=== block 1 ===
==> config.mk <==
export PLATFORM = sky130hd
export DESIGN_NAME = traffic_light_ctrl
export DESIGN_NICKNAME = d
export VERILOG_FILES = /design/src/rtl/traffic_light_ctrl.sv
export SDC_FILE = /design/constraint.sdc
export NUM_CORES = 1
export LEC_CHECK = 0
export CORE_AREA = 2 2 39 41
export CTS_CLUSTER_SIZE = 28
export DETAILED_ROUTE_END_ITERATION = 7
export DIE_AREA = 0 0 41 43
export RECOVER_POWER = 25
export SYNTH_ARGS = -nofsm -noshare
export SYNTH_HDL_FRONTEND = slang
export SYNTH_SLANG_ARGS = --single-unit
==> constraint.sdc <==
create_clock -name clk -period 1.6 [get_ports clk]
set_clock_uncertainty 0.05 [all_clocks]
set_input_delay 0.32 -clock clk [delete_from_list [all_inputs] [get_ports clk]]
set_output_delay 0.32 -clock clk [all_outputs]
set_load 0.01 [all_outputs]
==> src/rtl/traffic_light_ctrl.sv <==
// Two-road intersection controller with a pedestrian crossing on the side-road phase.
// Drives one external timer: each phase issues a one-cycle t_start with the phase
// length, then waits for t_done before moving on. Main green is extended for as long
// as there is no side-road demand.
module traffic_light_ctrl #(
   parameter int unsigned MAIN_GREEN_LEN = 20,
   parameter int unsigned SIDE_GREEN_LEN = 10,
   parameter int unsigned YELLOW_LEN     = 4,
   parameter int unsigned ALLRED_LEN     = 2
) (
   input  logic       clk,
   input  logic       reset,
   input  logic       car_side,
   input  logic       ped_req,
   input  logic       t_done,
   input  logic       t_flicker,
   output logic       t_start,
   output logic [4:0] t_length,
   output logic       main_r,
   output logic       main_y,
   output logic       main_g,
   output logic       side_r,
   output logic       side_y,
   output logic       side_g,
   output logic       walk,
   output logic [2:0] state
);

   localparam logic [2:0] AR_A = 3'd0;  // all red after main
   localparam logic [2:0] MG   = 3'd1;
   localparam logic [2:0] MY   = 3'd2;
   localparam logic [2:0] AR_B = 3'd3;  // all red after side
   localparam logic [2:0] SG   = 3'd4;
   localparam logic [2:0] SY   = 3'd5;

   localparam logic [4:0] MainGreenLen = 5'(MAIN_GREEN_LEN);
   localparam logic [4:0] SideGreenLen = 5'(SIDE_GREEN_LEN);
   localparam logic [4:0] YellowLen    = 5'(YELLOW_LEN);
   localparam logic [4:0] AllredLen    = 5'(ALLRED_LEN);

   logic [2:0] state_q, state_d;
   logic       first_q, first_d;
   logic       ped_pending_q, ped_pending_d;
   logic       walk_active_q, walk_active_d;
   logic       blk_q, blk_d;

   logic advance;
   logic demand;
   logic enter_sg;
   logic leave_sg;

   // A stale t_done from the previous phase is ignored in the first cycle of a phase.
   assign advance  = ~first_q & t_done;
   assign demand   = car_side | ped_pending_q | ped_req;
   assign enter_sg = advance & (state_q == AR_A);
   assign leave_sg = advance & (state_q == SG);

   // Phase sequencing; main green with no demand re-enters itself to restart the timer.
   always_comb begin
      state_d = state_q;
      first_d = 1'b0;
      if (advance) begin
         first_d = 1'b1;
         case (state_q)
            AR_B:    state_d = MG;
            MG:      state_d = demand ? MY : MG;
            MY:      state_d = AR_A;
            AR_A:    state_d = SG;
            SG:      state_d = SY;
            SY:      state_d = AR_B;
            default: state_d = AR_B;
         endcase
      end
   end

   // Pedestrian request latch, walk enable and walk blink next-state.
   always_comb begin
      // A request arriving on the SG entry edge must survive the clear.
      ped_pending_d = ped_req | (ped_pending_q & ~enter_sg);

      walk_active_d = walk_active_q;
      if (enter_sg) begin
         walk_active_d = ped_pending_q | ped_req;
      end else if (leave_sg) begin
         walk_active_d = 1'b0;
      end

      blk_d = t_flicker & ~blk_q;
   end

   // Controller state registers with synchronous reset into the all-red phase.
   always_ff @(posedge clk) begin
      if (reset) begin
         state_q       <= AR_B;
         first_q       <= 1'b1;
         ped_pending_q <= 1'b0;
         walk_active_q <= 1'b0;
         blk_q         <= 1'b0;
      end else begin
         state_q       <= state_d;
         first_q       <= first_d;
         ped_pending_q <= ped_pending_d;
         walk_active_q <= walk_active_d;
         blk_q         <= blk_d;
      end
   end

   // Timer length decoded from the current phase.
   always_comb begin
      case (state_q)
         MG:      t_length = MainGreenLen;
         SG:      t_length = SideGreenLen;
         MY, SY:  t_length = YellowLen;
         default: t_length = AllredLen;
      endcase
   end

   assign t_start = first_q;
   assign state   = state_q;

   // Lamps are a pure decode of the phase, so exactly one lamp per road is lit.
   assign main_g = (state_q == MG);
   assign main_y = (state_q == MY);
   assign main_r = ~(main_g | main_y);
   assign side_g = (state_q == SG);
   assign side_y = (state_q == SY);
   assign side_r = ~(side_g | side_y);

   assign walk = walk_active_q & (state_q == SG) & ~(t_flicker & blk_q);

endmodule
Block 1, metal 1:
Supply wires on this layer in gray.
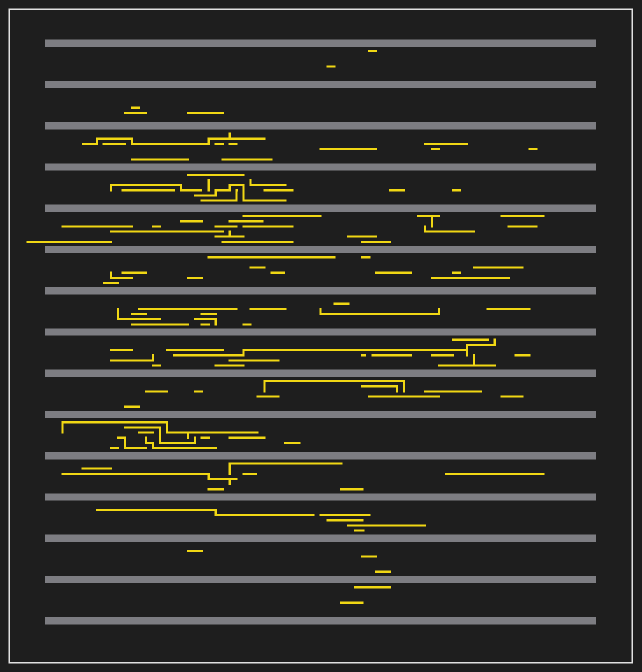
The longest straight run is 14.7 µm. 62 nets have wire on it.
sum of routed wire length over all layers: 880 µm
met1 Track Usage GR: 12.3%

==> summary.txt <==
impl run done, here's what came out: clock network power consumption=between 150 and 200 µW, Internal Dissipation=335 µW, Final Worst Setup Slack=-0.0937 ns, Multi-Input Combinational=30, WL per Instance=around 9.5 µm, sequential share of cell area=between 20% and 30%, detailed-routed wire length on met2=approximately 450 µm, Gate power share=between 20% and 30%, failing checks=negative setup slack, routing usage on met2=between 10% and 20%, largest area contributor in the netlist=sky130_fd_sc_hd__dfxtp_1, worst stage delay on the critical path=0.51 ns, Min Clock Period, post-route=about 1.7 ns, post-synthesis simple-gate area fraction=roughly 36%, slowest library cell on the worst path=sky130_fd_sc_hd__or4b_4, dpl hpwl=669 µm, Antenna Diode Count=0, CP Launch Type=register, Final setup violation count=2, maximum fanout along the worst path=4, count of synthesis-stage warnings from yosys=0, chain of cells forming the critical path=buf_6 > buf_6 > or4b_4 > or3_4 > a21oi_2, antenna-violating nets left=0, Max-area cell class=buffers, CORE AREA=1380 µm², share of the final layout cell area in multi-input gates=29.8%, die footprint=roughly 1800 µm², Min Hold Slack=~0.37 ns, total number of sequential cells=7, combinational gate area=roughly 210 µm², top cell types by occurrence after synthesis=sky130_fd_sc_hd__dfxtp_1, sky130_fd_sc_hd__nand2b_1, sky130_fd_sc_hd__nor2_1, sky130_fd_sc_hd__nor3_1, library cells used by synthesis=21, final-stage net count=between 80 and 90, cell area after layout=a little over 700 µm², share of synthesized registers carrying an async set or reset=0%, count of buffers not belonging to the clock network in the layout=35, transition time at the pin with the least slew margin=a little over 0.5 ns, number of flops mapped to enable cells by yosys=0, total power draw=444 µW, GR Layer Usage met3=3.14%, Synth mux share=0%, hold crit path type=reg2reg, fillcell total=around 150, cells in synth_stat.txt=43, max FFs per register=3, outcome=complete, but fails checks, number of global-route vias before repair=around 370, kind of cell adding the most delay to the critical path=simple AND/OR/NAND/NOR gates, total power per unit cell area=between 600 and 700 nW/µm², metal1 wirelength=348 µm, static leakage=roughly 0.00034 µW, Area after DPL=between 600 and 700 µm², Seq cells post-synth=7, max-slew violation total from the final report=0, met3 wirelength from detailed routing=between 70 and 80 µm, CTS Hold Buffers Added=0

=== block 2 ===
Block 2, cells colored by class:
The bar under the picture is 20 µm long. Fill, decap, tap and diode cells in gray.
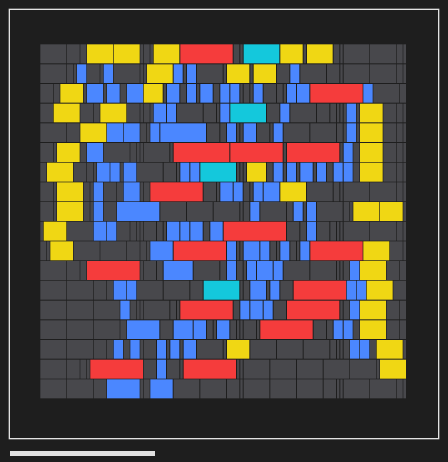
Block 2, track usage over the die:
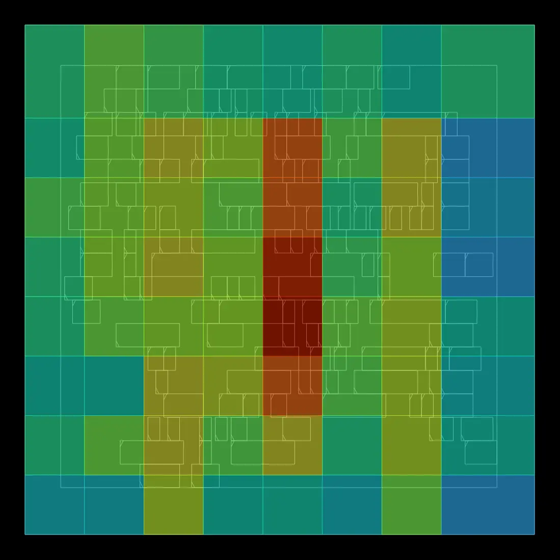
[src/rtl/dut_access_arbiter_if.sv]
// dut_access_arbiter_if: request/response handshake between one requester and the arbiter
// Signals:
//   req_valid/req_ready  request handshake, req_ready is a same-cycle accept
//   req_write            1 = write, 0 = read
//   req_addr/req_wdata   address and write data of the request
//   rsp_valid            one-cycle response pulse
//   rsp_data/rsp_err     read data (0 for writes/errors), timeout flag
// Modports: master = requester side, slave = arbiter side.
interface dut_access_arbiter_if #(
    parameter int ADDR_W = 3,
    parameter int DATA_W = 1
);
    logic              req_valid;
    logic              req_ready;
    logic              req_write;
    logic [ADDR_W-1:0] req_addr;
    logic [DATA_W-1:0] req_wdata;
    logic              rsp_valid;
    logic [DATA_W-1:0] rsp_data;
    logic              rsp_err;
    modport master (
        output req_valid, req_write, req_addr, req_wdata,
        input  req_ready, rsp_valid, rsp_data, rsp_err
    );
    modport slave (
        input  req_valid, req_write, req_addr, req_wdata,
        output req_ready, rsp_valid, rsp_data, rsp_err
    );
endinterface

[src/rtl/dut_access_arbiter.sv]
// dut_access_arbiter: round-robin sharing of the bit-memory write/read methods between requesters A and B
// Ports:
//   CLK, RST                  clock, synchronous active-high reset
//   a, b                      requester handshakes (slave side of dut_access_arbiter_if)
//   write_address/data/en     write method to the memory, write_en only while write_rdy
//   write_rdy                 write method ready
//   read_address/en           read method to the memory, read_en only while read_rdy
//   read_data, read_rdy       read result (valid in the read_en cycle), read method ready
// One transaction in flight: IDLE accepts, ISSUE waits for rdy or times out,
// the response is a registered pulse to the granted requester only.
module dut_access_arbiter #(
    parameter int ADDR_W      = 3,
    parameter int DATA_W      = 1,
    parameter int TIMEOUT_CYC = 16
) (
    input  logic                CLK,
    input  logic                RST,
    dut_access_arbiter_if.slave a,
    dut_access_arbiter_if.slave b,
    output logic [ADDR_W-1:0]   write_address,
    output logic [DATA_W-1:0]   write_data,
    output logic                write_en,
    input  logic                write_rdy,
    output logic [ADDR_W-1:0]   read_address,
    output logic                read_en,
    input  logic [DATA_W-1:0]   read_data,
    input  logic                read_rdy
);
    localparam int CW = (TIMEOUT_CYC > 2) ? $clog2(TIMEOUT_CYC) : 1;
    localparam logic [CW-1:0] CNT_LAST = CW'(TIMEOUT_CYC - 1);

    typedef enum logic {IDLE, ISSUE} state_t;

    state_t            state, state_n;
    logic              last_grant;
    logic              grant;
    logic              lat_write;
    logic [ADDR_W-1:0] lat_addr;
    logic [DATA_W-1:0] lat_wdata;
    logic [CW-1:0]     cnt;
    logic              sel_a, sel_b, accept, done, timeout;
    logic              rsp_a, rsp_b, rsp_err;
    logic [DATA_W-1:0] rsp_data;

    always_comb begin
        state_n       = state;
        sel_a         = 1'b0;
        sel_b         = 1'b0;
        write_address = '0;
        write_data    = '0;
        write_en      = 1'b0;
        read_address  = '0;
        read_en       = 1'b0;
        timeout       = 1'b0;
        if (state == IDLE) begin
            // on a tie the requester that did not win last time goes first
            sel_a   = a.req_valid && (!b.req_valid || last_grant);
            sel_b   = b.req_valid && (!a.req_valid || !last_grant);
            state_n = (sel_a || sel_b) ? ISSUE : IDLE;
        end else begin
            if (lat_write) begin
                write_address = lat_addr;
                write_data    = lat_wdata;
                write_en      = write_rdy;
            end else begin
                read_address = lat_addr;
                read_en      = read_rdy;
            end
            // give up on the last allowed cycle only if the method is still not ready
            timeout = !(lat_write ? write_rdy : read_rdy) && (cnt == CNT_LAST);
            state_n = (write_en || read_en || timeout) ? IDLE : ISSUE;
        end
    end

    assign accept = sel_a || sel_b;
    assign done   = write_en || read_en || timeout;

    always_ff @(posedge CLK) begin
        if (RST) begin
            state      <= IDLE;
            last_grant <= 1'b1;
            grant      <= 1'b0;
            lat_write  <= 1'b0;
            lat_addr   <= '0;
            lat_wdata  <= '0;
            cnt        <= '0;
            rsp_a      <= 1'b0;
            rsp_b      <= 1'b0;
            rsp_err    <= 1'b0;
            rsp_data   <= '0;
        end else begin
            state    <= state_n;
            rsp_a    <= done && !grant;
            rsp_b    <= done && grant;
            rsp_err  <= timeout;
            rsp_data <= read_en ? read_data : '0;
            if (accept) begin
                grant      <= sel_b;
                last_grant <= sel_b;
                lat_write  <= sel_b ? b.req_write : a.req_write;
                lat_addr   <= sel_b ? b.req_addr  : a.req_addr;
                lat_wdata  <= sel_b ? b.req_wdata : a.req_wdata;
                cnt        <= '0;
            end else if (state == ISSUE) begin
                cnt <= cnt + 1'b1;
            end
        end
    end

    assign a.req_ready = sel_a;
    assign b.req_ready = sel_b;
    assign a.rsp_valid = rsp_a;
    assign b.rsp_valid = rsp_b;
    assign a.rsp_data  = rsp_a ? rsp_data : '0;
    assign b.rsp_data  = rsp_b ? rsp_data : '0;
    assign a.rsp_err   = rsp_a && rsp_err;
    assign b.rsp_err   = rsp_b && rsp_err;
endmodule

[src/flat_wrapper.sv]
// flat-port wrapper written by rule: the top's interface ports become plain ports
module dut_access_arbiter_flat 
#(
    parameter int ADDR_W      = 3,
    parameter int DATA_W      = 1,
    parameter int TIMEOUT_CYC = 16
)
  (CLK, RST, write_address, write_data, write_en, write_rdy, read_address, read_en, read_data, read_rdy, a_req_valid, a_req_write, a_req_addr, a_req_wdata, a_req_ready, a_rsp_valid, a_rsp_data, a_rsp_err, b_req_valid, b_req_write, b_req_addr, b_req_wdata, b_req_ready, b_rsp_valid, b_rsp_data, b_rsp_err);
  dut_access_arbiter_if #(.ADDR_W(ADDR_W), .DATA_W(DATA_W)) a_i ();
  dut_access_arbiter_if #(.ADDR_W(ADDR_W), .DATA_W(DATA_W)) b_i ();
  input  logic CLK;
  input  logic RST;
  output logic [ADDR_W-1:0] write_address;
  output logic [DATA_W-1:0] write_data;
  output logic write_en;
  input  logic write_rdy;
  output logic [ADDR_W-1:0] read_address;
  output logic read_en;
  input  logic [DATA_W-1:0] read_data;
  input  logic read_rdy;
  input wire logic [$bits(a_i.req_valid)-1:0] a_req_valid;
  input wire logic [$bits(a_i.req_write)-1:0] a_req_write;
  input wire logic [$bits(a_i.req_addr)-1:0] a_req_addr;
  input wire logic [$bits(a_i.req_wdata)-1:0] a_req_wdata;
  output wire logic [$bits(a_i.req_ready)-1:0] a_req_ready;
  output wire logic [$bits(a_i.rsp_valid)-1:0] a_rsp_valid;
  output wire logic [$bits(a_i.rsp_data)-1:0] a_rsp_data;
  output wire logic [$bits(a_i.rsp_err)-1:0] a_rsp_err;
  input wire logic [$bits(b_i.req_valid)-1:0] b_req_valid;
  input wire logic [$bits(b_i.req_write)-1:0] b_req_write;
  input wire logic [$bits(b_i.req_addr)-1:0] b_req_addr;
  input wire logic [$bits(b_i.req_wdata)-1:0] b_req_wdata;
  output wire logic [$bits(b_i.req_ready)-1:0] b_req_ready;
  output wire logic [$bits(b_i.rsp_valid)-1:0] b_rsp_valid;
  output wire logic [$bits(b_i.rsp_data)-1:0] b_rsp_data;
  output wire logic [$bits(b_i.rsp_err)-1:0] b_rsp_err;
  assign a_i.req_valid = a_req_valid;
  assign a_i.req_write = a_req_write;
  assign a_i.req_addr = a_req_addr;
  assign a_i.req_wdata = a_req_wdata;
  assign a_req_ready = a_i.req_ready;
  assign a_rsp_valid = a_i.rsp_valid;
  assign a_rsp_data = a_i.rsp_data;
  assign a_rsp_err = a_i.rsp_err;
  assign b_i.req_valid = b_req_valid;
  assign b_i.req_write = b_req_write;
  assign b_i.req_addr = b_req_addr;
  assign b_i.req_wdata = b_req_wdata;
  assign b_req_ready = b_i.req_ready;
  assign b_rsp_valid = b_i.rsp_valid;
  assign b_rsp_data = b_i.rsp_data;
  assign b_rsp_err = b_i.rsp_err;
  dut_access_arbiter #(.ADDR_W(ADDR_W), .DATA_W(DATA_W), .TIMEOUT_CYC(TIMEOUT_CYC)) u_core (.CLK(CLK), .RST(RST), .a(a_i), .b(b_i), .write_address(write_address), .write_data(write_data), .write_en(write_en), .write_rdy(write_rdy), .read_address(read_address), .read_en(read_en), .read_data(read_data), .read_rdy(read_rdy));
endmodule
[config.mk]
export PLATFORM = sky130hd
export DESIGN_NAME = dut_access_arbiter_flat
export DESIGN_NICKNAME = d
export VERILOG_FILES = /design/src/rtl/dut_access_arbiter_if.sv /design/src/rtl/dut_access_arbiter.sv /design/src/flat_wrapper.sv
export SDC_FILE = /design/constraint.sdc
export NUM_CORES = 1
export LEC_CHECK = 0
export ABC_AREA = 1
export CELL_PAD_IN_SITES_DETAIL_PLACEMENT = 0
export CELL_PAD_IN_SITES_GLOBAL_PLACEMENT = 1
export CORE_MARGIN = 4
export CORE_UTILIZATION = 32
export CTS_BUF_LIST = sky130_fd_sc_hd__clkbuf_8
export DETAILED_ROUTE_END_ITERATION = 16
export GPL_TIMING_DRIVEN = 0
export PLACE_DENSITY_LB_ADDON = 0.2
export REMOVE_ABC_BUFFERS = 1
export SETUP_SLACK_MARGIN = 0.5
export SLEW_MARGIN = 20
export SYNTH_ARGS = -nofsm -noshare
export SYNTH_HDL_FRONTEND = slang
export SYNTH_SLANG_ARGS = --single-unit
[constraint.sdc]
create_clock -name CLK -period 2.1 [get_ports CLK]
set_input_delay 0.21 -clock CLK [delete_from_list [all_inputs] [get_ports CLK]]
set_output_delay 0.21 -clock CLK [all_outputs]
set_load 0.01 [all_outputs]
==> summary.txt <==
impl run done, here's what came out: outcome=finished clean, Final Non-Filler Cells=around 190, number of flops mapped to enable cells by yosys=0, met1 Track Usage GR=approximately 17%, total number of sequential cells=16, Critical Path AT=1.22 ns, top cell types by occurrence after synthesis=sky130_fd_sc_hd__nand2_1, sky130_fd_sc_hd__inv_1, sky130_fd_sc_hd__dfxtp_1, sky130_fd_sc_hd__nor2_1, sky130_fd_sc_hd__a21oi_1, Final clock-cell share=roughly 4.5%, detailed-routed wire length on met2=around 800 µm, Tapcell Cnt=30, DR DRC count=0, Final Hold Fails=0, switching power as a share of total power=27.3%, max layer used=met4, critical path class=reg2out, worst stage delay on the critical path=0.38 ns, CP Launch Type=register, most instantiated library cell after synthesis=sky130_fd_sc_hd__nand2_1
## Picture notes: 'cells colored by class' of block 2
Red shows flip-flops, cells 16. Cyan shows clock drivers and dummy loads, cells 4. Blue shows all other logic, cells 100. Yellow shows other buffers and delay cells, cells 35.
sequential share of cell area: 26.3%
CORE AREA: 2480 µm²
fin util: 49.9%

## Picture notes: 'track usage over the die' of block 2
WL per Instance: 10.6 µm
routing usage on met2: 17.8%


=== block 3 ===
### config.mk
export PLATFORM = sky130hd
export DESIGN_NAME = controle_bcd_serial
export DESIGN_NICKNAME = d
export VERILOG_FILES = /design/src/rtl/controle_bcd_serial_pkg.sv /design/src/rtl/controle_bcd_serial_passo_double_dabble.sv /design/src/rtl/controle_bcd_serial.sv
export SDC_FILE = /design/constraint.sdc
export NUM_CORES = 1
export LEC_CHECK = 0
export ABC_CLOCK_PERIOD_IN_PS = 5600
export CAP_MARGIN = 20
export CORE_ASPECT_RATIO = 0.9
export CORE_UTILIZATION = 56
export CTS_CLUSTER_DIAMETER = 80
export CTS_CLUSTER_SIZE = 16
export DETAILED_ROUTE_END_ITERATION = 12
export HOLD_SLACK_MARGIN = 0.1
export PLACE_DENSITY = 0.94
export SLEW_MARGIN = 20
export SYNTH_ARGS = -nofsm -noshare
export SYNTH_HDL_FRONTEND = slang
export SYNTH_SLANG_ARGS = --single-unit
### constraint.sdc
create_clock -name clk -period 5.6 [get_ports clk]
set_input_delay 0.56 -clock clk [delete_from_list [all_inputs] [get_ports clk]]
set_output_delay 0.56 -clock clk [all_outputs]
set_load 0.05 [all_outputs]
### src/rtl/controle_bcd_serial_pkg.sv
`default_nettype none
// +--------------------------------------------------------------------------+
// | controle_bcd_serial_pkg: shared FSM state type and sizing constants       |
// | Revision: 1.0                                                             |
// +--------------------------------------------------------------------------+
package controle_bcd_serial_pkg;

  typedef enum logic [1:0] {
    OCIOSO   = 2'd0,
    CONVERTE = 2'd1,
    FIM      = 2'd2
  } estado_t;

  localparam int LARGURA_BIN  = 16;
  localparam int N_DIGITOS    = 5;
  localparam int N_PASSOS     = 16;
  localparam int LARGURA_BCD  = 4 * N_DIGITOS;
  localparam int LARGURA_CONT = $clog2(N_PASSOS);

endpackage
`default_nettype wire

### src/rtl/controle_bcd_serial_passo_double_dabble.sv
`default_nettype none
// +--------------------------------------------------------------------------+
// | passo_double_dabble: one add-3-then-shift step on the BCD accumulator     |
// | Revision: 1.0                                                             |
// +--------------------------------------------------------------------------+
module passo_double_dabble
  import controle_bcd_serial_pkg::*;
(
  input  logic [LARGURA_BCD-1:0] bcd_in,
  input  logic                   bit_in,
  output logic [LARGURA_BCD-1:0] bcd_out
);

  logic [LARGURA_BCD-1:0] ajustado;

  for (genvar i = 0; i < N_DIGITOS; i++) begin : g_nibble
    assign ajustado[4*i +: 4] = (bcd_in[4*i +: 4] >= 4'd5) ? bcd_in[4*i +: 4] + 4'd3
                                                            : bcd_in[4*i +: 4];
  end

  assign bcd_out = {ajustado[LARGURA_BCD-2:0], bit_in};

endmodule
`default_nettype wire

### src/rtl/controle_bcd_serial.sv
`default_nettype none
// +--------------------------------------------------------------------------+
// | controle_bcd_serial: two-requester round-robin serial binary-to-BCD unit  |
// | Revision: 1.0                                                             |
// +--------------------------------------------------------------------------+
module controle_bcd_serial
  import controle_bcd_serial_pkg::*;
(
  input  logic                   clk,
  input  logic                   reset,
  input  logic                   pedido0,
  input  logic                   pedido1,
  input  logic [LARGURA_BIN-1:0] valor0,
  input  logic [LARGURA_BIN-1:0] valor1,
  output logic                   aceito0,
  output logic                   aceito1,
  output logic                   ocupado,
  output logic                   pronto,
  output logic                   dono,
  output logic [3:0]             dezenaDeMilhar,
  output logic [3:0]             milhar,
  output logic [3:0]             centena,
  output logic [3:0]             dezena,
  output logic [3:0]             unidade
);

  estado_t                 estado_q, estado_d;
  logic [LARGURA_BIN-1:0]  desloc_q, desloc_d;
  logic [LARGURA_BCD-1:0]  acc_q, acc_d;
  logic [LARGURA_CONT-1:0] cont_q, cont_d;
  logic                    pendente_q, pendente_d;
  logic                    ultimo_q, ultimo_d;
  logic [LARGURA_BCD-1:0]  digitos_q, digitos_d;
  logic                    dono_q, dono_d;
  logic                    pronto_q, pronto_d;
  logic                    ocupado_q, ocupado_d;

  logic                    ocioso;
  logic                    conc0;
  logic                    conc1;
  logic [LARGURA_BCD-1:0]  passo_bcd;

  // Tie goes to whichever requester was not served last.
  assign ocioso = (estado_q == OCIOSO) && !reset;
  assign conc0  = ocioso && pedido0 && (!pedido1 || ultimo_q);
  assign conc1  = ocioso && pedido1 && (!pedido0 || !ultimo_q);

  passo_double_dabble u_passo (
    .bcd_in  (acc_q),
    .bit_in  (desloc_q[LARGURA_BIN-1]),
    .bcd_out (passo_bcd)
  );

  always_comb begin
    estado_d   = estado_q;
    desloc_d   = desloc_q;
    acc_d      = acc_q;
    cont_d     = cont_q;
    pendente_d = pendente_q;
    ultimo_d   = ultimo_q;
    digitos_d  = digitos_q;
    dono_d     = dono_q;
    pronto_d   = 1'b0;
    ocupado_d  = ocupado_q;
    case (estado_q)
      OCIOSO: begin
        if (conc0 || conc1) begin
          desloc_d   = conc1 ? valor1 : valor0;
          acc_d      = '0;
          cont_d     = '0;
          pendente_d = conc1;
          ultimo_d   = conc1;
          ocupado_d  = 1'b1;
          estado_d   = CONVERTE;
        end
      end
      CONVERTE: begin
        acc_d    = passo_bcd;
        desloc_d = {desloc_q[LARGURA_BIN-2:0], 1'b0};
        cont_d   = cont_q + 1'b1;
        // The last step's result goes straight to the visible digits.
        if (cont_q == LARGURA_CONT'(N_PASSOS - 1)) begin
          digitos_d = passo_bcd;
          dono_d    = pendente_q;
          pronto_d  = 1'b1;
          estado_d  = FIM;
        end
      end
      FIM: begin
        ocupado_d = 1'b0;
        estado_d  = OCIOSO;
      end
      default: begin
        ocupado_d = 1'b0;
        estado_d  = OCIOSO;
      end
    endcase
  end

  always_ff @(posedge clk or posedge reset) begin
    if (reset) begin
      estado_q   <= OCIOSO;
      desloc_q   <= '0;
      acc_q      <= '0;
      cont_q     <= '0;
      pendente_q <= 1'b0;
      ultimo_q   <= 1'b1;
      digitos_q  <= '0;
      dono_q     <= 1'b0;
      pronto_q   <= 1'b0;
      ocupado_q  <= 1'b0;
    end else begin
      estado_q   <= estado_d;
      desloc_q   <= desloc_d;
      acc_q      <= acc_d;
      cont_q     <= cont_d;
      pendente_q <= pendente_d;
      ultimo_q   <= ultimo_d;
      digitos_q  <= digitos_d;
      dono_q     <= dono_d;
      pronto_q   <= pronto_d;
      ocupado_q  <= ocupado_d;
    end
  end

  assign aceito0        = conc0;
  assign aceito1        = conc1;
  assign ocupado        = ocupado_q;
  assign pronto         = pronto_q;
  assign dono           = dono_q;
  assign dezenaDeMilhar = digitos_q[19:16];
  assign milhar         = digitos_q[15:12];
  assign centena        = digitos_q[11:8];
  assign dezena         = digitos_q[7:4];
  assign unidade        = digitos_q[3:0];

endmodule
`default_nettype wire
Block 3, cells colored by class:
The bar under the picture is 20 µm long. Fill, decap, tap and diode cells in gray.
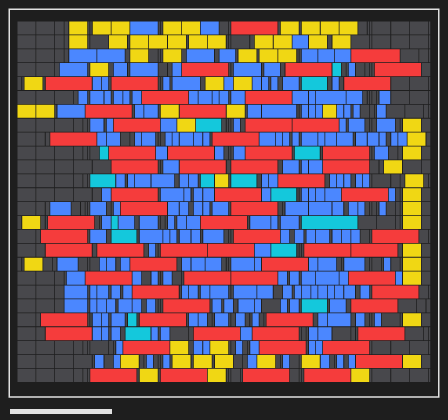
Cyan shows clock drivers and dummy loads, cells 16. Blue shows all other logic, cells 248. Red shows flip-flops, cells 67. Yellow shows other buffers and delay cells, cells 62.
cell area after layout: 4150 µm²
fin util: 72.5%
CORE AREA: 5730 µm²

Block 3, M4 wires:
The bar under the picture is 20 µm long. Supply wires on this layer in gray. Cells faint in the background.
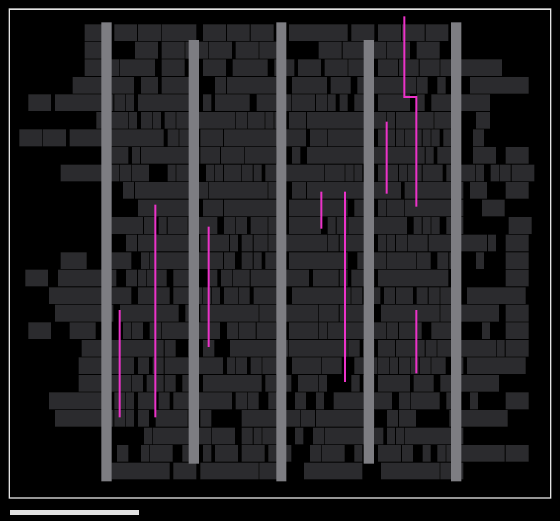
The layer holds 2.1% of the routed length. The wires run mostly vertical. 5 nets have wire on it. The layer carries 154 µm of wire. The longest straight run is 32.6 µm.
sum of routed wire length over all layers: 7290 µm
routed vias: 2750

==> summary.txt <==
impl run done, here's what came out: Gate power share=a little under half, per-cell via count in the routed design=approximately 5.9, library cell appearing most often on the critical path=sky130_fd_sc_hd__clkdlybuf4s50_1, reg2reg setup slack=between 3 and 4 ns, post-synthesis simple-gate area fraction=~15%, clock network power consumption=396 µW, wire length of the first global-routing pass=11900 µm, launch instance of the worst min-delay path=pendente_q$_DFFE_PP0P_, period utilisation layout=57.6%, met3 wirelength from detailed routing=256 µm, aoi/oai-family share of the synthesized area=about a fifth, number of I/O port buffers=about 60, largest area contributor in the netlist=sky130_fd_sc_hd__dfrtp_1, hold crit path type=reg2reg, Placed Instances=~450, Max-area cell class=sequential cells, detailed-routed wire length on met2=around 3700 µm, DR DRC count=0, top cell types by occurrence after synthesis=sky130_fd_sc_hd__dfrtp_1, sky130_fd_sc_hd__nand2_1, sky130_fd_sc_hd__o21ai_0, Tapcell Cnt=about 70, NonClk Buf Share=roughly 15%, Final Hold Fails=0, dominant register cell in the synthesized netlist=sky130_fd_sc_hd__dfrtp_1, dpl hpwl=~4900 µm, share of synthesized registers carrying an async set or reset=100%, Leading power group=combinational logic, pin count of the biggest net entering global routing=roughly 68, number of design-rule violations left by the first detailed-router iteration=218, y dimension of the die=about 76 µm, combinational gate area=around 1500 µm², f_max=between 300 and 400 MHz, detailed-router iteration count before antenna repair=4, maximum fanout along the worst path=18, Min Hold Slack=slightly below 0.5 ns, xor-xnor portion of the synthesized cell area=between 1.5 and 2%, fraction of synthesized cell area taken by the top area cell type=about half, Min Clock Period, post-route=~3.2 ns, number of gates on the worst path with buffers counted=4, Final clock-cell share=roughly 4.7%, number of setup buffers added after CTS=0, critical path class=in2out, number of flops mapped to enable cells by yosys=0, Clock Sinks=about 67, registers with the most flip-flops=acc_q x20, digitos_q x20, desloc_q x16, layout clock buffer count=11, WL per Instance=about 16 µm, Root Buffer=sky130_fd_sc_hd__clkbuf_8, H-tree level count=3, required time of the worst setup path=5.04 ns, clock insertion delay at the later pin of the skew report=approximately 0.34 ns, worst stage delay on the critical path=about 0.83 ns, outcome=finished clean, power in sequential cells=around 880 µW, relative contribution of the clock network to total power=16.5%, Setup crit end=aceito1, static leakage=between 0.0015 and 0.002 µW, startpoint of the lowest-slack register-to-register path=estado_q[1]$_DFFE_PP0P_, antenna violations before repair=0, Gate Count Post-Synth=334

=== block 4 ===
Block 4, M4 wires:
The bar under the picture is 20 µm long. Supply wires on this layer in gray. Cells faint in the background.
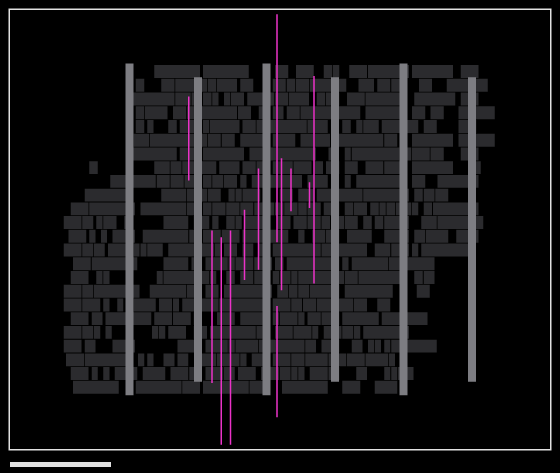
Block 4, metal 1:
Supply wires on this layer in gray.
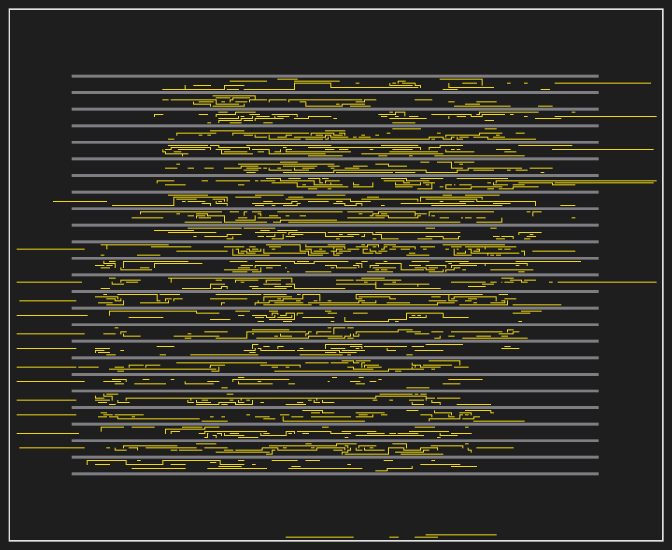
Block 4, cells colored by class:
The bar under the picture is 20 µm long. Fill, decap, tap and diode cells in gray.
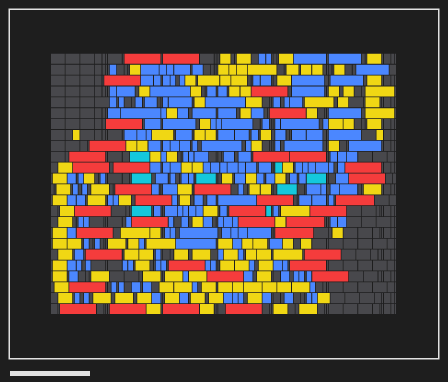
$ cat src/rtl/regfile_write_arbiter_pkg.sv
// Shared register-file geometry and helpers used by the writeback arbiter,
// the 8x16 register file and the decoder.
package regfile_write_arbiter_pkg;

    localparam int DATA_W   = 16;
    localparam int ADDR_W   = 3;
    localparam int NUM_REGS = 2 ** ADDR_W;

    typedef logic [ADDR_W-1:0] reg_addr_t;
    typedef logic [DATA_W-1:0] reg_data_t;

    // Next index in a ring of n entries.
    function automatic int wrap_inc(input int idx, input int n);
        return (idx + 1 >= n) ? 0 : idx + 1;
    endfunction

endpackage

$ cat src/rtl/regfile_write_arbiter_rr_arbiter.sv
// Round-robin arbiter: combinational one-hot grant searched from an internal
// pointer that moves just past the winner whenever a grant is taken.
module rr_arbiter
    import regfile_write_arbiter_pkg::*;
#(
    parameter int NUM_REQ = 2
) (
    input  logic               clk,
    input  logic               rst,
    input  logic [NUM_REQ-1:0] req,
    input  logic               advance,
    output logic [NUM_REQ-1:0] grant
);

    localparam int PTR_W = $clog2(NUM_REQ);

    logic [PTR_W-1:0] ptr;
    logic [PTR_W-1:0] grant_idx;
    logic             found;
    int               idx;

    always_comb begin
        grant     = '0;
        grant_idx = '0;
        found     = 1'b0;
        idx       = 0;
        for (int off = 0; off < NUM_REQ; off++) begin
            idx = int'(ptr) + off;
            if (idx >= NUM_REQ) begin
                idx = idx - NUM_REQ;
            end
            if (!found && req[idx]) begin
                grant[idx] = 1'b1;
                grant_idx  = PTR_W'(idx);
                found      = 1'b1;
            end
        end
    end

    always_ff @(posedge clk or posedge rst) begin
        if (rst) begin
            ptr <= '0;
        end else if (advance) begin
            ptr <= PTR_W'(wrap_inc(int'(grant_idx), NUM_REQ));
        end
    end

endmodule

$ cat src/rtl/regfile_write_arbiter.sv
// Shares the register-file write port among NUM_REQ writeback sources and
// tracks pending writes per register so issue can stall on RAW hazards.
module regfile_write_arbiter #(
    parameter int NUM_REQ = 2,
    parameter int DATA_W  = regfile_write_arbiter_pkg::DATA_W,
    parameter int ADDR_W  = regfile_write_arbiter_pkg::ADDR_W,
    parameter int CNT_W   = 2
) (
    input  logic                      CLK,
    input  logic                      Reset,
    input  logic [NUM_REQ-1:0]        Req_valid,
    output logic [NUM_REQ-1:0]        Req_ready,
    input  logic [NUM_REQ*ADDR_W-1:0] Req_address,
    input  logic [NUM_REQ*DATA_W-1:0] Req_data,
    output logic                      Reg_Write,
    output logic [ADDR_W-1:0]         Reg_input_address,
    output logic [DATA_W-1:0]         Reg_input_data,
    input  logic                      Issue_valid,
    input  logic [ADDR_W-1:0]         Issue_address,
    output logic                      Issue_ready,
    input  logic [ADDR_W-1:0]         Query_address1,
    input  logic [ADDR_W-1:0]         Query_address2,
    input  logic [ADDR_W-1:0]         Query_address3,
    output logic                      Busy1,
    output logic                      Busy2,
    output logic                      Busy3,
    output logic                      Sb_error
);

    import regfile_write_arbiter_pkg::*;

    localparam int NUM_ENTRIES = 2 ** ADDR_W;
    localparam logic [CNT_W-1:0] CNT_MAX = '1;

    logic [NUM_REQ-1:0]     grant;
    logic                   handshake;
    logic [ADDR_W-1:0]      sel_addr;
    logic [DATA_W-1:0]      sel_data;
    logic [CNT_W-1:0]       pend_cnt [NUM_ENTRIES];
    logic [NUM_ENTRIES-1:0] inc_vec;
    logic [NUM_ENTRIES-1:0] dec_vec;
    logic                   issue_fire;
    logic                   commit_same;

    rr_arbiter #(
        .NUM_REQ(NUM_REQ)
    ) u_rr_arbiter (
        .clk    (CLK),
        .rst    (Reset),
        .req    (Req_valid),
        .advance(handshake),
        .grant  (grant)
    );

    assign Req_ready = grant;
    assign handshake = |(Req_valid & grant);

    always_comb begin
        sel_addr = '0;
        sel_data = '0;
        for (int i = 0; i < NUM_REQ; i++) begin
            if (grant[i]) begin
                sel_addr = Req_address[i*ADDR_W +: ADDR_W];
                sel_data = Req_data[i*DATA_W +: DATA_W];
            end
        end
    end

    // Address and data hold their last values when no write is launched.
    always_ff @(posedge CLK or posedge Reset) begin
        if (Reset) begin
            Reg_Write         <= 1'b0;
            Reg_input_address <= '0;
            Reg_input_data    <= '0;
        end else begin
            Reg_Write <= handshake;
            if (handshake) begin
                Reg_input_address <= sel_addr;
                Reg_input_data    <= sel_data;
            end
        end
    end

    // A commit to the issuing register frees a slot this very edge.
    assign commit_same = Reg_Write && (Reg_input_address == Issue_address);
    assign Issue_ready = (pend_cnt[Issue_address] != CNT_MAX) || commit_same;
    assign issue_fire  = Issue_valid && Issue_ready;

    always_comb begin
        inc_vec = '0;
        dec_vec = '0;
        for (int r = 0; r < NUM_ENTRIES; r++) begin
            inc_vec[r] = issue_fire && (Issue_address == ADDR_W'(r));
            dec_vec[r] = Reg_Write && (Reg_input_address == ADDR_W'(r));
        end
    end

    always_ff @(posedge CLK or posedge Reset) begin
        if (Reset) begin
            for (int r = 0; r < NUM_ENTRIES; r++) begin
                pend_cnt[r] <= '0;
            end
            Sb_error <= 1'b0;
        end else begin
            for (int r = 0; r < NUM_ENTRIES; r++) begin
                if (inc_vec[r] && !dec_vec[r]) begin
                    pend_cnt[r] <= pend_cnt[r] + CNT_W'(1);
                end else if (dec_vec[r] && !inc_vec[r] && (pend_cnt[r] != '0)) begin
                    pend_cnt[r] <= pend_cnt[r] - CNT_W'(1);
                end
            end
            if (Reg_Write && (pend_cnt[Reg_input_address] == '0)) begin
                Sb_error <= 1'b1;
            end
        end
    end

    assign Busy1 = (pend_cnt[Query_address1] != '0);
    assign Busy2 = (pend_cnt[Query_address2] != '0);
    assign Busy3 = (pend_cnt[Query_address3] != '0);

endmodule

$ cat config.mk
export PLATFORM = sky130hd
export DESIGN_NAME = regfile_write_arbiter
export DESIGN_NICKNAME = d
export VERILOG_FILES = /design/src/rtl/regfile_write_arbiter_pkg.sv /design/src/rtl/regfile_write_arbiter_rr_arbiter.sv /design/src/rtl/regfile_write_arbiter.sv
export SDC_FILE = /design/constraint.sdc
export NUM_CORES = 1
export LEC_CHECK = 0
export CAP_MARGIN = 40
export CORE_AREA = 10 10 97 77
export CTS_CLUSTER_SIZE = 16
export DETAILED_ROUTE_END_ITERATION = 10
export DIE_AREA = 0 0 107 87
export PLACE_DENSITY = 0.78
export SETUP_SLACK_MARGIN = 0.1
export SYNTH_ARGS = -nofsm -noshare
export SYNTH_HDL_FRONTEND = slang
export SYNTH_SLANG_ARGS = --single-unit
export TNS_END_PERCENT = 100
$ cat constraint.sdc
create_clock -name CLK -period 2.1 [get_ports CLK]
set_input_delay 0.525 -clock CLK [delete_from_list [all_inputs] [get_ports CLK]]
set_output_delay 0.525 -clock CLK [all_outputs]
set_load 0.05 [all_outputs]
==> summary.txt <==
impl run done, here's what came out: number of global-route vias before repair=2510, number of non-clock inverters=14, CTS Hold Buffers Added=0, end of the worst register-to-register path=pend_cnt[12]$_DFFE_PP0P_, Synth mux share=around an eighth, max layer used=met4, Final Hold Fails=0, synthesis area per yosys=approximately 2500 µm², mean cell area of the mapped netlist=9.79 µm², routing usage on met2=between 20% and 30%, metal1 wirelength=roughly 3300 µm, wire length of the first global-routing pass=approximately 13000 µm, chain of cells forming the critical path=nand2_1 > mux4_2 > o21ai_4 > nand2_4 > buf_8, max-slew violation total from the final report=0, worst stage delay on the critical path=about 0.5 ns, detailed-router iteration count before antenna repair=4, required time of the worst setup path=~1.6 ns, failing checks=negative setup slack, CORE AREA=between 5000 and 6000 µm², cells on worst reg2reg path=7, Clock Sinks=38, most instantiated library cell after synthesis=sky130_fd_sc_hd__nor2_1, number of warnings in the stage logs=29, Internal Dissipation=2130 µW, TritonCTS clock tree=done, slowest library cell on the worst path=sky130_fd_sc_hd__mux4_2, layout cells sized above 1=between 30% and 40%, number of setup buffers added after CTS=16, Setup crit end=Issue_ready, outcome=complete, but fails checks, power of the combinational group=2040 µW, cells in synth_stat.txt=about 260, Area after DPL=3640 µm², Min-Delay Endpoint=Sb_error$_DFFE_PP0P_, crit path capture type=primary output, dpl hpwl=roughly 6000 µm, Buffers & Inverters on Critical Path=1, clock network power consumption=approximately 530 µW, clock insertion delay at the later pin of the skew report=0.29 ns, xor-xnor portion of the synthesized cell area=5.21%, setup skew after layout=roughly 0.0066 ns, critical path class=reg2out, Gate power share=around 56%, total power draw=3620 µW, Final setup violation count=4, Gate Count Post-Synth=roughly 260, Final Worst Setup Slack=-0.113 ns, WL per Instance=between 15 and 20 µm, total power per unit cell area=about 900 nW/µm², library cells used by synthesis=approximately 46, Root Buffer=sky130_fd_sc_hd__clkbuf_8, Cell area leaders=sky130_fd_sc_hd__dfrtp_1, sky130_fd_sc_hd__nor2_1, sky130_fd_sc_hd__mux4_2, post-CTS resize count=24, pre-CTS WS=-0.628 ns, fraction of synthesized cell area taken by the top area cell type=38.1%, Min Hold Slack=about 0.46 ns, proportion of power drawn by flip-flops and latches=29.0%, initial standard-cell utilization of the core=between 40% and 50%, fillcell total=~420, share of synthesized registers carrying an async set or reset=100%, Critical Path AT=between 1.5 and 2 ns, Dominant comb cell=AND-OR/OR-AND gates, transition time at the pin with the least slew margin=approximately 0.53 ns, top cell types by occurrence after synthesis=sky130_fd_sc_hd__nor2_1, sky130_fd_sc_hd__dfrtp_1, sky130_fd_sc_hd__a21oi_1, number of I/O port buffers=around 81, Antenna Diode Count=0, count of buffers not belonging to the clock network in the layout=roughly 130, # Max-Cap Violations=0, met3 wirelength from detailed routing=roughly 620 µm
Notes on 'M4 wires' of block 4 above:
The layer holds 3.5% of the routed length. 12 nets have wire on it. The layer carries 309 µm of wire. The wires run mostly vertical. The longest straight run is 44.9 µm.
sum of routed wire length over all layers: 8810 µm
routed vias: 2582

Notes on 'metal 1' of block 4 above:
The longest straight run is 40.9 µm. The wires run mostly horizontal. 397 nets have wire on it. The layer carries 3310 µm of wire. The layer holds 38% of the routed length.
met1 Track Usage GR: 19.4%

Notes on 'cells colored by class' of block 4 above:
Blue shows all other logic, cells 205. Cyan shows clock drivers and dummy loads, cells 8. Yellow shows other buffers and delay cells, cells 133. Red shows flip-flops, cells 38.
fin util: 71.5%
sequential share of cell area: 23.7%


=== block 5 ===
Block 5, metal 1:
Supply wires on this layer in gray.
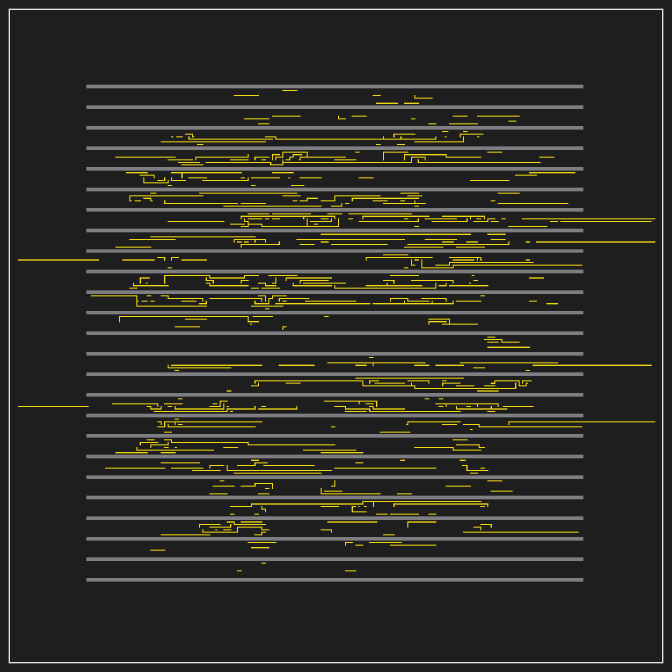
## src/rtl/shift_reg_pkg.sv

```systemverilog
// Shared definitions for the universal shift register: per-cycle mode codes,
// burst FSM states, and the burst-eligibility check.
package shift_reg_pkg;

  localparam logic [2:0] MODE_HOLD  = 3'd0;
  localparam logic [2:0] MODE_SHL   = 3'd1;
  localparam logic [2:0] MODE_SHR   = 3'd2;
  localparam logic [2:0] MODE_ROL   = 3'd3;
  localparam logic [2:0] MODE_ROR   = 3'd4;
  localparam logic [2:0] MODE_ASR   = 3'd5;
  localparam logic [2:0] MODE_LOAD  = 3'd6;
  localparam logic [2:0] MODE_CLEAR = 3'd7;

  typedef enum logic {
    ST_IDLE  = 1'b0,
    ST_BURST = 1'b1
  } state_t;

  // Only the shift and rotate modes make sense to repeat autonomously.
  function automatic logic is_burst_mode(input logic [2:0] mode);
    return (mode >= MODE_SHL) && (mode <= MODE_ASR);
  endfunction

endpackage

```

## src/rtl/shift_reg_core.sv

```systemverilog
// Combinational next-value function of the universal shift register.
// Maps the current contents, mode, serial input and load data to q'.
module shift_reg_core
  import shift_reg_pkg::*;
#(
  parameter int               WIDTH   = 8,
  parameter logic [WIDTH-1:0] RST_VAL = {WIDTH{1'b0}}
) (
  input  logic [WIDTH-1:0] q,
  input  logic [2:0]       mode,
  input  logic             sin,
  input  logic [WIDTH-1:0] pdata,
  output logic [WIDTH-1:0] q_next
);

  always_comb begin
    q_next = q;
    case (mode)
      MODE_SHL:   q_next = {q[WIDTH-2:0], sin};
      MODE_SHR:   q_next = {sin, q[WIDTH-1:1]};
      MODE_ROL:   q_next = {q[WIDTH-2:0], q[WIDTH-1]};
      MODE_ROR:   q_next = {q[0], q[WIDTH-1:1]};
      MODE_ASR:   q_next = {q[WIDTH-1], q[WIDTH-1:1]};
      MODE_LOAD:  q_next = pdata;
      MODE_CLEAR: q_next = RST_VAL;
      default:    q_next = q;
    endcase
  end

endmodule

```

## src/rtl/shift_reg_univ.sv

```systemverilog
// Universal shift register with per-cycle modes and an autonomous burst engine
// that repeats one shift/rotate N times under i_en, reporting busy/done.
module shift_reg_univ
  import shift_reg_pkg::*;
#(
  parameter int               WIDTH   = 8,
  parameter int               LEN_W   = 4,
  parameter logic [WIDTH-1:0] RST_VAL = {WIDTH{1'b0}}
) (
  input  logic             i_clk,
  input  logic             i_rstn,
  input  logic             i_en,
  input  logic [2:0]       i_mode,
  input  logic             i_sin,
  input  logic [WIDTH-1:0] i_pdata,
  input  logic             i_start,
  input  logic [LEN_W-1:0] i_len,
  output logic [WIDTH-1:0] o_q,
  output logic             o_sout_msb,
  output logic             o_sout_lsb,
  output logic             o_busy,
  output logic             o_done
);

  localparam logic [LEN_W-1:0] LEN_ONE = {{(LEN_W-1){1'b0}}, 1'b1};

  state_t           state;
  logic [WIDTH-1:0] q_reg;
  logic [WIDTH-1:0] q_next;
  logic [LEN_W-1:0] count;
  logic [2:0]       burst_mode;
  logic [2:0]       core_mode;
  logic             start_ok;

  // While bursting the latched mode drives the datapath; the live mode is ignored.
  assign core_mode = (state == ST_BURST) ? burst_mode : i_mode;
  assign start_ok  = (state == ST_IDLE) && i_start && is_burst_mode(i_mode)
                     && (i_len != {LEN_W{1'b0}});

  shift_reg_core #(
    .WIDTH   (WIDTH),
    .RST_VAL (RST_VAL)
  ) u_core (
    .q      (q_reg),
    .mode   (core_mode),
    .sin    (i_sin),
    .pdata  (i_pdata),
    .q_next (q_next)
  );

  // The start cycle only arms the burst; shifting begins on the next enabled cycle.
  always_ff @(posedge i_clk or negedge i_rstn) begin
    if (!i_rstn) begin
      state      <= ST_IDLE;
      q_reg      <= RST_VAL;
      count      <= {LEN_W{1'b0}};
      burst_mode <= MODE_HOLD;
      o_busy     <= 1'b0;
      o_done     <= 1'b0;
    end else begin
      o_done <= 1'b0;
      case (state)
        ST_IDLE: begin
          if (start_ok) begin
            state      <= ST_BURST;
            burst_mode <= i_mode;
            count      <= i_len;
            o_busy     <= 1'b1;
          end else if (i_en) begin
            q_reg <= q_next;
          end
        end
        ST_BURST: begin
          if (i_en) begin
            q_reg <= q_next;
            count <= count - LEN_ONE;
            if (count == LEN_ONE) begin
              state  <= ST_IDLE;
              o_busy <= 1'b0;
              o_done <= 1'b1;
            end
          end
        end
        default: begin
          state  <= ST_IDLE;
          o_busy <= 1'b0;
        end
      endcase
    end
  end

  assign o_q        = q_reg;
  assign o_sout_msb = q_reg[WIDTH-1];
  assign o_sout_lsb = q_reg[0];

endmodule
```

## config.mk

```make
export PLATFORM = sky130hd
export DESIGN_NAME = shift_reg_univ
export DESIGN_NICKNAME = d
export VERILOG_FILES = /design/src/rtl/shift_reg_pkg.sv /design/src/rtl/shift_reg_core.sv /design/src/rtl/shift_reg_univ.sv
export SDC_FILE = /design/constraint.sdc
export NUM_CORES = 1
export LEC_CHECK = 0
export ABC_AREA = 1
export CAP_MARGIN = 25
export CELL_PAD_IN_SITES_DETAIL_PLACEMENT = 0
export CELL_PAD_IN_SITES_GLOBAL_PLACEMENT = 1
export CORE_MARGIN = 10
export CORE_UTILIZATION = 30
export DETAILED_ROUTE_END_ITERATION = 10
export GPL_ROUTABILITY_DRIVEN = 1
export GPL_TIMING_DRIVEN = 0
export PLACE_DENSITY_LB_ADDON = 0.1
export SETUP_SLACK_MARGIN = 0.02
export SYNTH_ARGS = -nofsm -noshare
export SYNTH_HDL_FRONTEND = slang
export SYNTH_SLANG_ARGS = --single-unit
```

## constraint.sdc

```tcl
create_clock -name i_clk -period 1.8 [get_ports i_clk]
set_input_delay 0.54 -clock i_clk [delete_from_list [all_inputs] [get_ports i_clk]]
set_output_delay 0.54 -clock i_clk [all_outputs]
set_load 0.01 [all_outputs]
```

==> summary.txt <==
impl run done, here's what came out: outcome=finished clean, floorplan net count=approximately 200, initial standard-cell utilization of the core=a little under a third, chain of cells forming the critical path=clkdlybuf4s50_1, power in sequential cells=about 740 µW, period utilisation layout=94.6%, dominant register cell in the synthesized netlist=sky130_fd_sc_hd__dfrtp_1, number of setup buffers added after CTS=4, launch instance of the worst min-delay path=burst_mode[0]$_DFFE_PN0P_, cell row count=24, final global-route overflow total=0, layout cells sized above 1=15.9%, required time of the worst setup path=around 1.3 ns, crit path capture type=primary output, pin count of the biggest net entering global routing=19, DR DRC count=0, clock input transition at the sequential cells of the worst setup and hold paths=0.08 ns, number of non-clock inverters=25, layout clock buffer count=4, GR Layer Usage met3=under 10%, NonClk Buf Share=a little under a quarter, clock buffer count from CTS=3, worst stage delay on the critical path=roughly 0.54 ns, number of I/O port buffers=30, max layer used=met4, total number of sequential cells=18, H-tree level count=1, kind of cell adding the most delay to the critical path=buffers and inverters, setup tns final=0 ns, max-slew violation total from the final report=0, setup skew after layout=just over 0.01 ns, sequential share of cell area=24.8%, Min Clock Period, post-route=approximately 1.7 ns, arithmetic-cell share of the synthesized area counting full adders, half adders and majority gates=1.90%, Tapcell Cnt=approximately 52, fillcell total=roughly 470, maximum fanout along the worst path=2, top-level port count=32, Setup crit end=o_q[4], area delta synth->final=37.7%, setup repair after global routing missed its margin=yes, library cells used by synthesis=24, cell area after technology mapping=1320 µm², startpoint of the lowest-slack register-to-register path=state$_DFF_PN0_, post-CTS resize count=5, final-stage net count=about 240, antenna-violating nets left=0, die footprint=between 7000 and 8000 µm², most frequently placed logic cells in the final layout=sky130_fd_sc_hd__nand2_1, sky130_fd_sc_hd__inv_1, sky130_fd_sc_hd__clkdlybuf4s50_1, number of global-route vias before repair=approximately 1200, TritonCTS clock tree=done, aoi/oai-family share of the synthesized area=6.45%, switching power as a share of total power=46.8%, Clock Sinks=18, synthesis area per yosys=around 1300 µm², Internal Dissipation=1760 µW, cells in synth_stat.txt=181, number of gates on the worst path with buffers counted=1, # Max-Cap Violations=0, Final Worst Setup Slack=around 0.1 ns, detailed-routed wire length on met2=roughly 1700 µm, fin util=42.3%, Multi-Input Combinational=around 130
About 'metal 1' of block 5:
221 nets have wire on it. The wires run mostly horizontal.
met1 Track Usage GR: 13.1%
routed vias: 1230


=== block 6 ===
Block 6, cell area per tile:
The die is cut into 12 by 12 equal tiles; white is low, dark blue is high, 0 to 100% covered.
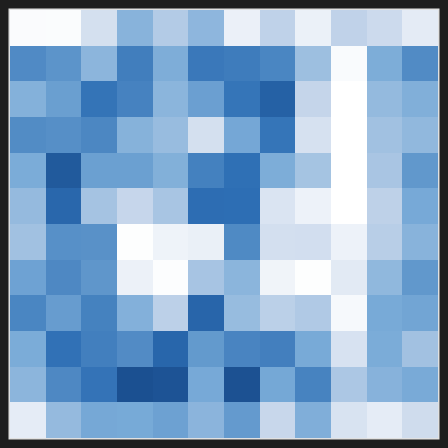
Block 6, cells colored by class:
The bar under the picture is 20 µm long. Fill, decap, tap and diode cells in gray.
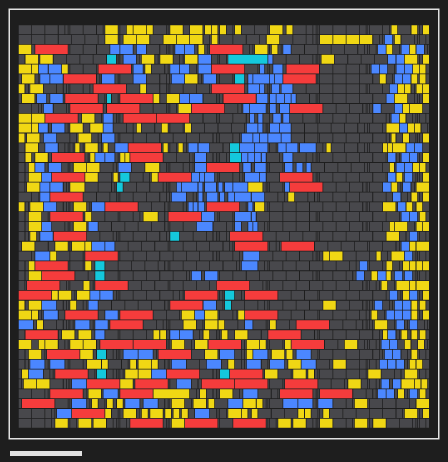
[config.mk]
export PLATFORM = sky130hd
export DESIGN_NAME = mem_port_arbiter
export DESIGN_NICKNAME = d
export VERILOG_FILES = /design/src/rtl/mem_port_arbiter.sv
export SDC_FILE = /design/constraint.sdc
export NUM_CORES = 1
export LEC_CHECK = 0
export CAP_MARGIN = 40
export CORE_MARGIN = 2
export CORE_UTILIZATION = 30
export CTS_BUF_LIST = sky130_fd_sc_hd__clkbuf_4
export CTS_CLUSTER_DIAMETER = 80
export CTS_CLUSTER_SIZE = 40
export DETAILED_ROUTE_END_ITERATION = 10
export GPL_TIMING_DRIVEN = 0
export PLACE_DENSITY = 0.74
export SKIP_LAST_GASP = 1
export SLEW_MARGIN = 40
export SYNTH_ARGS = -nofsm -noshare
export SYNTH_HDL_FRONTEND = slang
export SYNTH_SLANG_ARGS = --single-unit
[constraint.sdc]
create_clock -name clock -period 4.65 [get_ports clock]
set_clock_uncertainty 0.1 [all_clocks]
set_input_delay 0.6975 -clock clock [delete_from_list [all_inputs] [get_ports clock]]
set_output_delay 0.6975 -clock clock [all_outputs]
set_load 0.1 [all_outputs]
[src/rtl/mem_port_arbiter.sv]
// Arbitrates one fixed-latency single-port memory between fetch and data requesters.
// Latency: grant -> mem_en next cycle -> ack MEM_LAT cycles later; one access per MEM_LAT+1 cycles.
// Backpressure: requesters hold req until ack; if_stall/mem_stall freeze their stages meanwhile.
module mem_port_arbiter #(
    parameter int AW         = 32,
    parameter int MEM_LAT    = 2,
    parameter int STARVE_MAX = 4
) (
    input  logic          clock,
    input  logic          reset_n,
    input  logic          i_req,
    input  logic [AW-1:0] i_addr,
    input  logic          i_flush,
    output logic          i_ack,
    output logic [31:0]   i_rdata,
    input  logic          d_req,
    input  logic          d_we,
    input  logic [AW-1:0] d_addr,
    input  logic [31:0]   d_wdata,
    output logic          d_ack,
    output logic [31:0]   d_rdata,
    output logic          mem_en,
    output logic          mem_we,
    output logic [AW-3:0] mem_addr,
    output logic [31:0]   mem_wdata,
    input  logic [31:0]   mem_rdata,
    output logic          if_stall,
    output logic          mem_stall,
    output logic          busy
);

    typedef enum logic [1:0] {S_IDLE, S_ISSUE, S_WAIT} state_t;

    localparam logic [3:0] LP_LAT  = 4'(MEM_LAT);
    localparam logic [3:0] LP_SMAX = 4'(STARVE_MAX);

    state_t        r_state;
    logic [3:0]    r_cnt;
    logic [3:0]    r_starve;
    logic          r_own_i;
    logic          r_flushed;
    logic          r_mem_en;
    logic          r_mem_we;
    logic [AW-3:0] r_mem_addr;
    logic [31:0]   r_mem_wdata;

    logic w_resp;
    logic w_arb;
    logic w_i_elig;
    logic w_d_elig;
    logic w_gnt_i;
    logic w_gnt_d;
    logic w_unused_lsbs;

    assign w_unused_lsbs = ^{i_addr[1:0], d_addr[1:0]};

    assign w_resp  = (r_state == S_WAIT) && (r_cnt == 4'd1);
    assign i_ack   = w_resp & r_own_i & ~r_flushed & ~i_flush;
    assign d_ack   = w_resp & ~r_own_i;
    assign i_rdata = i_ack ? mem_rdata : 32'h0;
    assign d_rdata = d_ack ? mem_rdata : 32'h0;

    // The requester being acked this cycle sits out this arbitration round.
    assign w_arb    = (r_state == S_IDLE) | w_resp;
    assign w_i_elig = i_req & ~i_flush & ~i_ack;
    assign w_d_elig = d_req & ~d_ack;
    assign w_gnt_d  = w_arb & w_d_elig & ~(w_i_elig & (r_starve == LP_SMAX));
    assign w_gnt_i  = w_arb & w_i_elig & ~w_gnt_d;

    assign if_stall  = i_req & ~i_ack & ~i_flush;
    assign mem_stall = d_req & ~d_ack;
    assign busy      = (r_state != S_IDLE);
    assign mem_en    = r_mem_en;
    assign mem_we    = r_mem_we;
    assign mem_addr  = r_mem_addr;
    assign mem_wdata = r_mem_wdata;

    always_ff @(posedge clock or negedge reset_n) begin
        if (!reset_n) begin
            r_state     <= S_IDLE;
            r_cnt       <= 4'd0;
            r_starve    <= 4'd0;
            r_own_i     <= 1'b0;
            r_flushed   <= 1'b0;
            r_mem_en    <= 1'b0;
            r_mem_we    <= 1'b0;
            r_mem_addr  <= '0;
            r_mem_wdata <= 32'h0;
        end else begin
            r_mem_en <= 1'b0;
            r_mem_we <= 1'b0;

            if (!i_req || w_gnt_i) begin
                r_starve <= 4'd0;
            end else if (w_gnt_d && (r_starve != LP_SMAX)) begin
                r_starve <= r_starve + 4'd1;
            end

            if (w_gnt_i || w_gnt_d) begin
                r_state    <= S_ISSUE;
                r_own_i    <= w_gnt_i;
                r_flushed  <= 1'b0;
                r_mem_en   <= 1'b1;
                r_mem_we   <= w_gnt_d & d_we;
                r_mem_addr <= w_gnt_i ? i_addr[AW-1:2] : d_addr[AW-1:2];
                if (w_gnt_d) begin
                    r_mem_wdata <= d_wdata;
                end
            end else begin
                case (r_state)
                    S_ISSUE: begin
                        r_state <= S_WAIT;
                        r_cnt   <= LP_LAT;
                    end
                    S_WAIT: begin
                        r_cnt <= r_cnt - 4'd1;
                        if (w_resp) begin
                            r_state <= S_IDLE;
                        end
                    end
                    default: r_state <= S_IDLE;
                endcase
                // A squashed fetch still completes on the memory side; only its ack is dropped.
                if ((r_state != S_IDLE) && r_own_i && i_flush) begin
                    r_flushed <= 1'b1;
                end
            end
        end
    end

endmodule
==> summary.txt <==
impl run done, here's what came out: detailed-router iteration count before antenna repair=4, width of the chip=about 120 µm, TritonCTS clock tree=done, chain of cells forming the critical path=inv_1 > ha_1 > buf_4 > nand4bb_1 > nor4_2 > clkbuf_1 > and2_1 > buf_2, maximum fanout along the worst path=10, Setup crit end=i_rdata[20], Min Clock Period, post-route=slightly below 4 ns, clock input transition at the sequential cells of the worst setup and hold paths=between 0.1 and 0.15 ns, f_max=about 250 MHz, worst stage delay on the critical path=0.63 ns, clock buffer count from CTS=9, library cells used by synthesis=43, number of setup buffers added after CTS=0, Root Buffer=sky130_fd_sc_hd__clkbuf_4, Final Non-Filler Cells=798, combinational gate area=about 1800 µm², Worst setup startpoint=r_state[0]$_DFFE_PN0P_, H-tree level count=3, wire length of the first global-routing pass=approximately 21000 µm, relative contribution of the clock network to total power=~8.4%, startpoint of the lowest-slack register-to-register path=r_state[0]$_DFFE_PN0P_, max-slew violation total from the final report=0, relative slew slack=51.3%, outcome=finished clean, top cell types by occurrence after synthesis=sky130_fd_sc_hd__dfrtp_1, sky130_fd_sc_hd__and2_1, sky130_fd_sc_hd__mux2_2, Final setup violation count=0, xor-xnor portion of the synthesized cell area=0.223%
## Picture notes: 'cell area per tile' of block 6
The mean over all tiles is 43%. 4.9% of the tiles are nearly empty. The fullest tile reaches 87%. 6.2% of the tiles are over 75% full.
fin util: 49.5%
initial standard-cell utilization of the core: 30.9%

## Picture notes: 'cells colored by class' of block 6
Yellow shows other buffers and delay cells, cells 291. Cyan shows clock drivers and dummy loads, cells 16. Red shows flip-flops, cells 76. Blue shows all other logic, cells 243.
CORE AREA: 12700 µm²
cell area after layout: 6270 µm²


=== block 7 ===
Block 7, cells colored by class:
The bar under the picture is 50 µm long. Fill, decap, tap and diode cells in gray.
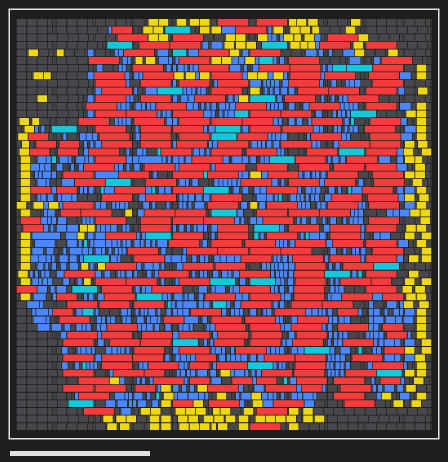
Block 7, M4 wires:
The bar under the picture is 50 µm long. Supply wires on this layer in gray. Cells faint in the background.
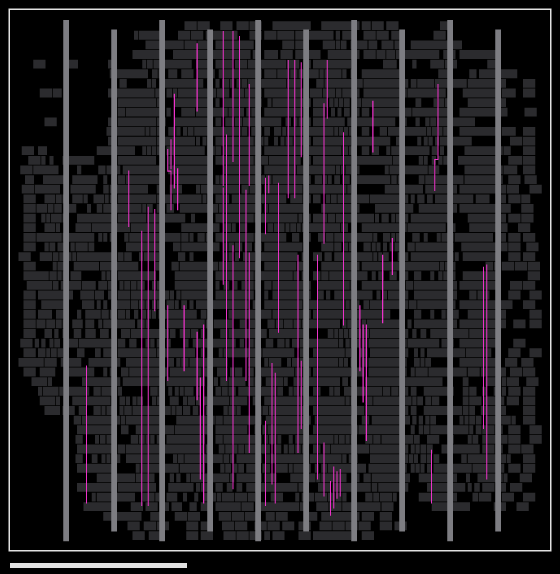
### src/rtl/config_regfile_pkg.sv
`default_nettype none
// +----------------------------------------------------------------------------+
// | Module   : config_regfile_pkg                                              |
// | Purpose  : Shared definitions for config_regfile_v2: unlock FSM state      |
// |            encodings, default unlock keys and the key-address helper.      |
// | Ports    : none (package)                                                  |
// | Revision : 2.0 - parametrised successor of the eight-entry register bank   |
// +----------------------------------------------------------------------------+
package config_regfile_pkg;

  // Unlock state encoding. The key/status address reads these values back,
  // so the numbering is visible to software and must stay fixed.
  localparam logic [1:0] ST_LOCKED   = 2'd0;
  localparam logic [1:0] ST_KEY1_OK  = 2'd1;
  localparam logic [1:0] ST_UNLOCKED = 2'd2;

  localparam logic [15:0] DEF_KEY1 = 16'hC0DE;
  localparam logic [15:0] DEF_KEY2 = 16'h5AFE;

  // The key/status register sits directly above the last data register.
  function automatic logic is_key_addr(input int addr, input int num_regs);
    return addr == num_regs;
  endfunction

endpackage : config_regfile_pkg
`default_nettype wire

### src/rtl/cfg_unlock_fsm.sv
`default_nettype none
// +----------------------------------------------------------------------------+
// | Module   : cfg_unlock_fsm                                                  |
// | Purpose  : Two-key unlock sequence with inactivity relock. Decides which   |
// |            host writes may reach the shadow registers.                     |
// | Ports    : CLK, RST_N      clock, synchronous active-low reset            |
// |            wren/abus/dbus  host write strobe, address, data               |
// |            wr_permit       write may update shadow[abus] this edge        |
// |            state           current unlock state (for status read-back)    |
// |            locked          high unless UNLOCKED                            |
// |            werr            one-cycle pulse after a rejected write          |
// | Revision : 2.0 - parametrised successor of the eight-entry register bank   |
// +----------------------------------------------------------------------------+
module cfg_unlock_fsm
  import config_regfile_pkg::*;
#(
  parameter int                NUM_REGS   = 8,
  parameter int                DATA_W     = 16,
  parameter int                ADDR_W     = 4,
  parameter logic [DATA_W-1:0] KEY1       = DATA_W'(DEF_KEY1),
  parameter logic [DATA_W-1:0] KEY2       = DATA_W'(DEF_KEY2),
  parameter int                UNLOCK_CYC = 1024
) (
  input  logic              CLK,
  input  logic              RST_N,
  input  logic              wren,
  input  logic [ADDR_W-1:0] abus,
  input  logic [DATA_W-1:0] dbus,
  output logic              wr_permit,
  output logic [1:0]        state,
  output logic              locked,
  output logic              werr
);

  localparam int             c_cnt_w   = (UNLOCK_CYC > 1) ? $clog2(UNLOCK_CYC) : 1;
  localparam logic [c_cnt_w-1:0] c_tmo_max = c_cnt_w'(UNLOCK_CYC - 1);

  logic [1:0]         r_state;
  logic [1:0]         w_state_nxt;
  logic [c_cnt_w-1:0] r_tmo;
  logic [c_cnt_w-1:0] w_tmo_nxt;
  logic               r_werr;
  logic               w_reject;
  logic               w_key;
  logic               w_in_range;

  assign w_key      = is_key_addr(32'(abus), NUM_REGS);
  assign w_in_range = abus < ADDR_W'(NUM_REGS);

  always_comb begin
    w_state_nxt = r_state;
    w_tmo_nxt   = r_tmo;
    w_reject    = 1'b0;
    case (r_state)
      ST_LOCKED: begin
        if (wren) begin
          if (w_key && (dbus == KEY1)) w_state_nxt = ST_KEY1_OK;
          else                         w_reject    = 1'b1;
        end
      end
      ST_KEY1_OK: begin
        // Only the immediately following write may carry KEY2.
        if (wren) begin
          if (w_key && (dbus == KEY2)) begin
            w_state_nxt = ST_UNLOCKED;
          end else begin
            w_state_nxt = ST_LOCKED;
            w_reject    = 1'b1;
          end
        end
      end
      ST_UNLOCKED: begin
        if (wren) begin
          if (w_in_range) begin
            w_tmo_nxt = '0;
          end else if (w_key) begin
            w_state_nxt = ST_LOCKED;
            w_tmo_nxt   = '0;
          end else begin
            // Rejected write neither counts as idle nor restarts the timer.
            w_reject = 1'b1;
          end
        end else if (r_tmo == c_tmo_max) begin
          w_state_nxt = ST_LOCKED;
          w_tmo_nxt   = '0;
        end else begin
          w_tmo_nxt = r_tmo + c_cnt_w'(1);
        end
      end
      default: begin
        w_state_nxt = ST_LOCKED;
        w_tmo_nxt   = '0;
      end
    endcase
  end

  always_ff @(posedge CLK) begin
    if (!RST_N) begin
      r_state <= ST_LOCKED;
      r_tmo   <= '0;
      r_werr  <= 1'b0;
    end else begin
      r_state <= w_state_nxt;
      r_tmo   <= w_tmo_nxt;
      r_werr  <= w_reject;
    end
  end

  assign wr_permit = wren && (r_state == ST_UNLOCKED) && w_in_range;
  assign state     = r_state;
  assign locked    = (r_state != ST_UNLOCKED);
  assign werr      = r_werr;

endmodule : cfg_unlock_fsm
`default_nettype wire

### src/rtl/config_regfile_v2.sv
`default_nettype none
// +----------------------------------------------------------------------------+
// | Module   : config_regfile_v2                                               |
// | Purpose  : NUM_REGS x DATA_W configuration bank. Host writes go to shadow |
// |            copies guarded by a two-key unlock; COMMIT copies all shadows  |
// |            to the active outputs. Registered read-back of active values.  |
// | Ports    : CLK, RST_N            clock, synchronous active-low reset      |
// |            WREN/ABUS/DBUS        host write                                |
// |            COMMIT/COMMIT_ACK     shadow->active copy and its ack pulse    |
// |            RDEN/RABUS/RDATA/RVALID  registered read-back                  |
// |            CFG_OUT               flattened active registers               |
// |            LOCKED/WERR           lock status, rejected-write pulse        |
// |            PERR                  sticky parity error (optional)           |
// | Options  : CONFIG_REGFILE_PARITY_EN adds per-register parity and PERR.    |
// | Revision : 2.0 - parametrised successor of the eight-entry register bank   |
// +----------------------------------------------------------------------------+
module config_regfile_v2
  import config_regfile_pkg::*;
#(
  parameter int                         NUM_REGS   = 8,
  parameter int                         DATA_W     = 16,
  parameter int                         ADDR_W     = 4,
  parameter logic [NUM_REGS*DATA_W-1:0] RST_VALS   = '0,
  parameter logic [DATA_W-1:0]          KEY1       = DATA_W'(DEF_KEY1),
  parameter logic [DATA_W-1:0]          KEY2       = DATA_W'(DEF_KEY2),
  parameter int                         UNLOCK_CYC = 1024
) (
  input  logic                         CLK,
  input  logic                         RST_N,
  input  logic                         WREN,
  input  logic [ADDR_W-1:0]            ABUS,
  input  logic [DATA_W-1:0]            DBUS,
  input  logic                         COMMIT,
  output logic                         COMMIT_ACK,
  input  logic                         RDEN,
  input  logic [ADDR_W-1:0]            RABUS,
  output logic [DATA_W-1:0]            RDATA,
  output logic                         RVALID,
  output logic [NUM_REGS*DATA_W-1:0]   CFG_OUT,
  output logic                         LOCKED,
  output logic                         WERR
`ifdef CONFIG_REGFILE_PARITY_EN
  ,
  output logic                         PERR
`endif
);

  logic [DATA_W-1:0] r_shadow     [NUM_REGS];
  logic [DATA_W-1:0] r_active     [NUM_REGS];
  logic [DATA_W-1:0] w_commit_val [NUM_REGS];
  logic              w_wr_permit;
  logic [1:0]        w_state;
  logic [DATA_W-1:0] w_rd;
  logic [DATA_W-1:0] r_rdata;
  logic              r_rvalid;
  logic              r_ack;

  cfg_unlock_fsm #(
    .NUM_REGS   (NUM_REGS),
    .DATA_W     (DATA_W),
    .ADDR_W     (ADDR_W),
    .KEY1       (KEY1),
    .KEY2       (KEY2),
    .UNLOCK_CYC (UNLOCK_CYC)
  ) u_fsm (
    .CLK       (CLK),
    .RST_N     (RST_N),
    .wren      (WREN),
    .abus      (ABUS),
    .dbus      (DBUS),
    .wr_permit (w_wr_permit),
    .state     (w_state),
    .locked    (LOCKED),
    .werr      (WERR)
  );

  for (genvar i = 0; i < NUM_REGS; i++) begin : g_reg
    logic w_hit;
    assign w_hit = w_wr_permit && (ABUS == ADDR_W'(i));

    // A write accepted in the commit cycle is forwarded so it lands in the
    // committed value rather than waiting for the next commit.
    assign w_commit_val[i] = w_hit ? DBUS : r_shadow[i];

    always_ff @(posedge CLK) begin
      if (!RST_N) begin
        r_shadow[i] <= RST_VALS[i*DATA_W +: DATA_W];
        r_active[i] <= RST_VALS[i*DATA_W +: DATA_W];
      end else begin
        if (w_hit)  r_shadow[i] <= DBUS;
        if (COMMIT) r_active[i] <= w_commit_val[i];
      end
    end

    assign CFG_OUT[i*DATA_W +: DATA_W] = r_active[i];
  end

  // Read mux samples active values before this edge's commit takes effect.
  always_comb begin
    w_rd = '0;
    for (int i = 0; i < NUM_REGS; i++) begin
      if (RABUS == ADDR_W'(i)) w_rd = r_active[i];
    end
    if (is_key_addr(32'(RABUS), NUM_REGS)) w_rd = DATA_W'(w_state);
  end

  always_ff @(posedge CLK) begin
    if (!RST_N) begin
      r_rdata  <= '0;
      r_rvalid <= 1'b0;
      r_ack    <= 1'b0;
    end else begin
      r_rvalid <= RDEN;
      r_ack    <= COMMIT;
      if (RDEN) r_rdata <= w_rd;
    end
  end

  assign RDATA      = r_rdata;
  assign RVALID     = r_rvalid;
  assign COMMIT_ACK = r_ack;

`ifdef CONFIG_REGFILE_PARITY_EN
  logic [NUM_REGS-1:0] r_par;
  logic [NUM_REGS-1:0] w_par_bad;
  logic                r_perr;

  for (genvar i = 0; i < NUM_REGS; i++) begin : g_par
    // Even parity: stored bit makes the total number of ones even.
    always_ff @(posedge CLK) begin
      if (!RST_N)      r_par[i] <= ^RST_VALS[i*DATA_W +: DATA_W];
      else if (COMMIT) r_par[i] <= ^w_commit_val[i];
    end
    assign w_par_bad[i] = (^r_active[i]) != r_par[i];
  end

  always_ff @(posedge CLK) begin
    if (!RST_N)            r_perr <= 1'b0;
    else if (COMMIT)       r_perr <= 1'b0;
    else if (|w_par_bad)   r_perr <= 1'b1;
  end

  assign PERR = r_perr;
`endif

endmodule : config_regfile_v2
`default_nettype wire
### config.mk
export PLATFORM = sky130hd
export DESIGN_NAME = config_regfile_v2
export DESIGN_NICKNAME = d
export VERILOG_FILES = /design/src/rtl/config_regfile_pkg.sv /design/src/rtl/cfg_unlock_fsm.sv /design/src/rtl/config_regfile_v2.sv
export SDC_FILE = /design/constraint.sdc
export NUM_CORES = 1
export LEC_CHECK = 0
export CORE_MARGIN = 2
export CORE_UTILIZATION = 60
export CTS_CLUSTER_DIAMETER = 200
export DETAILED_ROUTE_END_ITERATION = 7
export GPL_ROUTABILITY_DRIVEN = 0
export HOLD_SLACK_MARGIN = 0.03
export PLACE_DENSITY = 0.86
export SLEW_MARGIN = 20
export SYNTH_ARGS = -nofsm -noshare
export SYNTH_HDL_FRONTEND = slang
export SYNTH_HIERARCHICAL = 1
export SYNTH_SLANG_ARGS = --single-unit
### constraint.sdc
create_clock -name CLK -period 9.55 [get_ports CLK]
set_clock_uncertainty 0.15 [all_clocks]
set_input_delay 0.955 -clock CLK [delete_from_list [all_inputs] [get_ports CLK]]
set_output_delay 0.955 -clock CLK [all_outputs]
set_load 0.02 [all_outputs]
==> summary.txt <==
impl run done, here's what came out: launch instance of the worst min-delay path=RDATA[15]$_SDFFE_PN0P_, hold crit path type=reg2reg, Clock Sinks=between 200 and 300, critical path class=in2reg, sequential cell area fraction in the yosys report=between 60% and 70%, max-slew violation total from the final report=0, total power draw=around 2800 µW, fillcell total=about 1400, most used logic cell in the final layout=sky130_fd_sc_hd__nand2_1, Gate Count Post-Synth=roughly 1200, pin count of the biggest net entering global routing=~100, switching power as a share of total power=roughly a quarter, cells on worst reg2reg path=7, width of the chip=153 µm, startpoint of the lowest-slack register-to-register path=u_fsm/state[0]$_SDFFE_PN0P_, final global-route overflow total=0, fraction of synthesized cell area taken by the top area cell type=between 50% and 60%, metal1 wirelength=about 13000 µm, final-stage net count=1376, floorplan net count=approximately 1300, f_max=approximately 280 MHz, clock insertion delay at the later pin of the skew report=roughly 0.54 ns, per-cell via count in the routed design=6.39, kind of cell adding the most delay to the critical path=simple AND/OR/NAND/NOR gates, number of global-route vias before repair=roughly 10000, Final Non-Filler Cells=approximately 1600, chain of cells forming the critical path=clkdlybuf4s50_1 > buf_4 > nor2b_1 > nand3_1 > o22ai_1 > a32o_1, Dominant comb cell=simple AND/OR/NAND/NOR gates, proportion of power drawn by flip-flops and latches=a little over half, relative slew slack=roughly a third, Final Hold Fails=0, CTS Hold Buffers Added=0, total number of sequential cells=287, dominant register cell in the synthesized netlist=sky130_fd_sc_hd__edfxtp_1, y dimension of the die=around 150 µm, H-tree level count=1, cell area after technology mapping=~13000 µm², maximum fanout along the worst path=26, outcome=finished clean, relative contribution of the clock network to total power=a little under two fifths
About 'cells colored by class' of block 7:
Blue shows all other logic, cells 828. Yellow shows other buffers and delay cells, cells 196. Cyan shows clock drivers and dummy loads, cells 52. Red shows flip-flops, cells 287.
cell area after layout: 16000 µm²
CORE AREA: 21800 µm²
sequential share of cell area: 52.0%

About 'M4 wires' of block 7:
The layer holds 4.7% of the routed length. The longest straight run is 84.3 µm. 44 nets have wire on it. The wires run mostly vertical. The layer carries 1740 µm of wire.
routed vias: 10500
sum of routed wire length over all layers: 36700 µm


=== block 8 ===
File: src/rtl/posit16_pack.sv
// posit16_pack: assembles a posit<16,0> word from a regime bitstring, sign,
// scale and float fraction. Two-stage valid/ready pipeline:
// stage 1 aligns the fraction under the regime, stage 2 rounds and negates.
// Optional macro POSIT16_PACK_RNE_EN: when defined, round-to-nearest-even;
// when undefined, results are truncated (out_inexact still reported).
module posit16_pack #(
    parameter int FRAC_W = 23
) (
    input  logic              clk,
    input  logic              rst,
    input  logic              in_valid,
    output logic              in_ready,
    input  logic              in_sign,
    input  logic              in_zero,
    input  logic              in_nar,
    input  logic [15:0]       in_exp,
    input  logic [FRAC_W-1:0] in_frac,
    input  logic [15:0]       in_regbits,
    output logic              out_valid,
    input  logic              out_ready,
    output logic [15:0]       out_posit,
    output logic              out_inexact
);

    typedef enum logic [2:0] {
        CLS_NORMAL,
        CLS_ZERO,
        CLS_NAR,
        CLS_SAT_HI,
        CLS_SAT_LO
    } cls_t;

    // pipeline control
    logic w_s1_en;
    logic w_s2_en;

    // stage 1 registers
    logic        r_s1_valid;
    logic [14:0] r_s1_body;
    logic        r_s1_guard;
    logic        r_s1_sticky;
    logic        r_s1_sign;
    cls_t        r_s1_cls;

    // stage 2 (output) registers
    logic        r_s2_valid;
    logic [15:0] r_posit;
    logic        r_inexact;

    // stage 1 combinational
    logic signed [17:0]      w_k;
    logic signed [17:0]      w_reglen;
    logic [3:0]              w_fbits;
    logic [FRAC_W+14:0]      w_fx;
    logic [14:0]             w_body;
    logic                    w_guard;
    logic                    w_sticky;
    cls_t                    w_cls;

    // stage 2 combinational
    logic        w_inc;
    logic [15:0] w_mag;
    logic [15:0] w_res_posit;
    logic        w_res_inexact;

    // regime MSB (bit15) is always zero by construction and is not needed
    logic w_unused_ok;
    assign w_unused_ok = in_regbits[15];

    assign w_s2_en   = !r_s2_valid || out_ready;
    assign w_s1_en   = !r_s1_valid || w_s2_en;
    assign in_ready  = w_s1_en;
    assign out_valid = r_s2_valid;
    assign out_posit = r_posit;
    assign out_inexact = r_inexact;

    // Stage 1: place fraction bits directly below the regime terminator and
    // split the discarded bits into guard and sticky; classify specials.
    always_comb begin
        w_k      = {{2{in_exp[15]}}, in_exp};
        w_reglen = w_k[17] ? (18'sd1 - w_k) : (w_k + 18'sd2);
        w_fbits  = (w_reglen >= 18'sd15) ? 4'd0 : 4'(18'sd15 - w_reglen);
        // fraction shifted left by fbits: its top fbits bits land in the
        // 15-bit body field, the next bit is guard, the rest feed sticky
        w_fx     = {15'b0, in_frac} << w_fbits;
        w_body   = in_regbits[14:0] | w_fx[FRAC_W+14:FRAC_W];
        w_guard  = w_fx[FRAC_W-1];
        w_sticky = |w_fx[FRAC_W-2:0];
        w_cls    = CLS_NORMAL;
        if (in_nar) begin
            w_cls = CLS_NAR;
        end else if (in_zero) begin
            w_cls = CLS_ZERO;
        end else if (w_k >= 18'sd14) begin
            w_cls    = CLS_SAT_HI;
            w_body   = 15'h7FFF;
            w_guard  = 1'b0;
            w_sticky = (w_k > 18'sd14) || (|in_frac);
        end else if (w_k <= -18'sd14) begin
            w_cls    = CLS_SAT_LO;
            w_body   = 15'h0001;
            w_guard  = 1'b0;
            w_sticky = (w_k < -18'sd14) || (|in_frac);
        end
    end

    // Stage 1 register: capture aligned body, rounding bits and class
    always_ff @(posedge clk) begin
        if (rst) begin
            r_s1_valid  <= 1'b0;
            r_s1_body   <= '0;
            r_s1_guard  <= 1'b0;
            r_s1_sticky <= 1'b0;
            r_s1_sign   <= 1'b0;
            r_s1_cls    <= CLS_NORMAL;
        end else if (w_s1_en) begin
            r_s1_valid <= in_valid;
            if (in_valid) begin
                r_s1_body   <= w_body;
                r_s1_guard  <= w_guard;
                r_s1_sticky <= w_sticky;
                r_s1_sign   <= in_sign;
                r_s1_cls    <= w_cls;
            end
        end
    end

    // Stage 2: round (carry may ripple into the regime) and negate
    always_comb begin
`ifdef POSIT16_PACK_RNE_EN
        w_inc = r_s1_guard && (r_s1_sticky || r_s1_body[0]);
`else
        w_inc = 1'b0;
`endif
        w_mag         = {1'b0, r_s1_body} + {15'b0, w_inc};
        w_res_posit   = r_s1_sign ? (~w_mag + 16'd1) : w_mag;
        w_res_inexact = r_s1_guard || r_s1_sticky;
        case (r_s1_cls)
            CLS_NAR: begin
                w_res_posit   = 16'h8000;
                w_res_inexact = 1'b0;
            end
            CLS_ZERO: begin
                w_res_posit   = 16'h0000;
                w_res_inexact = 1'b0;
            end
            default: ;
        endcase
    end

    // Stage 2 register: result holds while the consumer stalls
    always_ff @(posedge clk) begin
        if (rst) begin
            r_s2_valid <= 1'b0;
            r_posit    <= '0;
            r_inexact  <= 1'b0;
        end else if (w_s2_en) begin
            r_s2_valid <= r_s1_valid;
            if (r_s1_valid) begin
                r_posit   <= w_res_posit;
                r_inexact <= w_res_inexact;
            end
        end
    end

endmodule

File: config.mk
export PLATFORM = sky130hd
export DESIGN_NAME = posit16_pack
export DESIGN_NICKNAME = d
export VERILOG_FILES = /design/src/rtl/posit16_pack.sv
export SDC_FILE = /design/constraint.sdc
export NUM_CORES = 1
export LEC_CHECK = 0
export CAP_MARGIN = 20
export CORE_ASPECT_RATIO = 2
export CORE_MARGIN = 3
export CORE_UTILIZATION = 30
export CTS_BUF_LIST = sky130_fd_sc_hd__clkbuf_4
export DETAILED_ROUTE_END_ITERATION = 6
export PLACE_DENSITY = 0.55
export RECOVER_POWER = 25
export SLEW_MARGIN = 0
export SYNTH_ARGS = -nofsm -noshare
export SYNTH_HDL_FRONTEND = slang
export SYNTH_SLANG_ARGS = --single-unit
File: constraint.sdc
create_clock -name clk -period 3.6 [get_ports clk]
set_input_delay 0.72 -clock clk [delete_from_list [all_inputs] [get_ports clk]]
set_output_delay 0.72 -clock clk [all_outputs]
set_load 0.01 [all_outputs]
Block 8, metal 1:
Supply wires on this layer in gray.
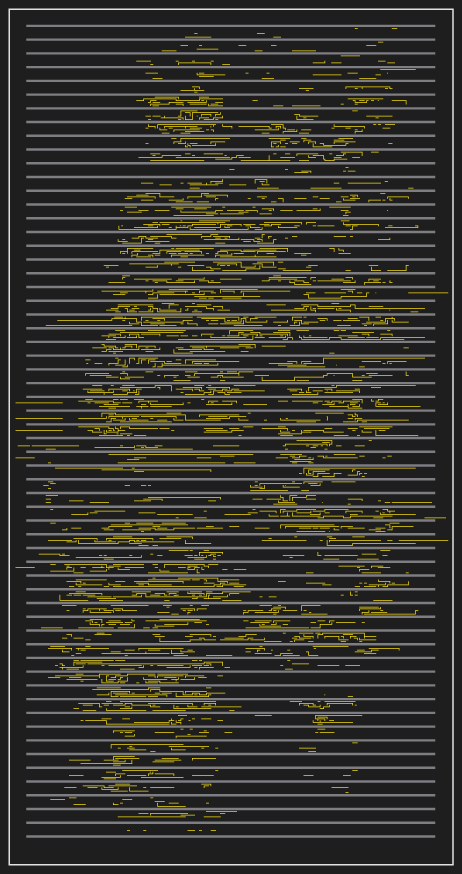
The layer carries 4840 µm of wire. The wires run mostly horizontal. 696 nets have wire on it. The longest straight run is 28.5 µm.
met1 Track Usage GR: 18.2%
routed vias: 4827
sum of routed wire length over all layers: 14300 µm

Block 8, track usage over the die:
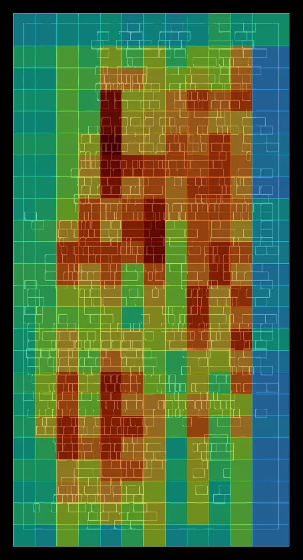
fin util: 46.5%
GR Layer Usage met3: 1.32%
global routing's busiest layer: met2

==> summary.txt <==
impl run done, here's what came out: Final setup violation count=1, sequential cell area fraction in the yosys report=between 20% and 30%, final-stage net count=slightly below 800, clock input transition at the sequential cells of the worst setup and hold paths=0.11 ns, Clock Sinks=roughly 40, setup skew after layout=0.0166 ns, outcome=complete, but fails checks, mean cell area of the mapped netlist=7.37 µm², number of design-rule violations left by the first detailed-router iteration=around 210, CP Launch Type=input port, Final Worst Setup Slack=-0.0361 ns, cell area after layout=6040 µm², total power per unit cell area=~210 nW/µm², power in sequential cells=488 µW, total number of sequential cells=roughly 40, Seq cells post-synth=around 40, hold crit path type=reg2reg, failing checks=negative setup slack, metal1 wirelength=around 4800 µm, worst voltage drop across the vdd grid=about 0.22 mV, relative slew slack=around two fifths, Root Buffer=sky130_fd_sc_hd__clkbuf_4, static leakage=0.00231 µW, Antenna Diode Count=1, transition time at the pin with the least slew margin=approximately 0.90 ns, count of synthesis-stage warnings from yosys=0, max FFs per register=16

=== block 9 ===
Block 9, track usage over the die:
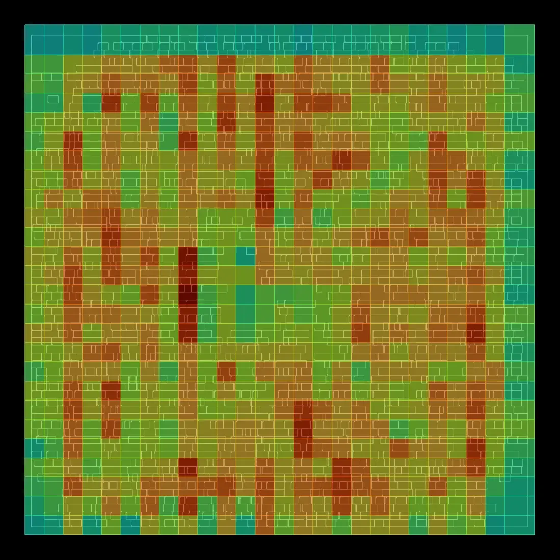
File: src/rtl/slow2fast_fifo_buffer.sv
// Slow-to-fast AXI-Stream bridge: samples a slow-phase source once per slow period
// and drains it to a full-rate sink through a small FIFO plus an output register.
module slow2fast_fifo_buffer #(
  parameter int DWIDTH     = 128,
  parameter int RATIO      = 2,
  parameter int DEPTH      = 2,
  parameter int SAMPLE_IDX = 0,
  parameter int RDY_IDX    = RATIO - 1
) (
  input  logic                         clk,
  input  logic                         rst,
  input  logic [$clog2(RATIO)-1:0]     clk_cnt,
  input  logic [DWIDTH-1:0]            s_axis_tdata,
  input  logic [DWIDTH/8-1:0]          s_axis_tkeep,
  input  logic                         s_axis_tlast,
  input  logic                         s_axis_tvalid,
  output logic                         s_axis_tready,
  output logic [DWIDTH-1:0]            m_axis_tdata,
  output logic [DWIDTH/8-1:0]          m_axis_tkeep,
  output logic                         m_axis_tlast,
  output logic                         m_axis_tvalid,
  input  logic                         m_axis_tready,
  output logic [$clog2(DEPTH+1)-1:0]   fill_level
);

  localparam int KW = DWIDTH / 8;
  localparam int EW = DWIDTH + KW + 1;
  localparam int CW = $clog2(RATIO);
  localparam int FW = $clog2(DEPTH + 1);
  localparam int PW = (DEPTH > 1) ? $clog2(DEPTH) : 1;

  logic [EW-1:0]     r_mem [DEPTH];
  logic [PW-1:0]     r_wr_ptr;
  logic [PW-1:0]     r_rd_ptr;
  logic [FW-1:0]     r_fill;
  logic              r_s_tready;
  logic              r_m_tvalid;
  logic [DWIDTH-1:0] r_m_tdata;
  logic [KW-1:0]     r_m_tkeep;
  logic              r_m_tlast;

  logic              w_accept;
  logic              w_ld;
  logic              w_fifo_ne;
  logic              w_pop;
  logic              w_bypass;
  logic              w_push;
  logic [FW-1:0]     w_fill_next;
  logic [PW-1:0]     w_wr_ptr_next;
  logic [PW-1:0]     w_rd_ptr_next;
  logic [EW-1:0]     w_in_beat;
  logic [EW-1:0]     w_head;

  assign w_in_beat = {s_axis_tlast, s_axis_tkeep, s_axis_tdata};
  assign w_head    = r_mem[r_rd_ptr];

  assign w_accept  = (clk_cnt == CW'(SAMPLE_IDX)) && s_axis_tvalid && r_s_tready;
  assign w_ld      = m_axis_tready || !r_m_tvalid;
  assign w_fifo_ne = (r_fill != '0);
  assign w_pop     = w_ld && w_fifo_ne;
  // Bypass only when the FIFO is empty so ordering is preserved.
  assign w_bypass  = w_ld && !w_fifo_ne && w_accept;
  assign w_push    = w_accept && !w_bypass;

  assign w_fill_next   = r_fill + FW'(w_push) - FW'(w_pop);
  assign w_wr_ptr_next = (r_wr_ptr == PW'(DEPTH - 1)) ? '0 : r_wr_ptr + 1'b1;
  assign w_rd_ptr_next = (r_rd_ptr == PW'(DEPTH - 1)) ? '0 : r_rd_ptr + 1'b1;

  always_ff @(posedge clk) begin
    if (w_push) begin
      r_mem[r_wr_ptr] <= w_in_beat;
    end
  end

  always_ff @(posedge clk or posedge rst) begin
    if (rst) begin
      r_wr_ptr   <= '0;
      r_rd_ptr   <= '0;
      r_fill     <= '0;
      r_s_tready <= 1'b1;
    end else begin
      if (w_push) begin
        r_wr_ptr <= w_wr_ptr_next;
      end
      if (w_pop) begin
        r_rd_ptr <= w_rd_ptr_next;
      end
      r_fill <= w_fill_next;
      // At most one push per slow period, so refreshing once per period cannot overflow.
      if (clk_cnt == CW'(RDY_IDX)) begin
        r_s_tready <= (w_fill_next < FW'(DEPTH));
      end
    end
  end

  always_ff @(posedge clk or posedge rst) begin
    if (rst) begin
      r_m_tvalid <= 1'b0;
      r_m_tdata  <= '0;
      r_m_tkeep  <= '0;
      r_m_tlast  <= 1'b0;
    end else if (w_pop) begin
      r_m_tvalid <= 1'b1;
      {r_m_tlast, r_m_tkeep, r_m_tdata} <= w_head;
    end else if (w_bypass) begin
      r_m_tvalid <= 1'b1;
      {r_m_tlast, r_m_tkeep, r_m_tdata} <= w_in_beat;
    end else if (w_ld) begin
      r_m_tvalid <= 1'b0;
    end
  end

  assign s_axis_tready = r_s_tready;
  assign m_axis_tvalid = r_m_tvalid;
  assign m_axis_tdata  = r_m_tdata;
  assign m_axis_tkeep  = r_m_tkeep;
  assign m_axis_tlast  = r_m_tlast;
  assign fill_level    = r_fill;

endmodule

File: config.mk
export PLATFORM = sky130hd
export DESIGN_NAME = slow2fast_fifo_buffer
export DESIGN_NICKNAME = d
export VERILOG_FILES = /design/src/rtl/slow2fast_fifo_buffer.sv
export SDC_FILE = /design/constraint.sdc
export NUM_CORES = 1
export LEC_CHECK = 0
export CAP_MARGIN = 20
export CORE_MARGIN = 2
export CORE_UTILIZATION = 55
export CTS_CLUSTER_DIAMETER = 150
export DETAILED_ROUTE_END_ITERATION = 7
export GPL_ROUTABILITY_DRIVEN = 0
export PLACE_DENSITY_LB_ADDON = 0.15
export RECOVER_POWER = 25
export REMOVE_ABC_BUFFERS = 1
export SYNTH_ARGS = -nofsm -noshare
export SYNTH_HDL_FRONTEND = slang
export SYNTH_SLANG_ARGS = --single-unit
File: constraint.sdc
create_clock -name clk -period 24.7 [get_ports clk]
set_input_delay 2.47 -clock clk [delete_from_list [all_inputs] [get_ports clk]]
set_output_delay 2.47 -clock clk [all_outputs]
set_load 0.01 [all_outputs]
==> summary.txt <==
impl run done, here's what came out: GR Layer Usage met3=about 4.7%, post-synthesis simple-gate area fraction=under 10%, most frequently placed logic cells in the final layout=sky130_fd_sc_hd__edfxtp_1, sky130_fd_sc_hd__clkdlybuf4s50_1, sky130_fd_sc_hd__dfrtp_1, fin util=roughly 71%, antenna-violating nets left=0, detailed-routed wire length on met2=~21000 µm, max-slew violation total from the final report=0, # Max-Cap Violations=0, chain of cells forming the critical path=clkdlybuf4s50_1 > and3b_4 > o21ai_1 > nor2_4 > buf_4 > buf_4, CORE AREA=approximately 32000 µm², Final clock-cell share=6.45%, Placed Instances=1759, Final Worst Setup Slack=18.99 ns, power in sequential cells=1110 µW, outcome=finished clean, hold crit path type=reg2reg, die footprint=about 34000 µm², y dimension of the die=approximately 180 µm, aoi/oai-family share of the synthesized area=13.5%, Hold Path Cell Cnt=2, relative contribution of the clock network to total power=about a quarter, Multi-Input Combinational=between 500 and 600, total power per unit cell area=126 nW/µm², wire length of the first global-routing pass=67100 µm, antenna violations before repair=4, clock network power consumption=around 660 µW, sequential share of cell area=between 50% and 60%, library cell appearing most often on the critical path=sky130_fd_sc_hd__buf_4, cell area after technology mapping=between 15000 and 20000 µm², number of warnings in the stage logs=25, launch instance of the worst min-delay path=s_axis_tready$_DFFE_PP1P_, final-stage net count=approximately 1600, Tapcell Cnt=approximately 400, setup tns final=0 ns, cell row count=65, arithmetic-cell share of the synthesized area counting full adders, half adders and majority gates=less than 1%, combinational gate area=about 4700 µm², crit path capture type=register, Min Hold Slack=0.499 ns, Area after DPL=between 20000 and 25000 µm², sum of routed wire length over all layers=around 43000 µm, number of I/O port buffers=a little under 300, total area of sequential cells=~12000 µm², transition time at the pin with the least slew margin=1.10 ns, count of buffers not belonging to the clock network in the layout=approximately 320, top cell types by occurrence after synthesis=sky130_fd_sc_hd__edfxtp_1, sky130_fd_sc_hd__dfrtp_1, number of gates on the worst path with buffers counted=6, width of the chip=183 µm, power of the combinational group=1030 µW, clock input transition at the sequential cells of the worst setup and hold paths=roughly 0.060 ns, clock buffer count from CTS=44, routed vias=between 10000 and 15000, dominant register cell in the synthesized netlist=sky130_fd_sc_hd__edfxtp_1, xor-xnor portion of the synthesized cell area=less than 1%, Clock Sinks=about 440, maximum fanout along the worst path=between 60 and 70, H-tree level count=2, final global-route overflow total=0, total net switching power=roughly 920 µW, CTS Hold Buffers Added=0, layout clock buffer count=between 60 and 70
About 'track usage over the die' of block 9:
gr usage total: 25.6%
global routing's busiest layer: met2


=== block 10 ===
===== src/rtl/ddr_region_loader.sv =====
// rtl/ddr_region_loader.sv - streams source words into up to NUM_REGION DDR regions, one lane per write
module ddr_region_loader #(
  parameter int                    PORT_DATAWIDTH = 128,
  parameter int                    DATA_WIDTH     = 8,
  parameter int                    NUM_REGION     = 5,
  parameter int                    ADDR_WIDTH     = 32,
  parameter int                    TX_SIZE_WIDTH  = 20,
  parameter logic [ADDR_WIDTH-1:0] DDR_BASE       = 32'h0800_0000
) (
  input  logic                                  clk,
  input  logic                                  rst_n,
  input  logic                                  start,
  input  logic                                  abort,
  input  logic [NUM_REGION-1:0]                 cfg_en,
  input  logic [NUM_REGION*ADDR_WIDTH-1:0]      cfg_base,
  input  logic [NUM_REGION*TX_SIZE_WIDTH-1:0]   cfg_words,
  input  logic                                  s_valid,
  input  logic [PORT_DATAWIDTH-1:0]             s_data,
  output logic                                  s_ready,
  output logic                                  mem_we,
  output logic [ADDR_WIDTH-1:0]                 mem_addr,
  output logic [DATA_WIDTH-1:0]                 mem_wdata,
  input  logic                                  mem_ready,
  output logic                                  busy,
  output logic                                  done,
  output logic                                  err,
  output logic [$clog2(NUM_REGION+1)-1:0]       cur_region
);
  localparam int LANES = PORT_DATAWIDTH / DATA_WIDTH;
  localparam int LW    = (LANES > 1) ? $clog2(LANES) : 1;
  localparam int RW    = $clog2(NUM_REGION + 1);
  localparam logic [LW-1:0] LAST_LANE = LW'(LANES - 1);
  localparam logic [RW-1:0] NREG      = RW'(NUM_REGION);

  typedef enum logic [2:0] {IDLE, SETUP, FETCH, WRITE, DONE} state_t;

  state_t                              state_q, state_d;
  logic [RW-1:0]                       region_q, region_d;
  logic [ADDR_WIDTH-1:0]               addr_q, addr_d;
  logic [TX_SIZE_WIDTH-1:0]            cnt_q, cnt_d;
  logic [LW-1:0]                       lane_q, lane_d;
  logic [PORT_DATAWIDTH-1:0]           word_q, word_d;
  logic [NUM_REGION-1:0]               en_q, en_d;
  logic [NUM_REGION*ADDR_WIDTH-1:0]    base_q, base_d;
  logic [NUM_REGION*TX_SIZE_WIDTH-1:0] words_q, words_d;
  logic                                err_q, err_d;

  // region_q reaches NUM_REGION in SETUP; clamp the select so it never indexes past the table
  logic [RW-1:0]            ridx;
  logic                     sel_en;
  logic [ADDR_WIDTH-1:0]    sel_base;
  logic [TX_SIZE_WIDTH-1:0] sel_words;

  always_comb begin
    ridx      = (region_q < NREG) ? region_q : '0;
    sel_en    = en_q[ridx];
    sel_base  = base_q[int'(ridx)*ADDR_WIDTH +: ADDR_WIDTH];
    sel_words = words_q[int'(ridx)*TX_SIZE_WIDTH +: TX_SIZE_WIDTH];
  end

  always_comb begin
    state_d  = state_q;
    region_d = region_q;
    addr_d   = addr_q;
    cnt_d    = cnt_q;
    lane_d   = lane_q;
    word_d   = word_q;
    en_d     = en_q;
    base_d   = base_q;
    words_d  = words_q;
    err_d    = err_q;
    if (abort && state_q != IDLE) begin
      state_d = IDLE;
    end else begin
      case (state_q)
        IDLE: begin
          if (start) begin
            en_d     = cfg_en;
            base_d   = cfg_base;
            words_d  = cfg_words;
            err_d    = 1'b0;
            region_d = '0;
            cnt_d    = '0;
            lane_d   = '0;
            state_d  = SETUP;
          end
        end
        SETUP: begin
          if (region_q == NREG) begin
            state_d = DONE;
          end else if (!sel_en || sel_words == '0) begin
            region_d = region_q + 1'b1;
          end else if (sel_base < DDR_BASE) begin
            err_d    = 1'b1;
            region_d = region_q + 1'b1;
          end else begin
            addr_d  = sel_base - DDR_BASE;
            cnt_d   = '0;
            state_d = FETCH;
          end
        end
        FETCH: begin
          if (s_valid) begin
            word_d  = s_data;
            lane_d  = '0;
            state_d = WRITE;
          end
        end
        WRITE: begin
          if (mem_ready) begin
            addr_d = addr_q + 1'b1;
            if (lane_q == LAST_LANE) begin
              lane_d = '0;
              cnt_d  = cnt_q + 1'b1;
              if (cnt_q + 1'b1 == sel_words) begin
                region_d = region_q + 1'b1;
                state_d  = SETUP;
              end else begin
                state_d = FETCH;
              end
            end else begin
              lane_d = lane_q + 1'b1;
            end
          end
        end
        DONE:    state_d = IDLE;
        default: state_d = IDLE;
      endcase
    end
  end

  always_ff @(posedge clk or negedge rst_n) begin
    if (!rst_n) begin
      state_q  <= IDLE;
      region_q <= '0;
      addr_q   <= '0;
      cnt_q    <= '0;
      lane_q   <= '0;
      word_q   <= '0;
      en_q     <= '0;
      base_q   <= '0;
      words_q  <= '0;
      err_q    <= 1'b0;
    end else begin
      state_q  <= state_d;
      region_q <= region_d;
      addr_q   <= addr_d;
      cnt_q    <= cnt_d;
      lane_q   <= lane_d;
      word_q   <= word_d;
      en_q     <= en_d;
      base_q   <= base_d;
      words_q  <= words_d;
      err_q    <= err_d;
    end
  end

  assign s_ready    = (state_q == FETCH);
  assign mem_we     = (state_q == WRITE);
  assign mem_addr   = addr_q;
  assign mem_wdata  = word_q[int'(lane_q)*DATA_WIDTH +: DATA_WIDTH];
  assign busy       = (state_q != IDLE);
  assign done       = (state_q == DONE);
  assign err        = err_q;
  assign cur_region = region_q;
endmodule

===== config.mk =====
export PLATFORM = sky130hd
export DESIGN_NAME = ddr_region_loader
export DESIGN_NICKNAME = d
export VERILOG_FILES = /design/src/rtl/ddr_region_loader.sv
export SDC_FILE = /design/constraint.sdc
export NUM_CORES = 1
export LEC_CHECK = 0
export CAP_MARGIN = 20
export CORE_MARGIN = 2
export CORE_UTILIZATION = 56
export DETAILED_ROUTE_END_ITERATION = 12
export PLACE_DENSITY = 0.86
export SLEW_MARGIN = 20
export SYNTH_ARGS = -nofsm -noshare
export SYNTH_HDL_FRONTEND = slang
export SYNTH_SLANG_ARGS = --single-unit

===== constraint.sdc =====
create_clock -name clk -period 6.5 [get_ports clk]
set_clock_uncertainty 0.2 [all_clocks]
set_input_delay 1.3 -clock clk [delete_from_list [all_inputs] [get_ports clk]]
set_output_delay 1.3 -clock clk [all_outputs]
set_load 0.03 [all_outputs]

Block 10, M4 wires:
The bar under the picture is 50 µm long. Supply wires on this layer in gray. Cells faint in the background.
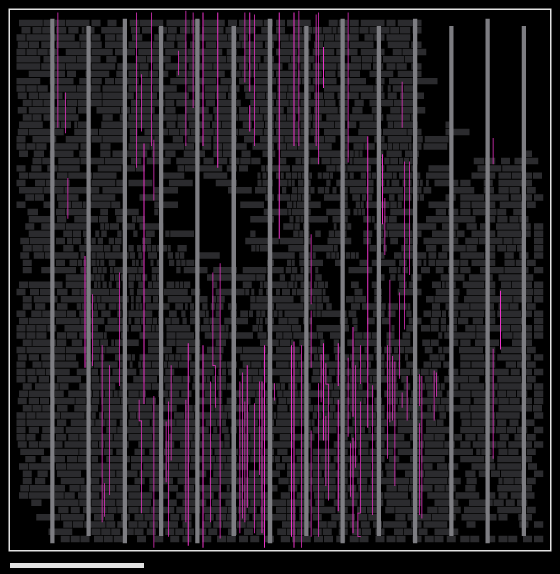
The wires run mostly vertical. The layer holds 5.8% of the routed length. The layer carries 3790 µm of wire.
routed vias: 16500
sum of routed wire length over all layers: 65900 µm

==> summary.txt <==
impl run done, here's what came out: proportion of power drawn by flip-flops and latches=38.1%, Seq cells post-synth=roughly 460, area delta synth->final=29.4%, max FFs per register=roughly 160, library cell appearing most often on the critical path=sky130_fd_sc_hd__mux4_2, total power draw=about 14000 µW, count of synthesis-stage warnings from yosys=0, library cells used by synthesis=~70, NonClk Buf Share=~16%, outcome=finished clean, crit path capture type=primary output, aoi/oai-family share of the synthesized area=a little over 10%, sequential share of cell area=between 40% and 50%, chain of cells forming the critical path=buf_4 > mux4_2 > mux4_2 > clkdlybuf4s50_1, number of setup buffers added after CTS=0, metal1 wirelength=about 26000 µm, cells in synth_stat.txt=roughly 1700, most instantiated library cell after synthesis=sky130_fd_sc_hd__dfrtp_1, layout cells sized above 1=around 27%, per-cell via count in the routed design=approximately 6.2, transition time at the pin with the least slew margin=~1.2 ns, y dimension of the die=slightly above 200 µm, antenna-violating nets left=0, Clock Sinks=approximately 460, mean cell area of the mapped netlist=around 13 µm²

=== block 11 ===
`config.mk`:
```
export PLATFORM = sky130hd
export DESIGN_NAME = shift_issue
export DESIGN_NICKNAME = d
export VERILOG_FILES = /design/src/rtl/shift_issue_pkg.sv /design/src/rtl/shift_issue_decode.sv /design/src/rtl/shift_issue.sv
export SDC_FILE = /design/constraint.sdc
export NUM_CORES = 1
export LEC_CHECK = 0
export ABC_AREA = 1
export CAP_MARGIN = 0
export CORE_UTILIZATION = 26
export CTS_CLUSTER_DIAMETER = 30
export DETAILED_ROUTE_END_ITERATION = 7
export HOLD_SLACK_MARGIN = 0.06
export PLACE_DENSITY = 0.51
export SLEW_MARGIN = 5
export SYNTH_ARGS = -nofsm -noshare
export SYNTH_HDL_FRONTEND = slang
export SYNTH_SLANG_ARGS = --single-unit
```
`constraint.sdc`:
```
create_clock -name i_clk -period 1.31 [get_ports i_clk]
set_input_delay 0.262 -clock i_clk [delete_from_list [all_inputs] [get_ports i_clk]]
set_output_delay 0.262 -clock i_clk [all_outputs]
set_load 0.03 [all_outputs]
```
`src/rtl/shift_issue_pkg.sv`:
```
// Shared constants for the shift issue stage: funct3 codes, FSM states, width defaults.
// Forwarding is enabled by defining SHIFT_ISSUE_FWD_EN.
package shift_issue_pkg;
    localparam int XLEN_DEF    = 32;
    localparam int SHAMT_W_DEF = 5;

    localparam logic [2:0] F3_SLL = 3'b001;
    localparam logic [2:0] F3_SR  = 3'b101;

    typedef enum logic [1:0] {
        EMPTY = 2'd0,
        ONE   = 2'd1,
        FULL  = 2'd2
    } state_e;
endpackage

```
`src/rtl/shift_issue_decode.sv`:
```
// Combinational decode of funct3/funct7b5 into shifter mode, direction and illegal flag.
module shift_decode
    import shift_issue_pkg::*;
(
    input  logic [2:0] i_funct3,
    input  logic       i_funct7b5,
    output logic       o_mode,
    output logic       o_direction,
    output logic       o_illegal
);

    // Legal encodings select mode/direction; everything else is illegal with zeroed controls.
    always_comb begin
        o_mode      = 1'b0;
        o_direction = 1'b0;
        o_illegal   = 1'b0;
        case ({i_funct7b5, i_funct3})
            {1'b0, F3_SLL}: begin
                o_mode      = 1'b0;
                o_direction = 1'b0;
            end
            {1'b0, F3_SR}: begin
                o_mode      = 1'b0;
                o_direction = 1'b1;
            end
            {1'b1, F3_SR}: begin
                o_mode      = 1'b1;
                o_direction = 1'b1;
            end
            default: begin
                o_illegal = 1'b1;
            end
        endcase
    end

endmodule

```
`src/rtl/shift_issue.sv`:
```
// Shift-instruction issue stage: decode, operand forming and a two-entry skid buffer.
// Define SHIFT_ISSUE_FWD_EN to enable writeback forwarding (adds rs index inputs).
module shift_issue
    import shift_issue_pkg::*;
#(
    parameter int XLEN    = XLEN_DEF,
    parameter int SHAMT_W = SHAMT_W_DEF
) (
    input  logic               i_clk,
    input  logic               i_rst_n,
    input  logic               i_valid,
    output logic               o_ready,
    input  logic [2:0]         i_funct3,
    input  logic               i_funct7b5,
    input  logic               i_is_imm,
    input  logic [XLEN-1:0]    i_rs1_data,
    input  logic [XLEN-1:0]    i_rs2_data,
    input  logic [SHAMT_W-1:0] i_shamt,
    input  logic [4:0]         i_rd,
`ifdef SHIFT_ISSUE_FWD_EN
    input  logic [4:0]         i_rs1_idx,
    input  logic [4:0]         i_rs2_idx,
`endif
    input  logic               i_wb_valid,
    input  logic [4:0]         i_wb_rd,
    input  logic [XLEN-1:0]    i_wb_data,
    output logic               o_valid,
    input  logic               i_ready,
    output logic               o_mode,
    output logic               o_direction,
    output logic [XLEN-1:0]    o_a,
    output logic [XLEN-1:0]    o_b,
    output logic [4:0]         o_rd,
    output logic               o_illegal
);

    typedef struct packed {
        logic            mode;
        logic            direction;
        logic            illegal;
        logic [XLEN-1:0] a;
        logic [XLEN-1:0] b;
        logic [4:0]      rd;
    } entry_t;

    state_e          r_state;
    logic            r_valid;
    logic            r_ready;
    entry_t          r_out;
    entry_t          r_skid;

    logic            w_mode;
    logic            w_direction;
    logic            w_illegal;
    logic [XLEN-1:0] w_rs1;
    logic [XLEN-1:0] w_rs2;
    entry_t          w_new;
    logic            w_push;
    logic            w_pop;
    logic            w_unused;

    shift_decode u_decode (
        .i_funct3    (i_funct3),
        .i_funct7b5  (i_funct7b5),
        .o_mode      (w_mode),
        .o_direction (w_direction),
        .o_illegal   (w_illegal)
    );

`ifdef SHIFT_ISSUE_FWD_EN
    assign w_rs1 = (i_wb_valid && (i_wb_rd != 5'd0) && (i_wb_rd == i_rs1_idx)) ? i_wb_data : i_rs1_data;
    assign w_rs2 = (i_wb_valid && (i_wb_rd != 5'd0) && (i_wb_rd == i_rs2_idx)) ? i_wb_data : i_rs2_data;
    assign w_unused = ^w_rs2[XLEN-1:SHAMT_W];
`else
    assign w_rs1 = i_rs1_data;
    assign w_rs2 = i_rs2_data;
    assign w_unused = ^{i_wb_valid, i_wb_rd, i_wb_data, w_rs2[XLEN-1:SHAMT_W]};
`endif

    assign w_new.mode      = w_mode;
    assign w_new.direction = w_direction;
    assign w_new.illegal   = w_illegal;
    assign w_new.a         = w_rs1;
    assign w_new.b         = i_is_imm ? {{(XLEN-SHAMT_W){1'b0}}, i_shamt}
                                      : {{(XLEN-SHAMT_W){1'b0}}, w_rs2[SHAMT_W-1:0]};
    assign w_new.rd        = i_rd;

    assign w_push = i_valid && r_ready;
    assign w_pop  = r_valid && i_ready;

    // Skid-buffer FSM; ready/valid are registered alongside the state so they track it exactly.
    always_ff @(posedge i_clk or negedge i_rst_n) begin
        if (!i_rst_n) begin
            r_state <= EMPTY;
            r_valid <= 1'b0;
            r_ready <= 1'b0;
            r_out   <= '0;
            r_skid  <= '0;
        end else begin
            case (r_state)
                EMPTY: begin
                    r_ready <= 1'b1;
                    if (w_push) begin
                        r_out   <= w_new;
                        r_valid <= 1'b1;
                        r_state <= ONE;
                    end
                end
                ONE: begin
                    if (w_push && !w_pop) begin
                        r_skid  <= w_new;
                        r_ready <= 1'b0;
                        r_state <= FULL;
                    end else if (w_push && w_pop) begin
                        r_out   <= w_new;
                    end else if (w_pop) begin
                        r_valid <= 1'b0;
                        r_state <= EMPTY;
                    end
                end
                FULL: begin
                    if (w_pop) begin
                        r_out   <= r_skid;
                        r_ready <= 1'b1;
                        r_state <= ONE;
                    end
                end
                default: begin
                    r_state <= EMPTY;
                    r_valid <= 1'b0;
                    r_ready <= 1'b1;
                end
            endcase
        end
    end

    assign o_valid     = r_valid;
    assign o_ready     = r_ready;
    assign o_mode      = r_out.mode;
    assign o_direction = r_out.direction;
    assign o_illegal   = r_out.illegal;
    assign o_a         = r_out.a;
    assign o_b         = r_out.b;
    assign o_rd        = r_out.rd;

endmodule

```
Block 11, cell area per tile:
The die is cut into 13 by 13 equal tiles; white is low, dark blue is high, 0 to 100% covered.
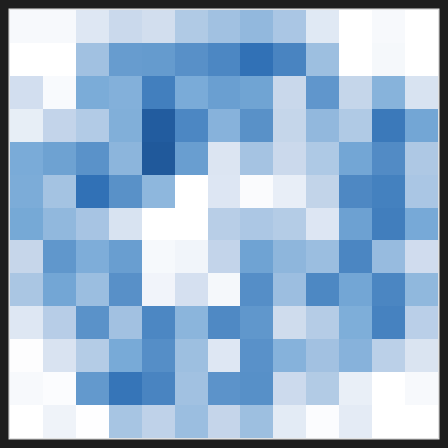
10% of the tiles are nearly empty. The densest ninth of the die: top middle. The fullest tile reaches 84%. 1.2% of the tiles are over 75% full. The mean over all tiles is 35%.
fin util: 39.0%
initial standard-cell utilization of the core: 26.7%
CORE AREA: 16600 µm²

Block 11, metal 1:
Supply wires on this layer in gray.
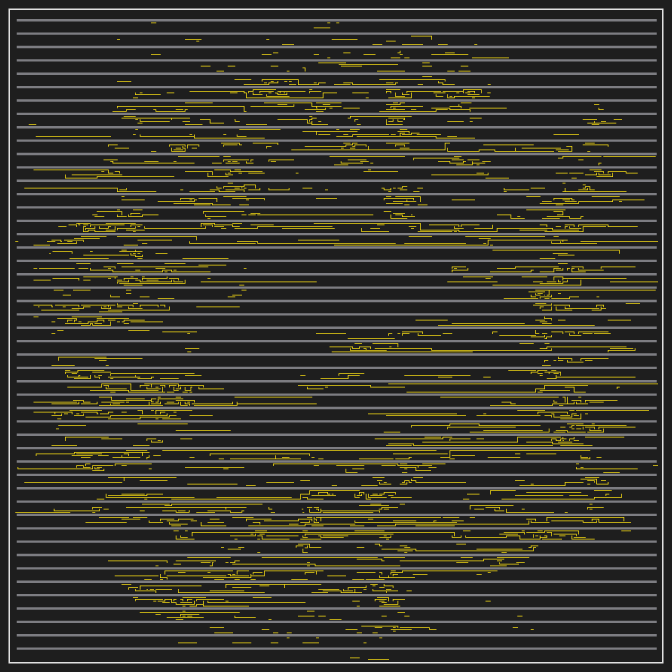
The layer carries 5770 µm of wire. The wires run mostly horizontal. 632 nets have wire on it.
sum of routed wire length over all layers: 12500 µm
routed vias: 3899
met1 Track Usage GR: 16.8%

==> summary.txt <==
impl run done, here's what came out: relative contribution of the clock network to total power=a little under half, chain of cells forming the critical path=inv_4 > nand3_4 > nor2_4 > buf_12 > buf_8 > o21ai_0, Area after DPL=between 5000 and 6000 µm², count of buffers not belonging to the clock network in the layout=approximately 140, Internal Dissipation=approximately 4800 µW, number of I/O port buffers=102, number of flops mapped to enable cells by yosys=0, final-stage net count=roughly 820, setup tns final=-0.347 ns, die footprint=between 15000 and 20000 µm², post-CTS resize count=approximately 110, Seq cells post-synth=~94, H-tree level count=3, cells on worst reg2reg path=6, wire length of the first global-routing pass=around 18000 µm, GR Layer Usage met3=under 10%, Antenna Diode Count=0, Gate power share=7.6%, Final Hold Fails=0, Multi-Input Combinational=394, top-level port count=between 150 and 200, library cells used by synthesis=17, number of non-clock inverters=57, slowest library cell on the worst path=sky130_fd_sc_hd__dfrtp_2, total power per unit cell area=roughly 950 nW/µm², pre-CTS WS=-0.324 ns, combinational gate area=around 1700 µm², Final Worst Setup Slack=-0.0280 ns, xor-xnor portion of the synthesized cell area=0%, period utilisation layout=102%, Min Hold Slack=0.339 ns, Final setup violation count=33, DR DRC count=0, count of synthesis-stage warnings from yosys=0, outcome=complete, but fails checks, sequential share of cell area=between 30% and 40%, post-synthesis simple-gate area fraction=25.0%, Tapcell Cnt=220, number of gates on the worst path with buffers counted=6, end of the worst register-to-register path=r_skid[45]$_DFFE_PN0P_, CTS Hold Buffers Added=1, static leakage=~0.0032 µW, CTS max path bufs=2, y dimension of the die=133 µm, dpl hpwl=between 7000 and 8000 µm, clock insertion delay at the later pin of the skew report=around 0.35 ns, total number of sequential cells=~94, kind of cell adding the most delay to the critical path=flip-flops, Max-area cell class=sequential cells, number of warnings in the stage logs=slightly above 90, arithmetic-cell share of the synthesized area counting full adders, half adders and majority gates=0%, GP Congestion=approximately 0.77, number of global-route vias before repair=roughly 3500, share of synthesized registers carrying an async set or reset=100%, required time of the worst setup path=1.53 ns, failing checks=negative setup slack, proportion of power drawn by flip-flops and latches=47.0%, CP Launch Type=register, max-slew violation total from the final report=0, fraction of synthesized cell area taken by the top area cell type=53.0%, max FFs per register=45, number of design-rule violations left by the first detailed-router iteration=roughly 150, f_max=approximately 750 MHz, cell row count=~47, routing usage on met2=about a fifth, switching power as a share of total power=~22%, met3 wirelength from detailed routing=around 630 µm, layout cells sized above 1=between 20% and 30%

=== block 12 ===
## config.mk

```make
export PLATFORM = sky130hd
export DESIGN_NAME = ps2_key_tracker
export DESIGN_NICKNAME = d
export VERILOG_FILES = /design/src/rtl/ps2_key_tracker.sv
export SDC_FILE = /design/constraint.sdc
export NUM_CORES = 1
export LEC_CHECK = 0
export ABC_CLOCK_PERIOD_IN_PS = 2080
export CAP_MARGIN = 40
export CORE_AREA = 2 2 57 72
export DETAILED_ROUTE_END_ITERATION = 12
export DIE_AREA = 0 0 59 74
export GPL_ROUTABILITY_DRIVEN = 0
export PLACE_DENSITY_LB_ADDON = 0.12
export SLEW_MARGIN = 20
export SYNTH_ARGS = -nofsm -noshare
export SYNTH_HDL_FRONTEND = slang
export SYNTH_SLANG_ARGS = --single-unit
```

## constraint.sdc

```tcl
create_clock -name clk -period 2.08 [get_ports clk]
set_clock_uncertainty 0.15 [all_clocks]
set_input_delay 0.312 -clock clk [delete_from_list [all_inputs] [get_ports clk]]
set_output_delay 0.312 -clock clk [all_outputs]
set_load 0.005 [all_outputs]
```

## src/rtl/ps2_key_tracker.sv

```systemverilog
`default_nettype none
// ps2_key_tracker: PS/2 set-2 byte stream -> held-key flags, paddle directions and event strobes.
// Rev 1.0
module ps2_key_tracker #(
  parameter int PREFIX_TIMEOUT = 500000,
  parameter int TO_W           = 20
) (
  input  logic       clk,
  input  logic       rst_n,
  input  logic [7:0] scan_code_i,
  input  logic       scan_ready_i,
  output logic [1:0] left_dir_o,
  output logic [1:0] right_dir_o,
  output logic [3:0] keys_held_o,
  output logic       restart_pulse_o,
  output logic       key_event_o
);

  typedef enum logic [1:0] {
    IDLE    = 2'd0,
    EXT     = 2'd1,
    BRK     = 2'd2,
    EXT_BRK = 2'd3
  } state_t;

  localparam logic [7:0]      C_E0      = 8'hE0;
  localparam logic [7:0]      C_F0      = 8'hF0;
  localparam logic [TO_W-1:0] C_TO_LAST = TO_W'(PREFIX_TIMEOUT - 1);

  state_t          state_q, state_d;
  logic [TO_W-1:0] to_cnt_q, to_cnt_d;
  logic            rdy_q;
  logic [3:0]      held_q, held_d;
  logic [1:0]      left_q, left_d, right_q, right_d;
  logic            restart_q, restart_d;
  logic            event_q, event_d;
  logic            accept_w, complete_w, is_ext_w, is_brk_w;

  function automatic logic [1:0] resolve_dir(input logic up, input logic dn);
    return {dn & ~up, up & ~dn};
  endfunction

  assign accept_w = scan_ready_i & ~rdy_q;

  always_comb begin
    state_d    = state_q;
    to_cnt_d   = to_cnt_q;
    held_d     = held_q;
    restart_d  = 1'b0;
    event_d    = 1'b0;
    complete_w = 1'b0;
    is_ext_w   = 1'b0;
    is_brk_w   = 1'b0;

    if (accept_w) begin
      to_cnt_d = '0;
      unique case (state_q)
        IDLE: begin
          if (scan_code_i == C_E0)      state_d = EXT;
          else if (scan_code_i == C_F0) state_d = BRK;
          else                          complete_w = 1'b1;
        end
        EXT: begin
          if (scan_code_i == C_F0)      state_d = EXT_BRK;
          else if (scan_code_i == C_E0) state_d = EXT;
          else begin
            complete_w = 1'b1;
            is_ext_w   = 1'b1;
          end
        end
        BRK: begin
          complete_w = 1'b1;
          is_brk_w   = 1'b1;
        end
        EXT_BRK: begin
          complete_w = 1'b1;
          is_ext_w   = 1'b1;
          is_brk_w   = 1'b1;
        end
      endcase
    end else if (state_q == IDLE) begin
      to_cnt_d = '0;
    end else if (to_cnt_q == C_TO_LAST) begin
      // Abandon a dangling prefix silently
      state_d  = IDLE;
      to_cnt_d = '0;
    end else begin
      to_cnt_d = to_cnt_q + 1'b1;
    end

    if (complete_w) begin
      state_d = IDLE;
      event_d = 1'b1;
      unique case ({is_ext_w, scan_code_i})
        {1'b0, 8'h1D}: held_d[0] = ~is_brk_w;
        {1'b0, 8'h1B}: held_d[1] = ~is_brk_w;
        {1'b0, 8'h2D}: restart_d = ~is_brk_w;
        {1'b1, 8'h75}: held_d[2] = ~is_brk_w;
        {1'b1, 8'h72}: held_d[3] = ~is_brk_w;
        default: ;
      endcase
    end

    left_d  = resolve_dir(held_d[0], held_d[1]);
    right_d = resolve_dir(held_d[2], held_d[3]);
  end

  always_ff @(posedge clk or negedge rst_n) begin
    if (!rst_n) begin
      state_q   <= IDLE;
      to_cnt_q  <= '0;
      rdy_q     <= 1'b0;
      held_q    <= '0;
      left_q    <= '0;
      right_q   <= '0;
      restart_q <= 1'b0;
      event_q   <= 1'b0;
    end else begin
      state_q   <= state_d;
      to_cnt_q  <= to_cnt_d;
      rdy_q     <= scan_ready_i;
      held_q    <= held_d;
      left_q    <= left_d;
      right_q   <= right_d;
      restart_q <= restart_d;
      event_q   <= event_d;
    end
  end

  assign left_dir_o      = left_q;
  assign right_dir_o     = right_q;
  assign keys_held_o     = held_q;
  assign restart_pulse_o = restart_q;
  assign key_event_o     = event_q;

endmodule
`default_nettype wire

```

Block 12, nets reached from selected ports:
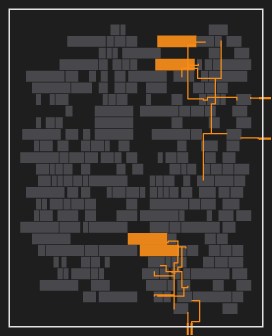
Orange shows `keys_held_o`, direction output, end cells 4, buffers 4, wire 164 µm.
top-level port count: 21
number of I/O port buffers: 20

==> summary.txt <==
impl run done, here's what came out: outcome=finished clean, die footprint=roughly 4400 µm², top cell types by occurrence after synthesis=sky130_fd_sc_hd__dfrtp_1, sky130_fd_sc_hd__nor2_1, sky130_fd_sc_hd__nand2_1, GR Layer Usage met3=around 4.3%, setup repair after global routing missed its margin=no, Tapcell Cnt=~40, final-stage net count=between 200 and 250, Antenna Diode Count=0, hold crit path type=in2async, required time of the worst setup path=~2.1 ns, switching power as a share of total power=approximately a fifth, dominant register cell in the synthesized netlist=sky130_fd_sc_hd__dfrtp_1, metal1 wirelength=1490 µm, CTS Hold Buffers Added=0, relative contribution of the clock network to total power=about two fifths, slowest library cell on the worst path=sky130_fd_sc_hd__or4_4, initial standard-cell utilization of the core=a little under half, Clock Sinks=33, startpoint of the lowest-slack register-to-register path=state_q[0]$_DFFE_PN0P_, period utilisation layout=between 90 and 100%, Placed Instances=around 260, share of synthesized registers carrying an async set or reset=100%, kind of cell adding the most delay to the critical path=simple AND/OR/NAND/NOR gates, cell area after layout=between 2000 and 2500 µm²


## Gallery

Nets reached from selected ports.
shot_01.png
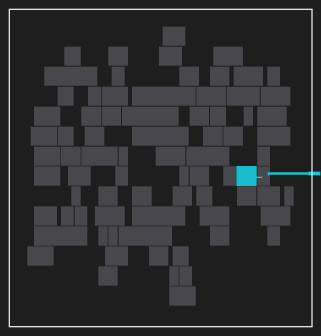
shot_02.png
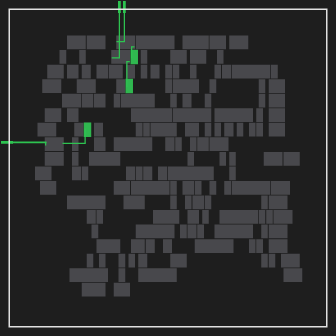
shot_03.png
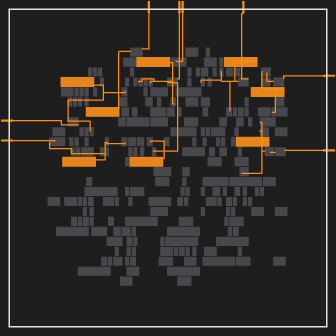
block 2 -> shot_02.png
block 5 -> shot_03.png
block 1 -> shot_01.png
Of these, most cells: shot_03.png
Of these, fewest cells: shot_01.png

Key to shot_01.png:
Cyan shows `side_y`, direction output, end cells 1, buffers 1, wire 6.50 µm.


==> notes/layouts.md <==
Pictures saved along the way, in no particular order.

M4 wires.
Plate I
The bar under the picture is 20 µm long. Supply wires on this layer in gray. Cells faint in the background.
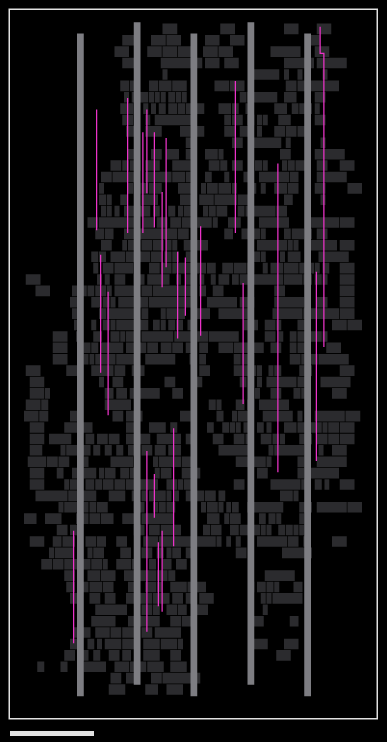
Plate II
The bar under the picture is 50 µm long. Supply wires on this layer in gray. Cells faint in the background.
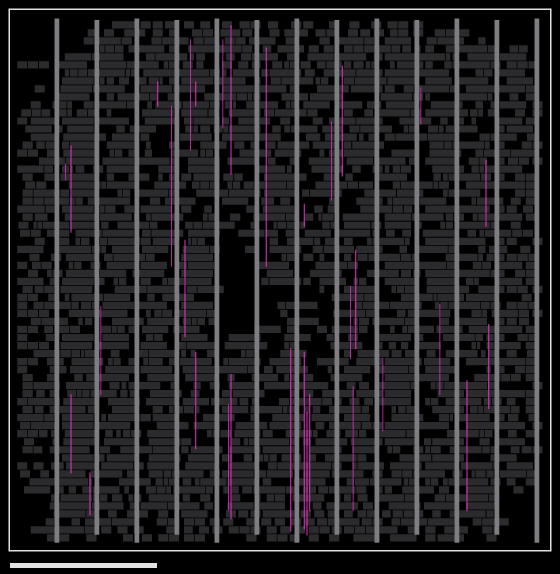
Plate III
The bar under the picture is 20 µm long. Supply wires on this layer in gray. Cells faint in the background.
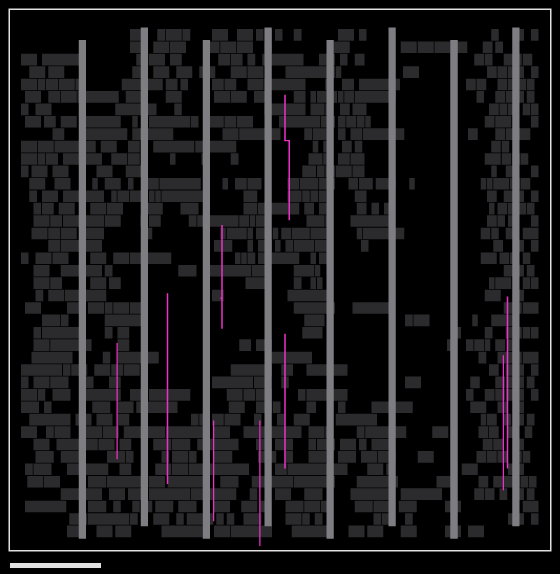
Plate IV
The bar under the picture is 50 µm long. Supply wires on this layer in gray. Cells faint in the background.
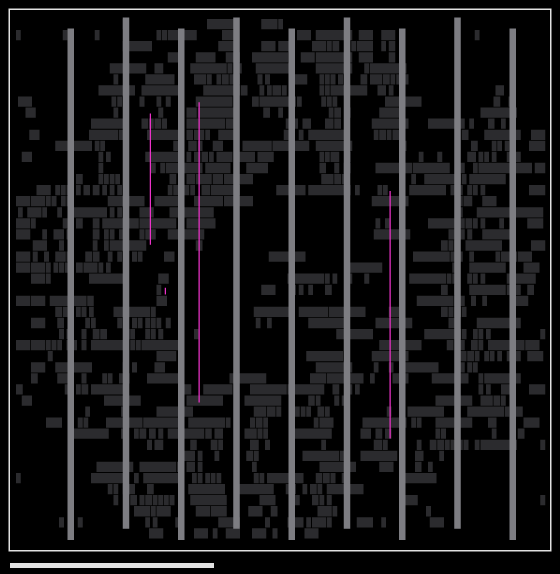
Of these, largest die: Plate II
block 6: Plate III
block 11: Plate IV
block 8: Plate I
block 9: Plate II

Power figures rest on the tool's default switching activity, not on a simulated workload.
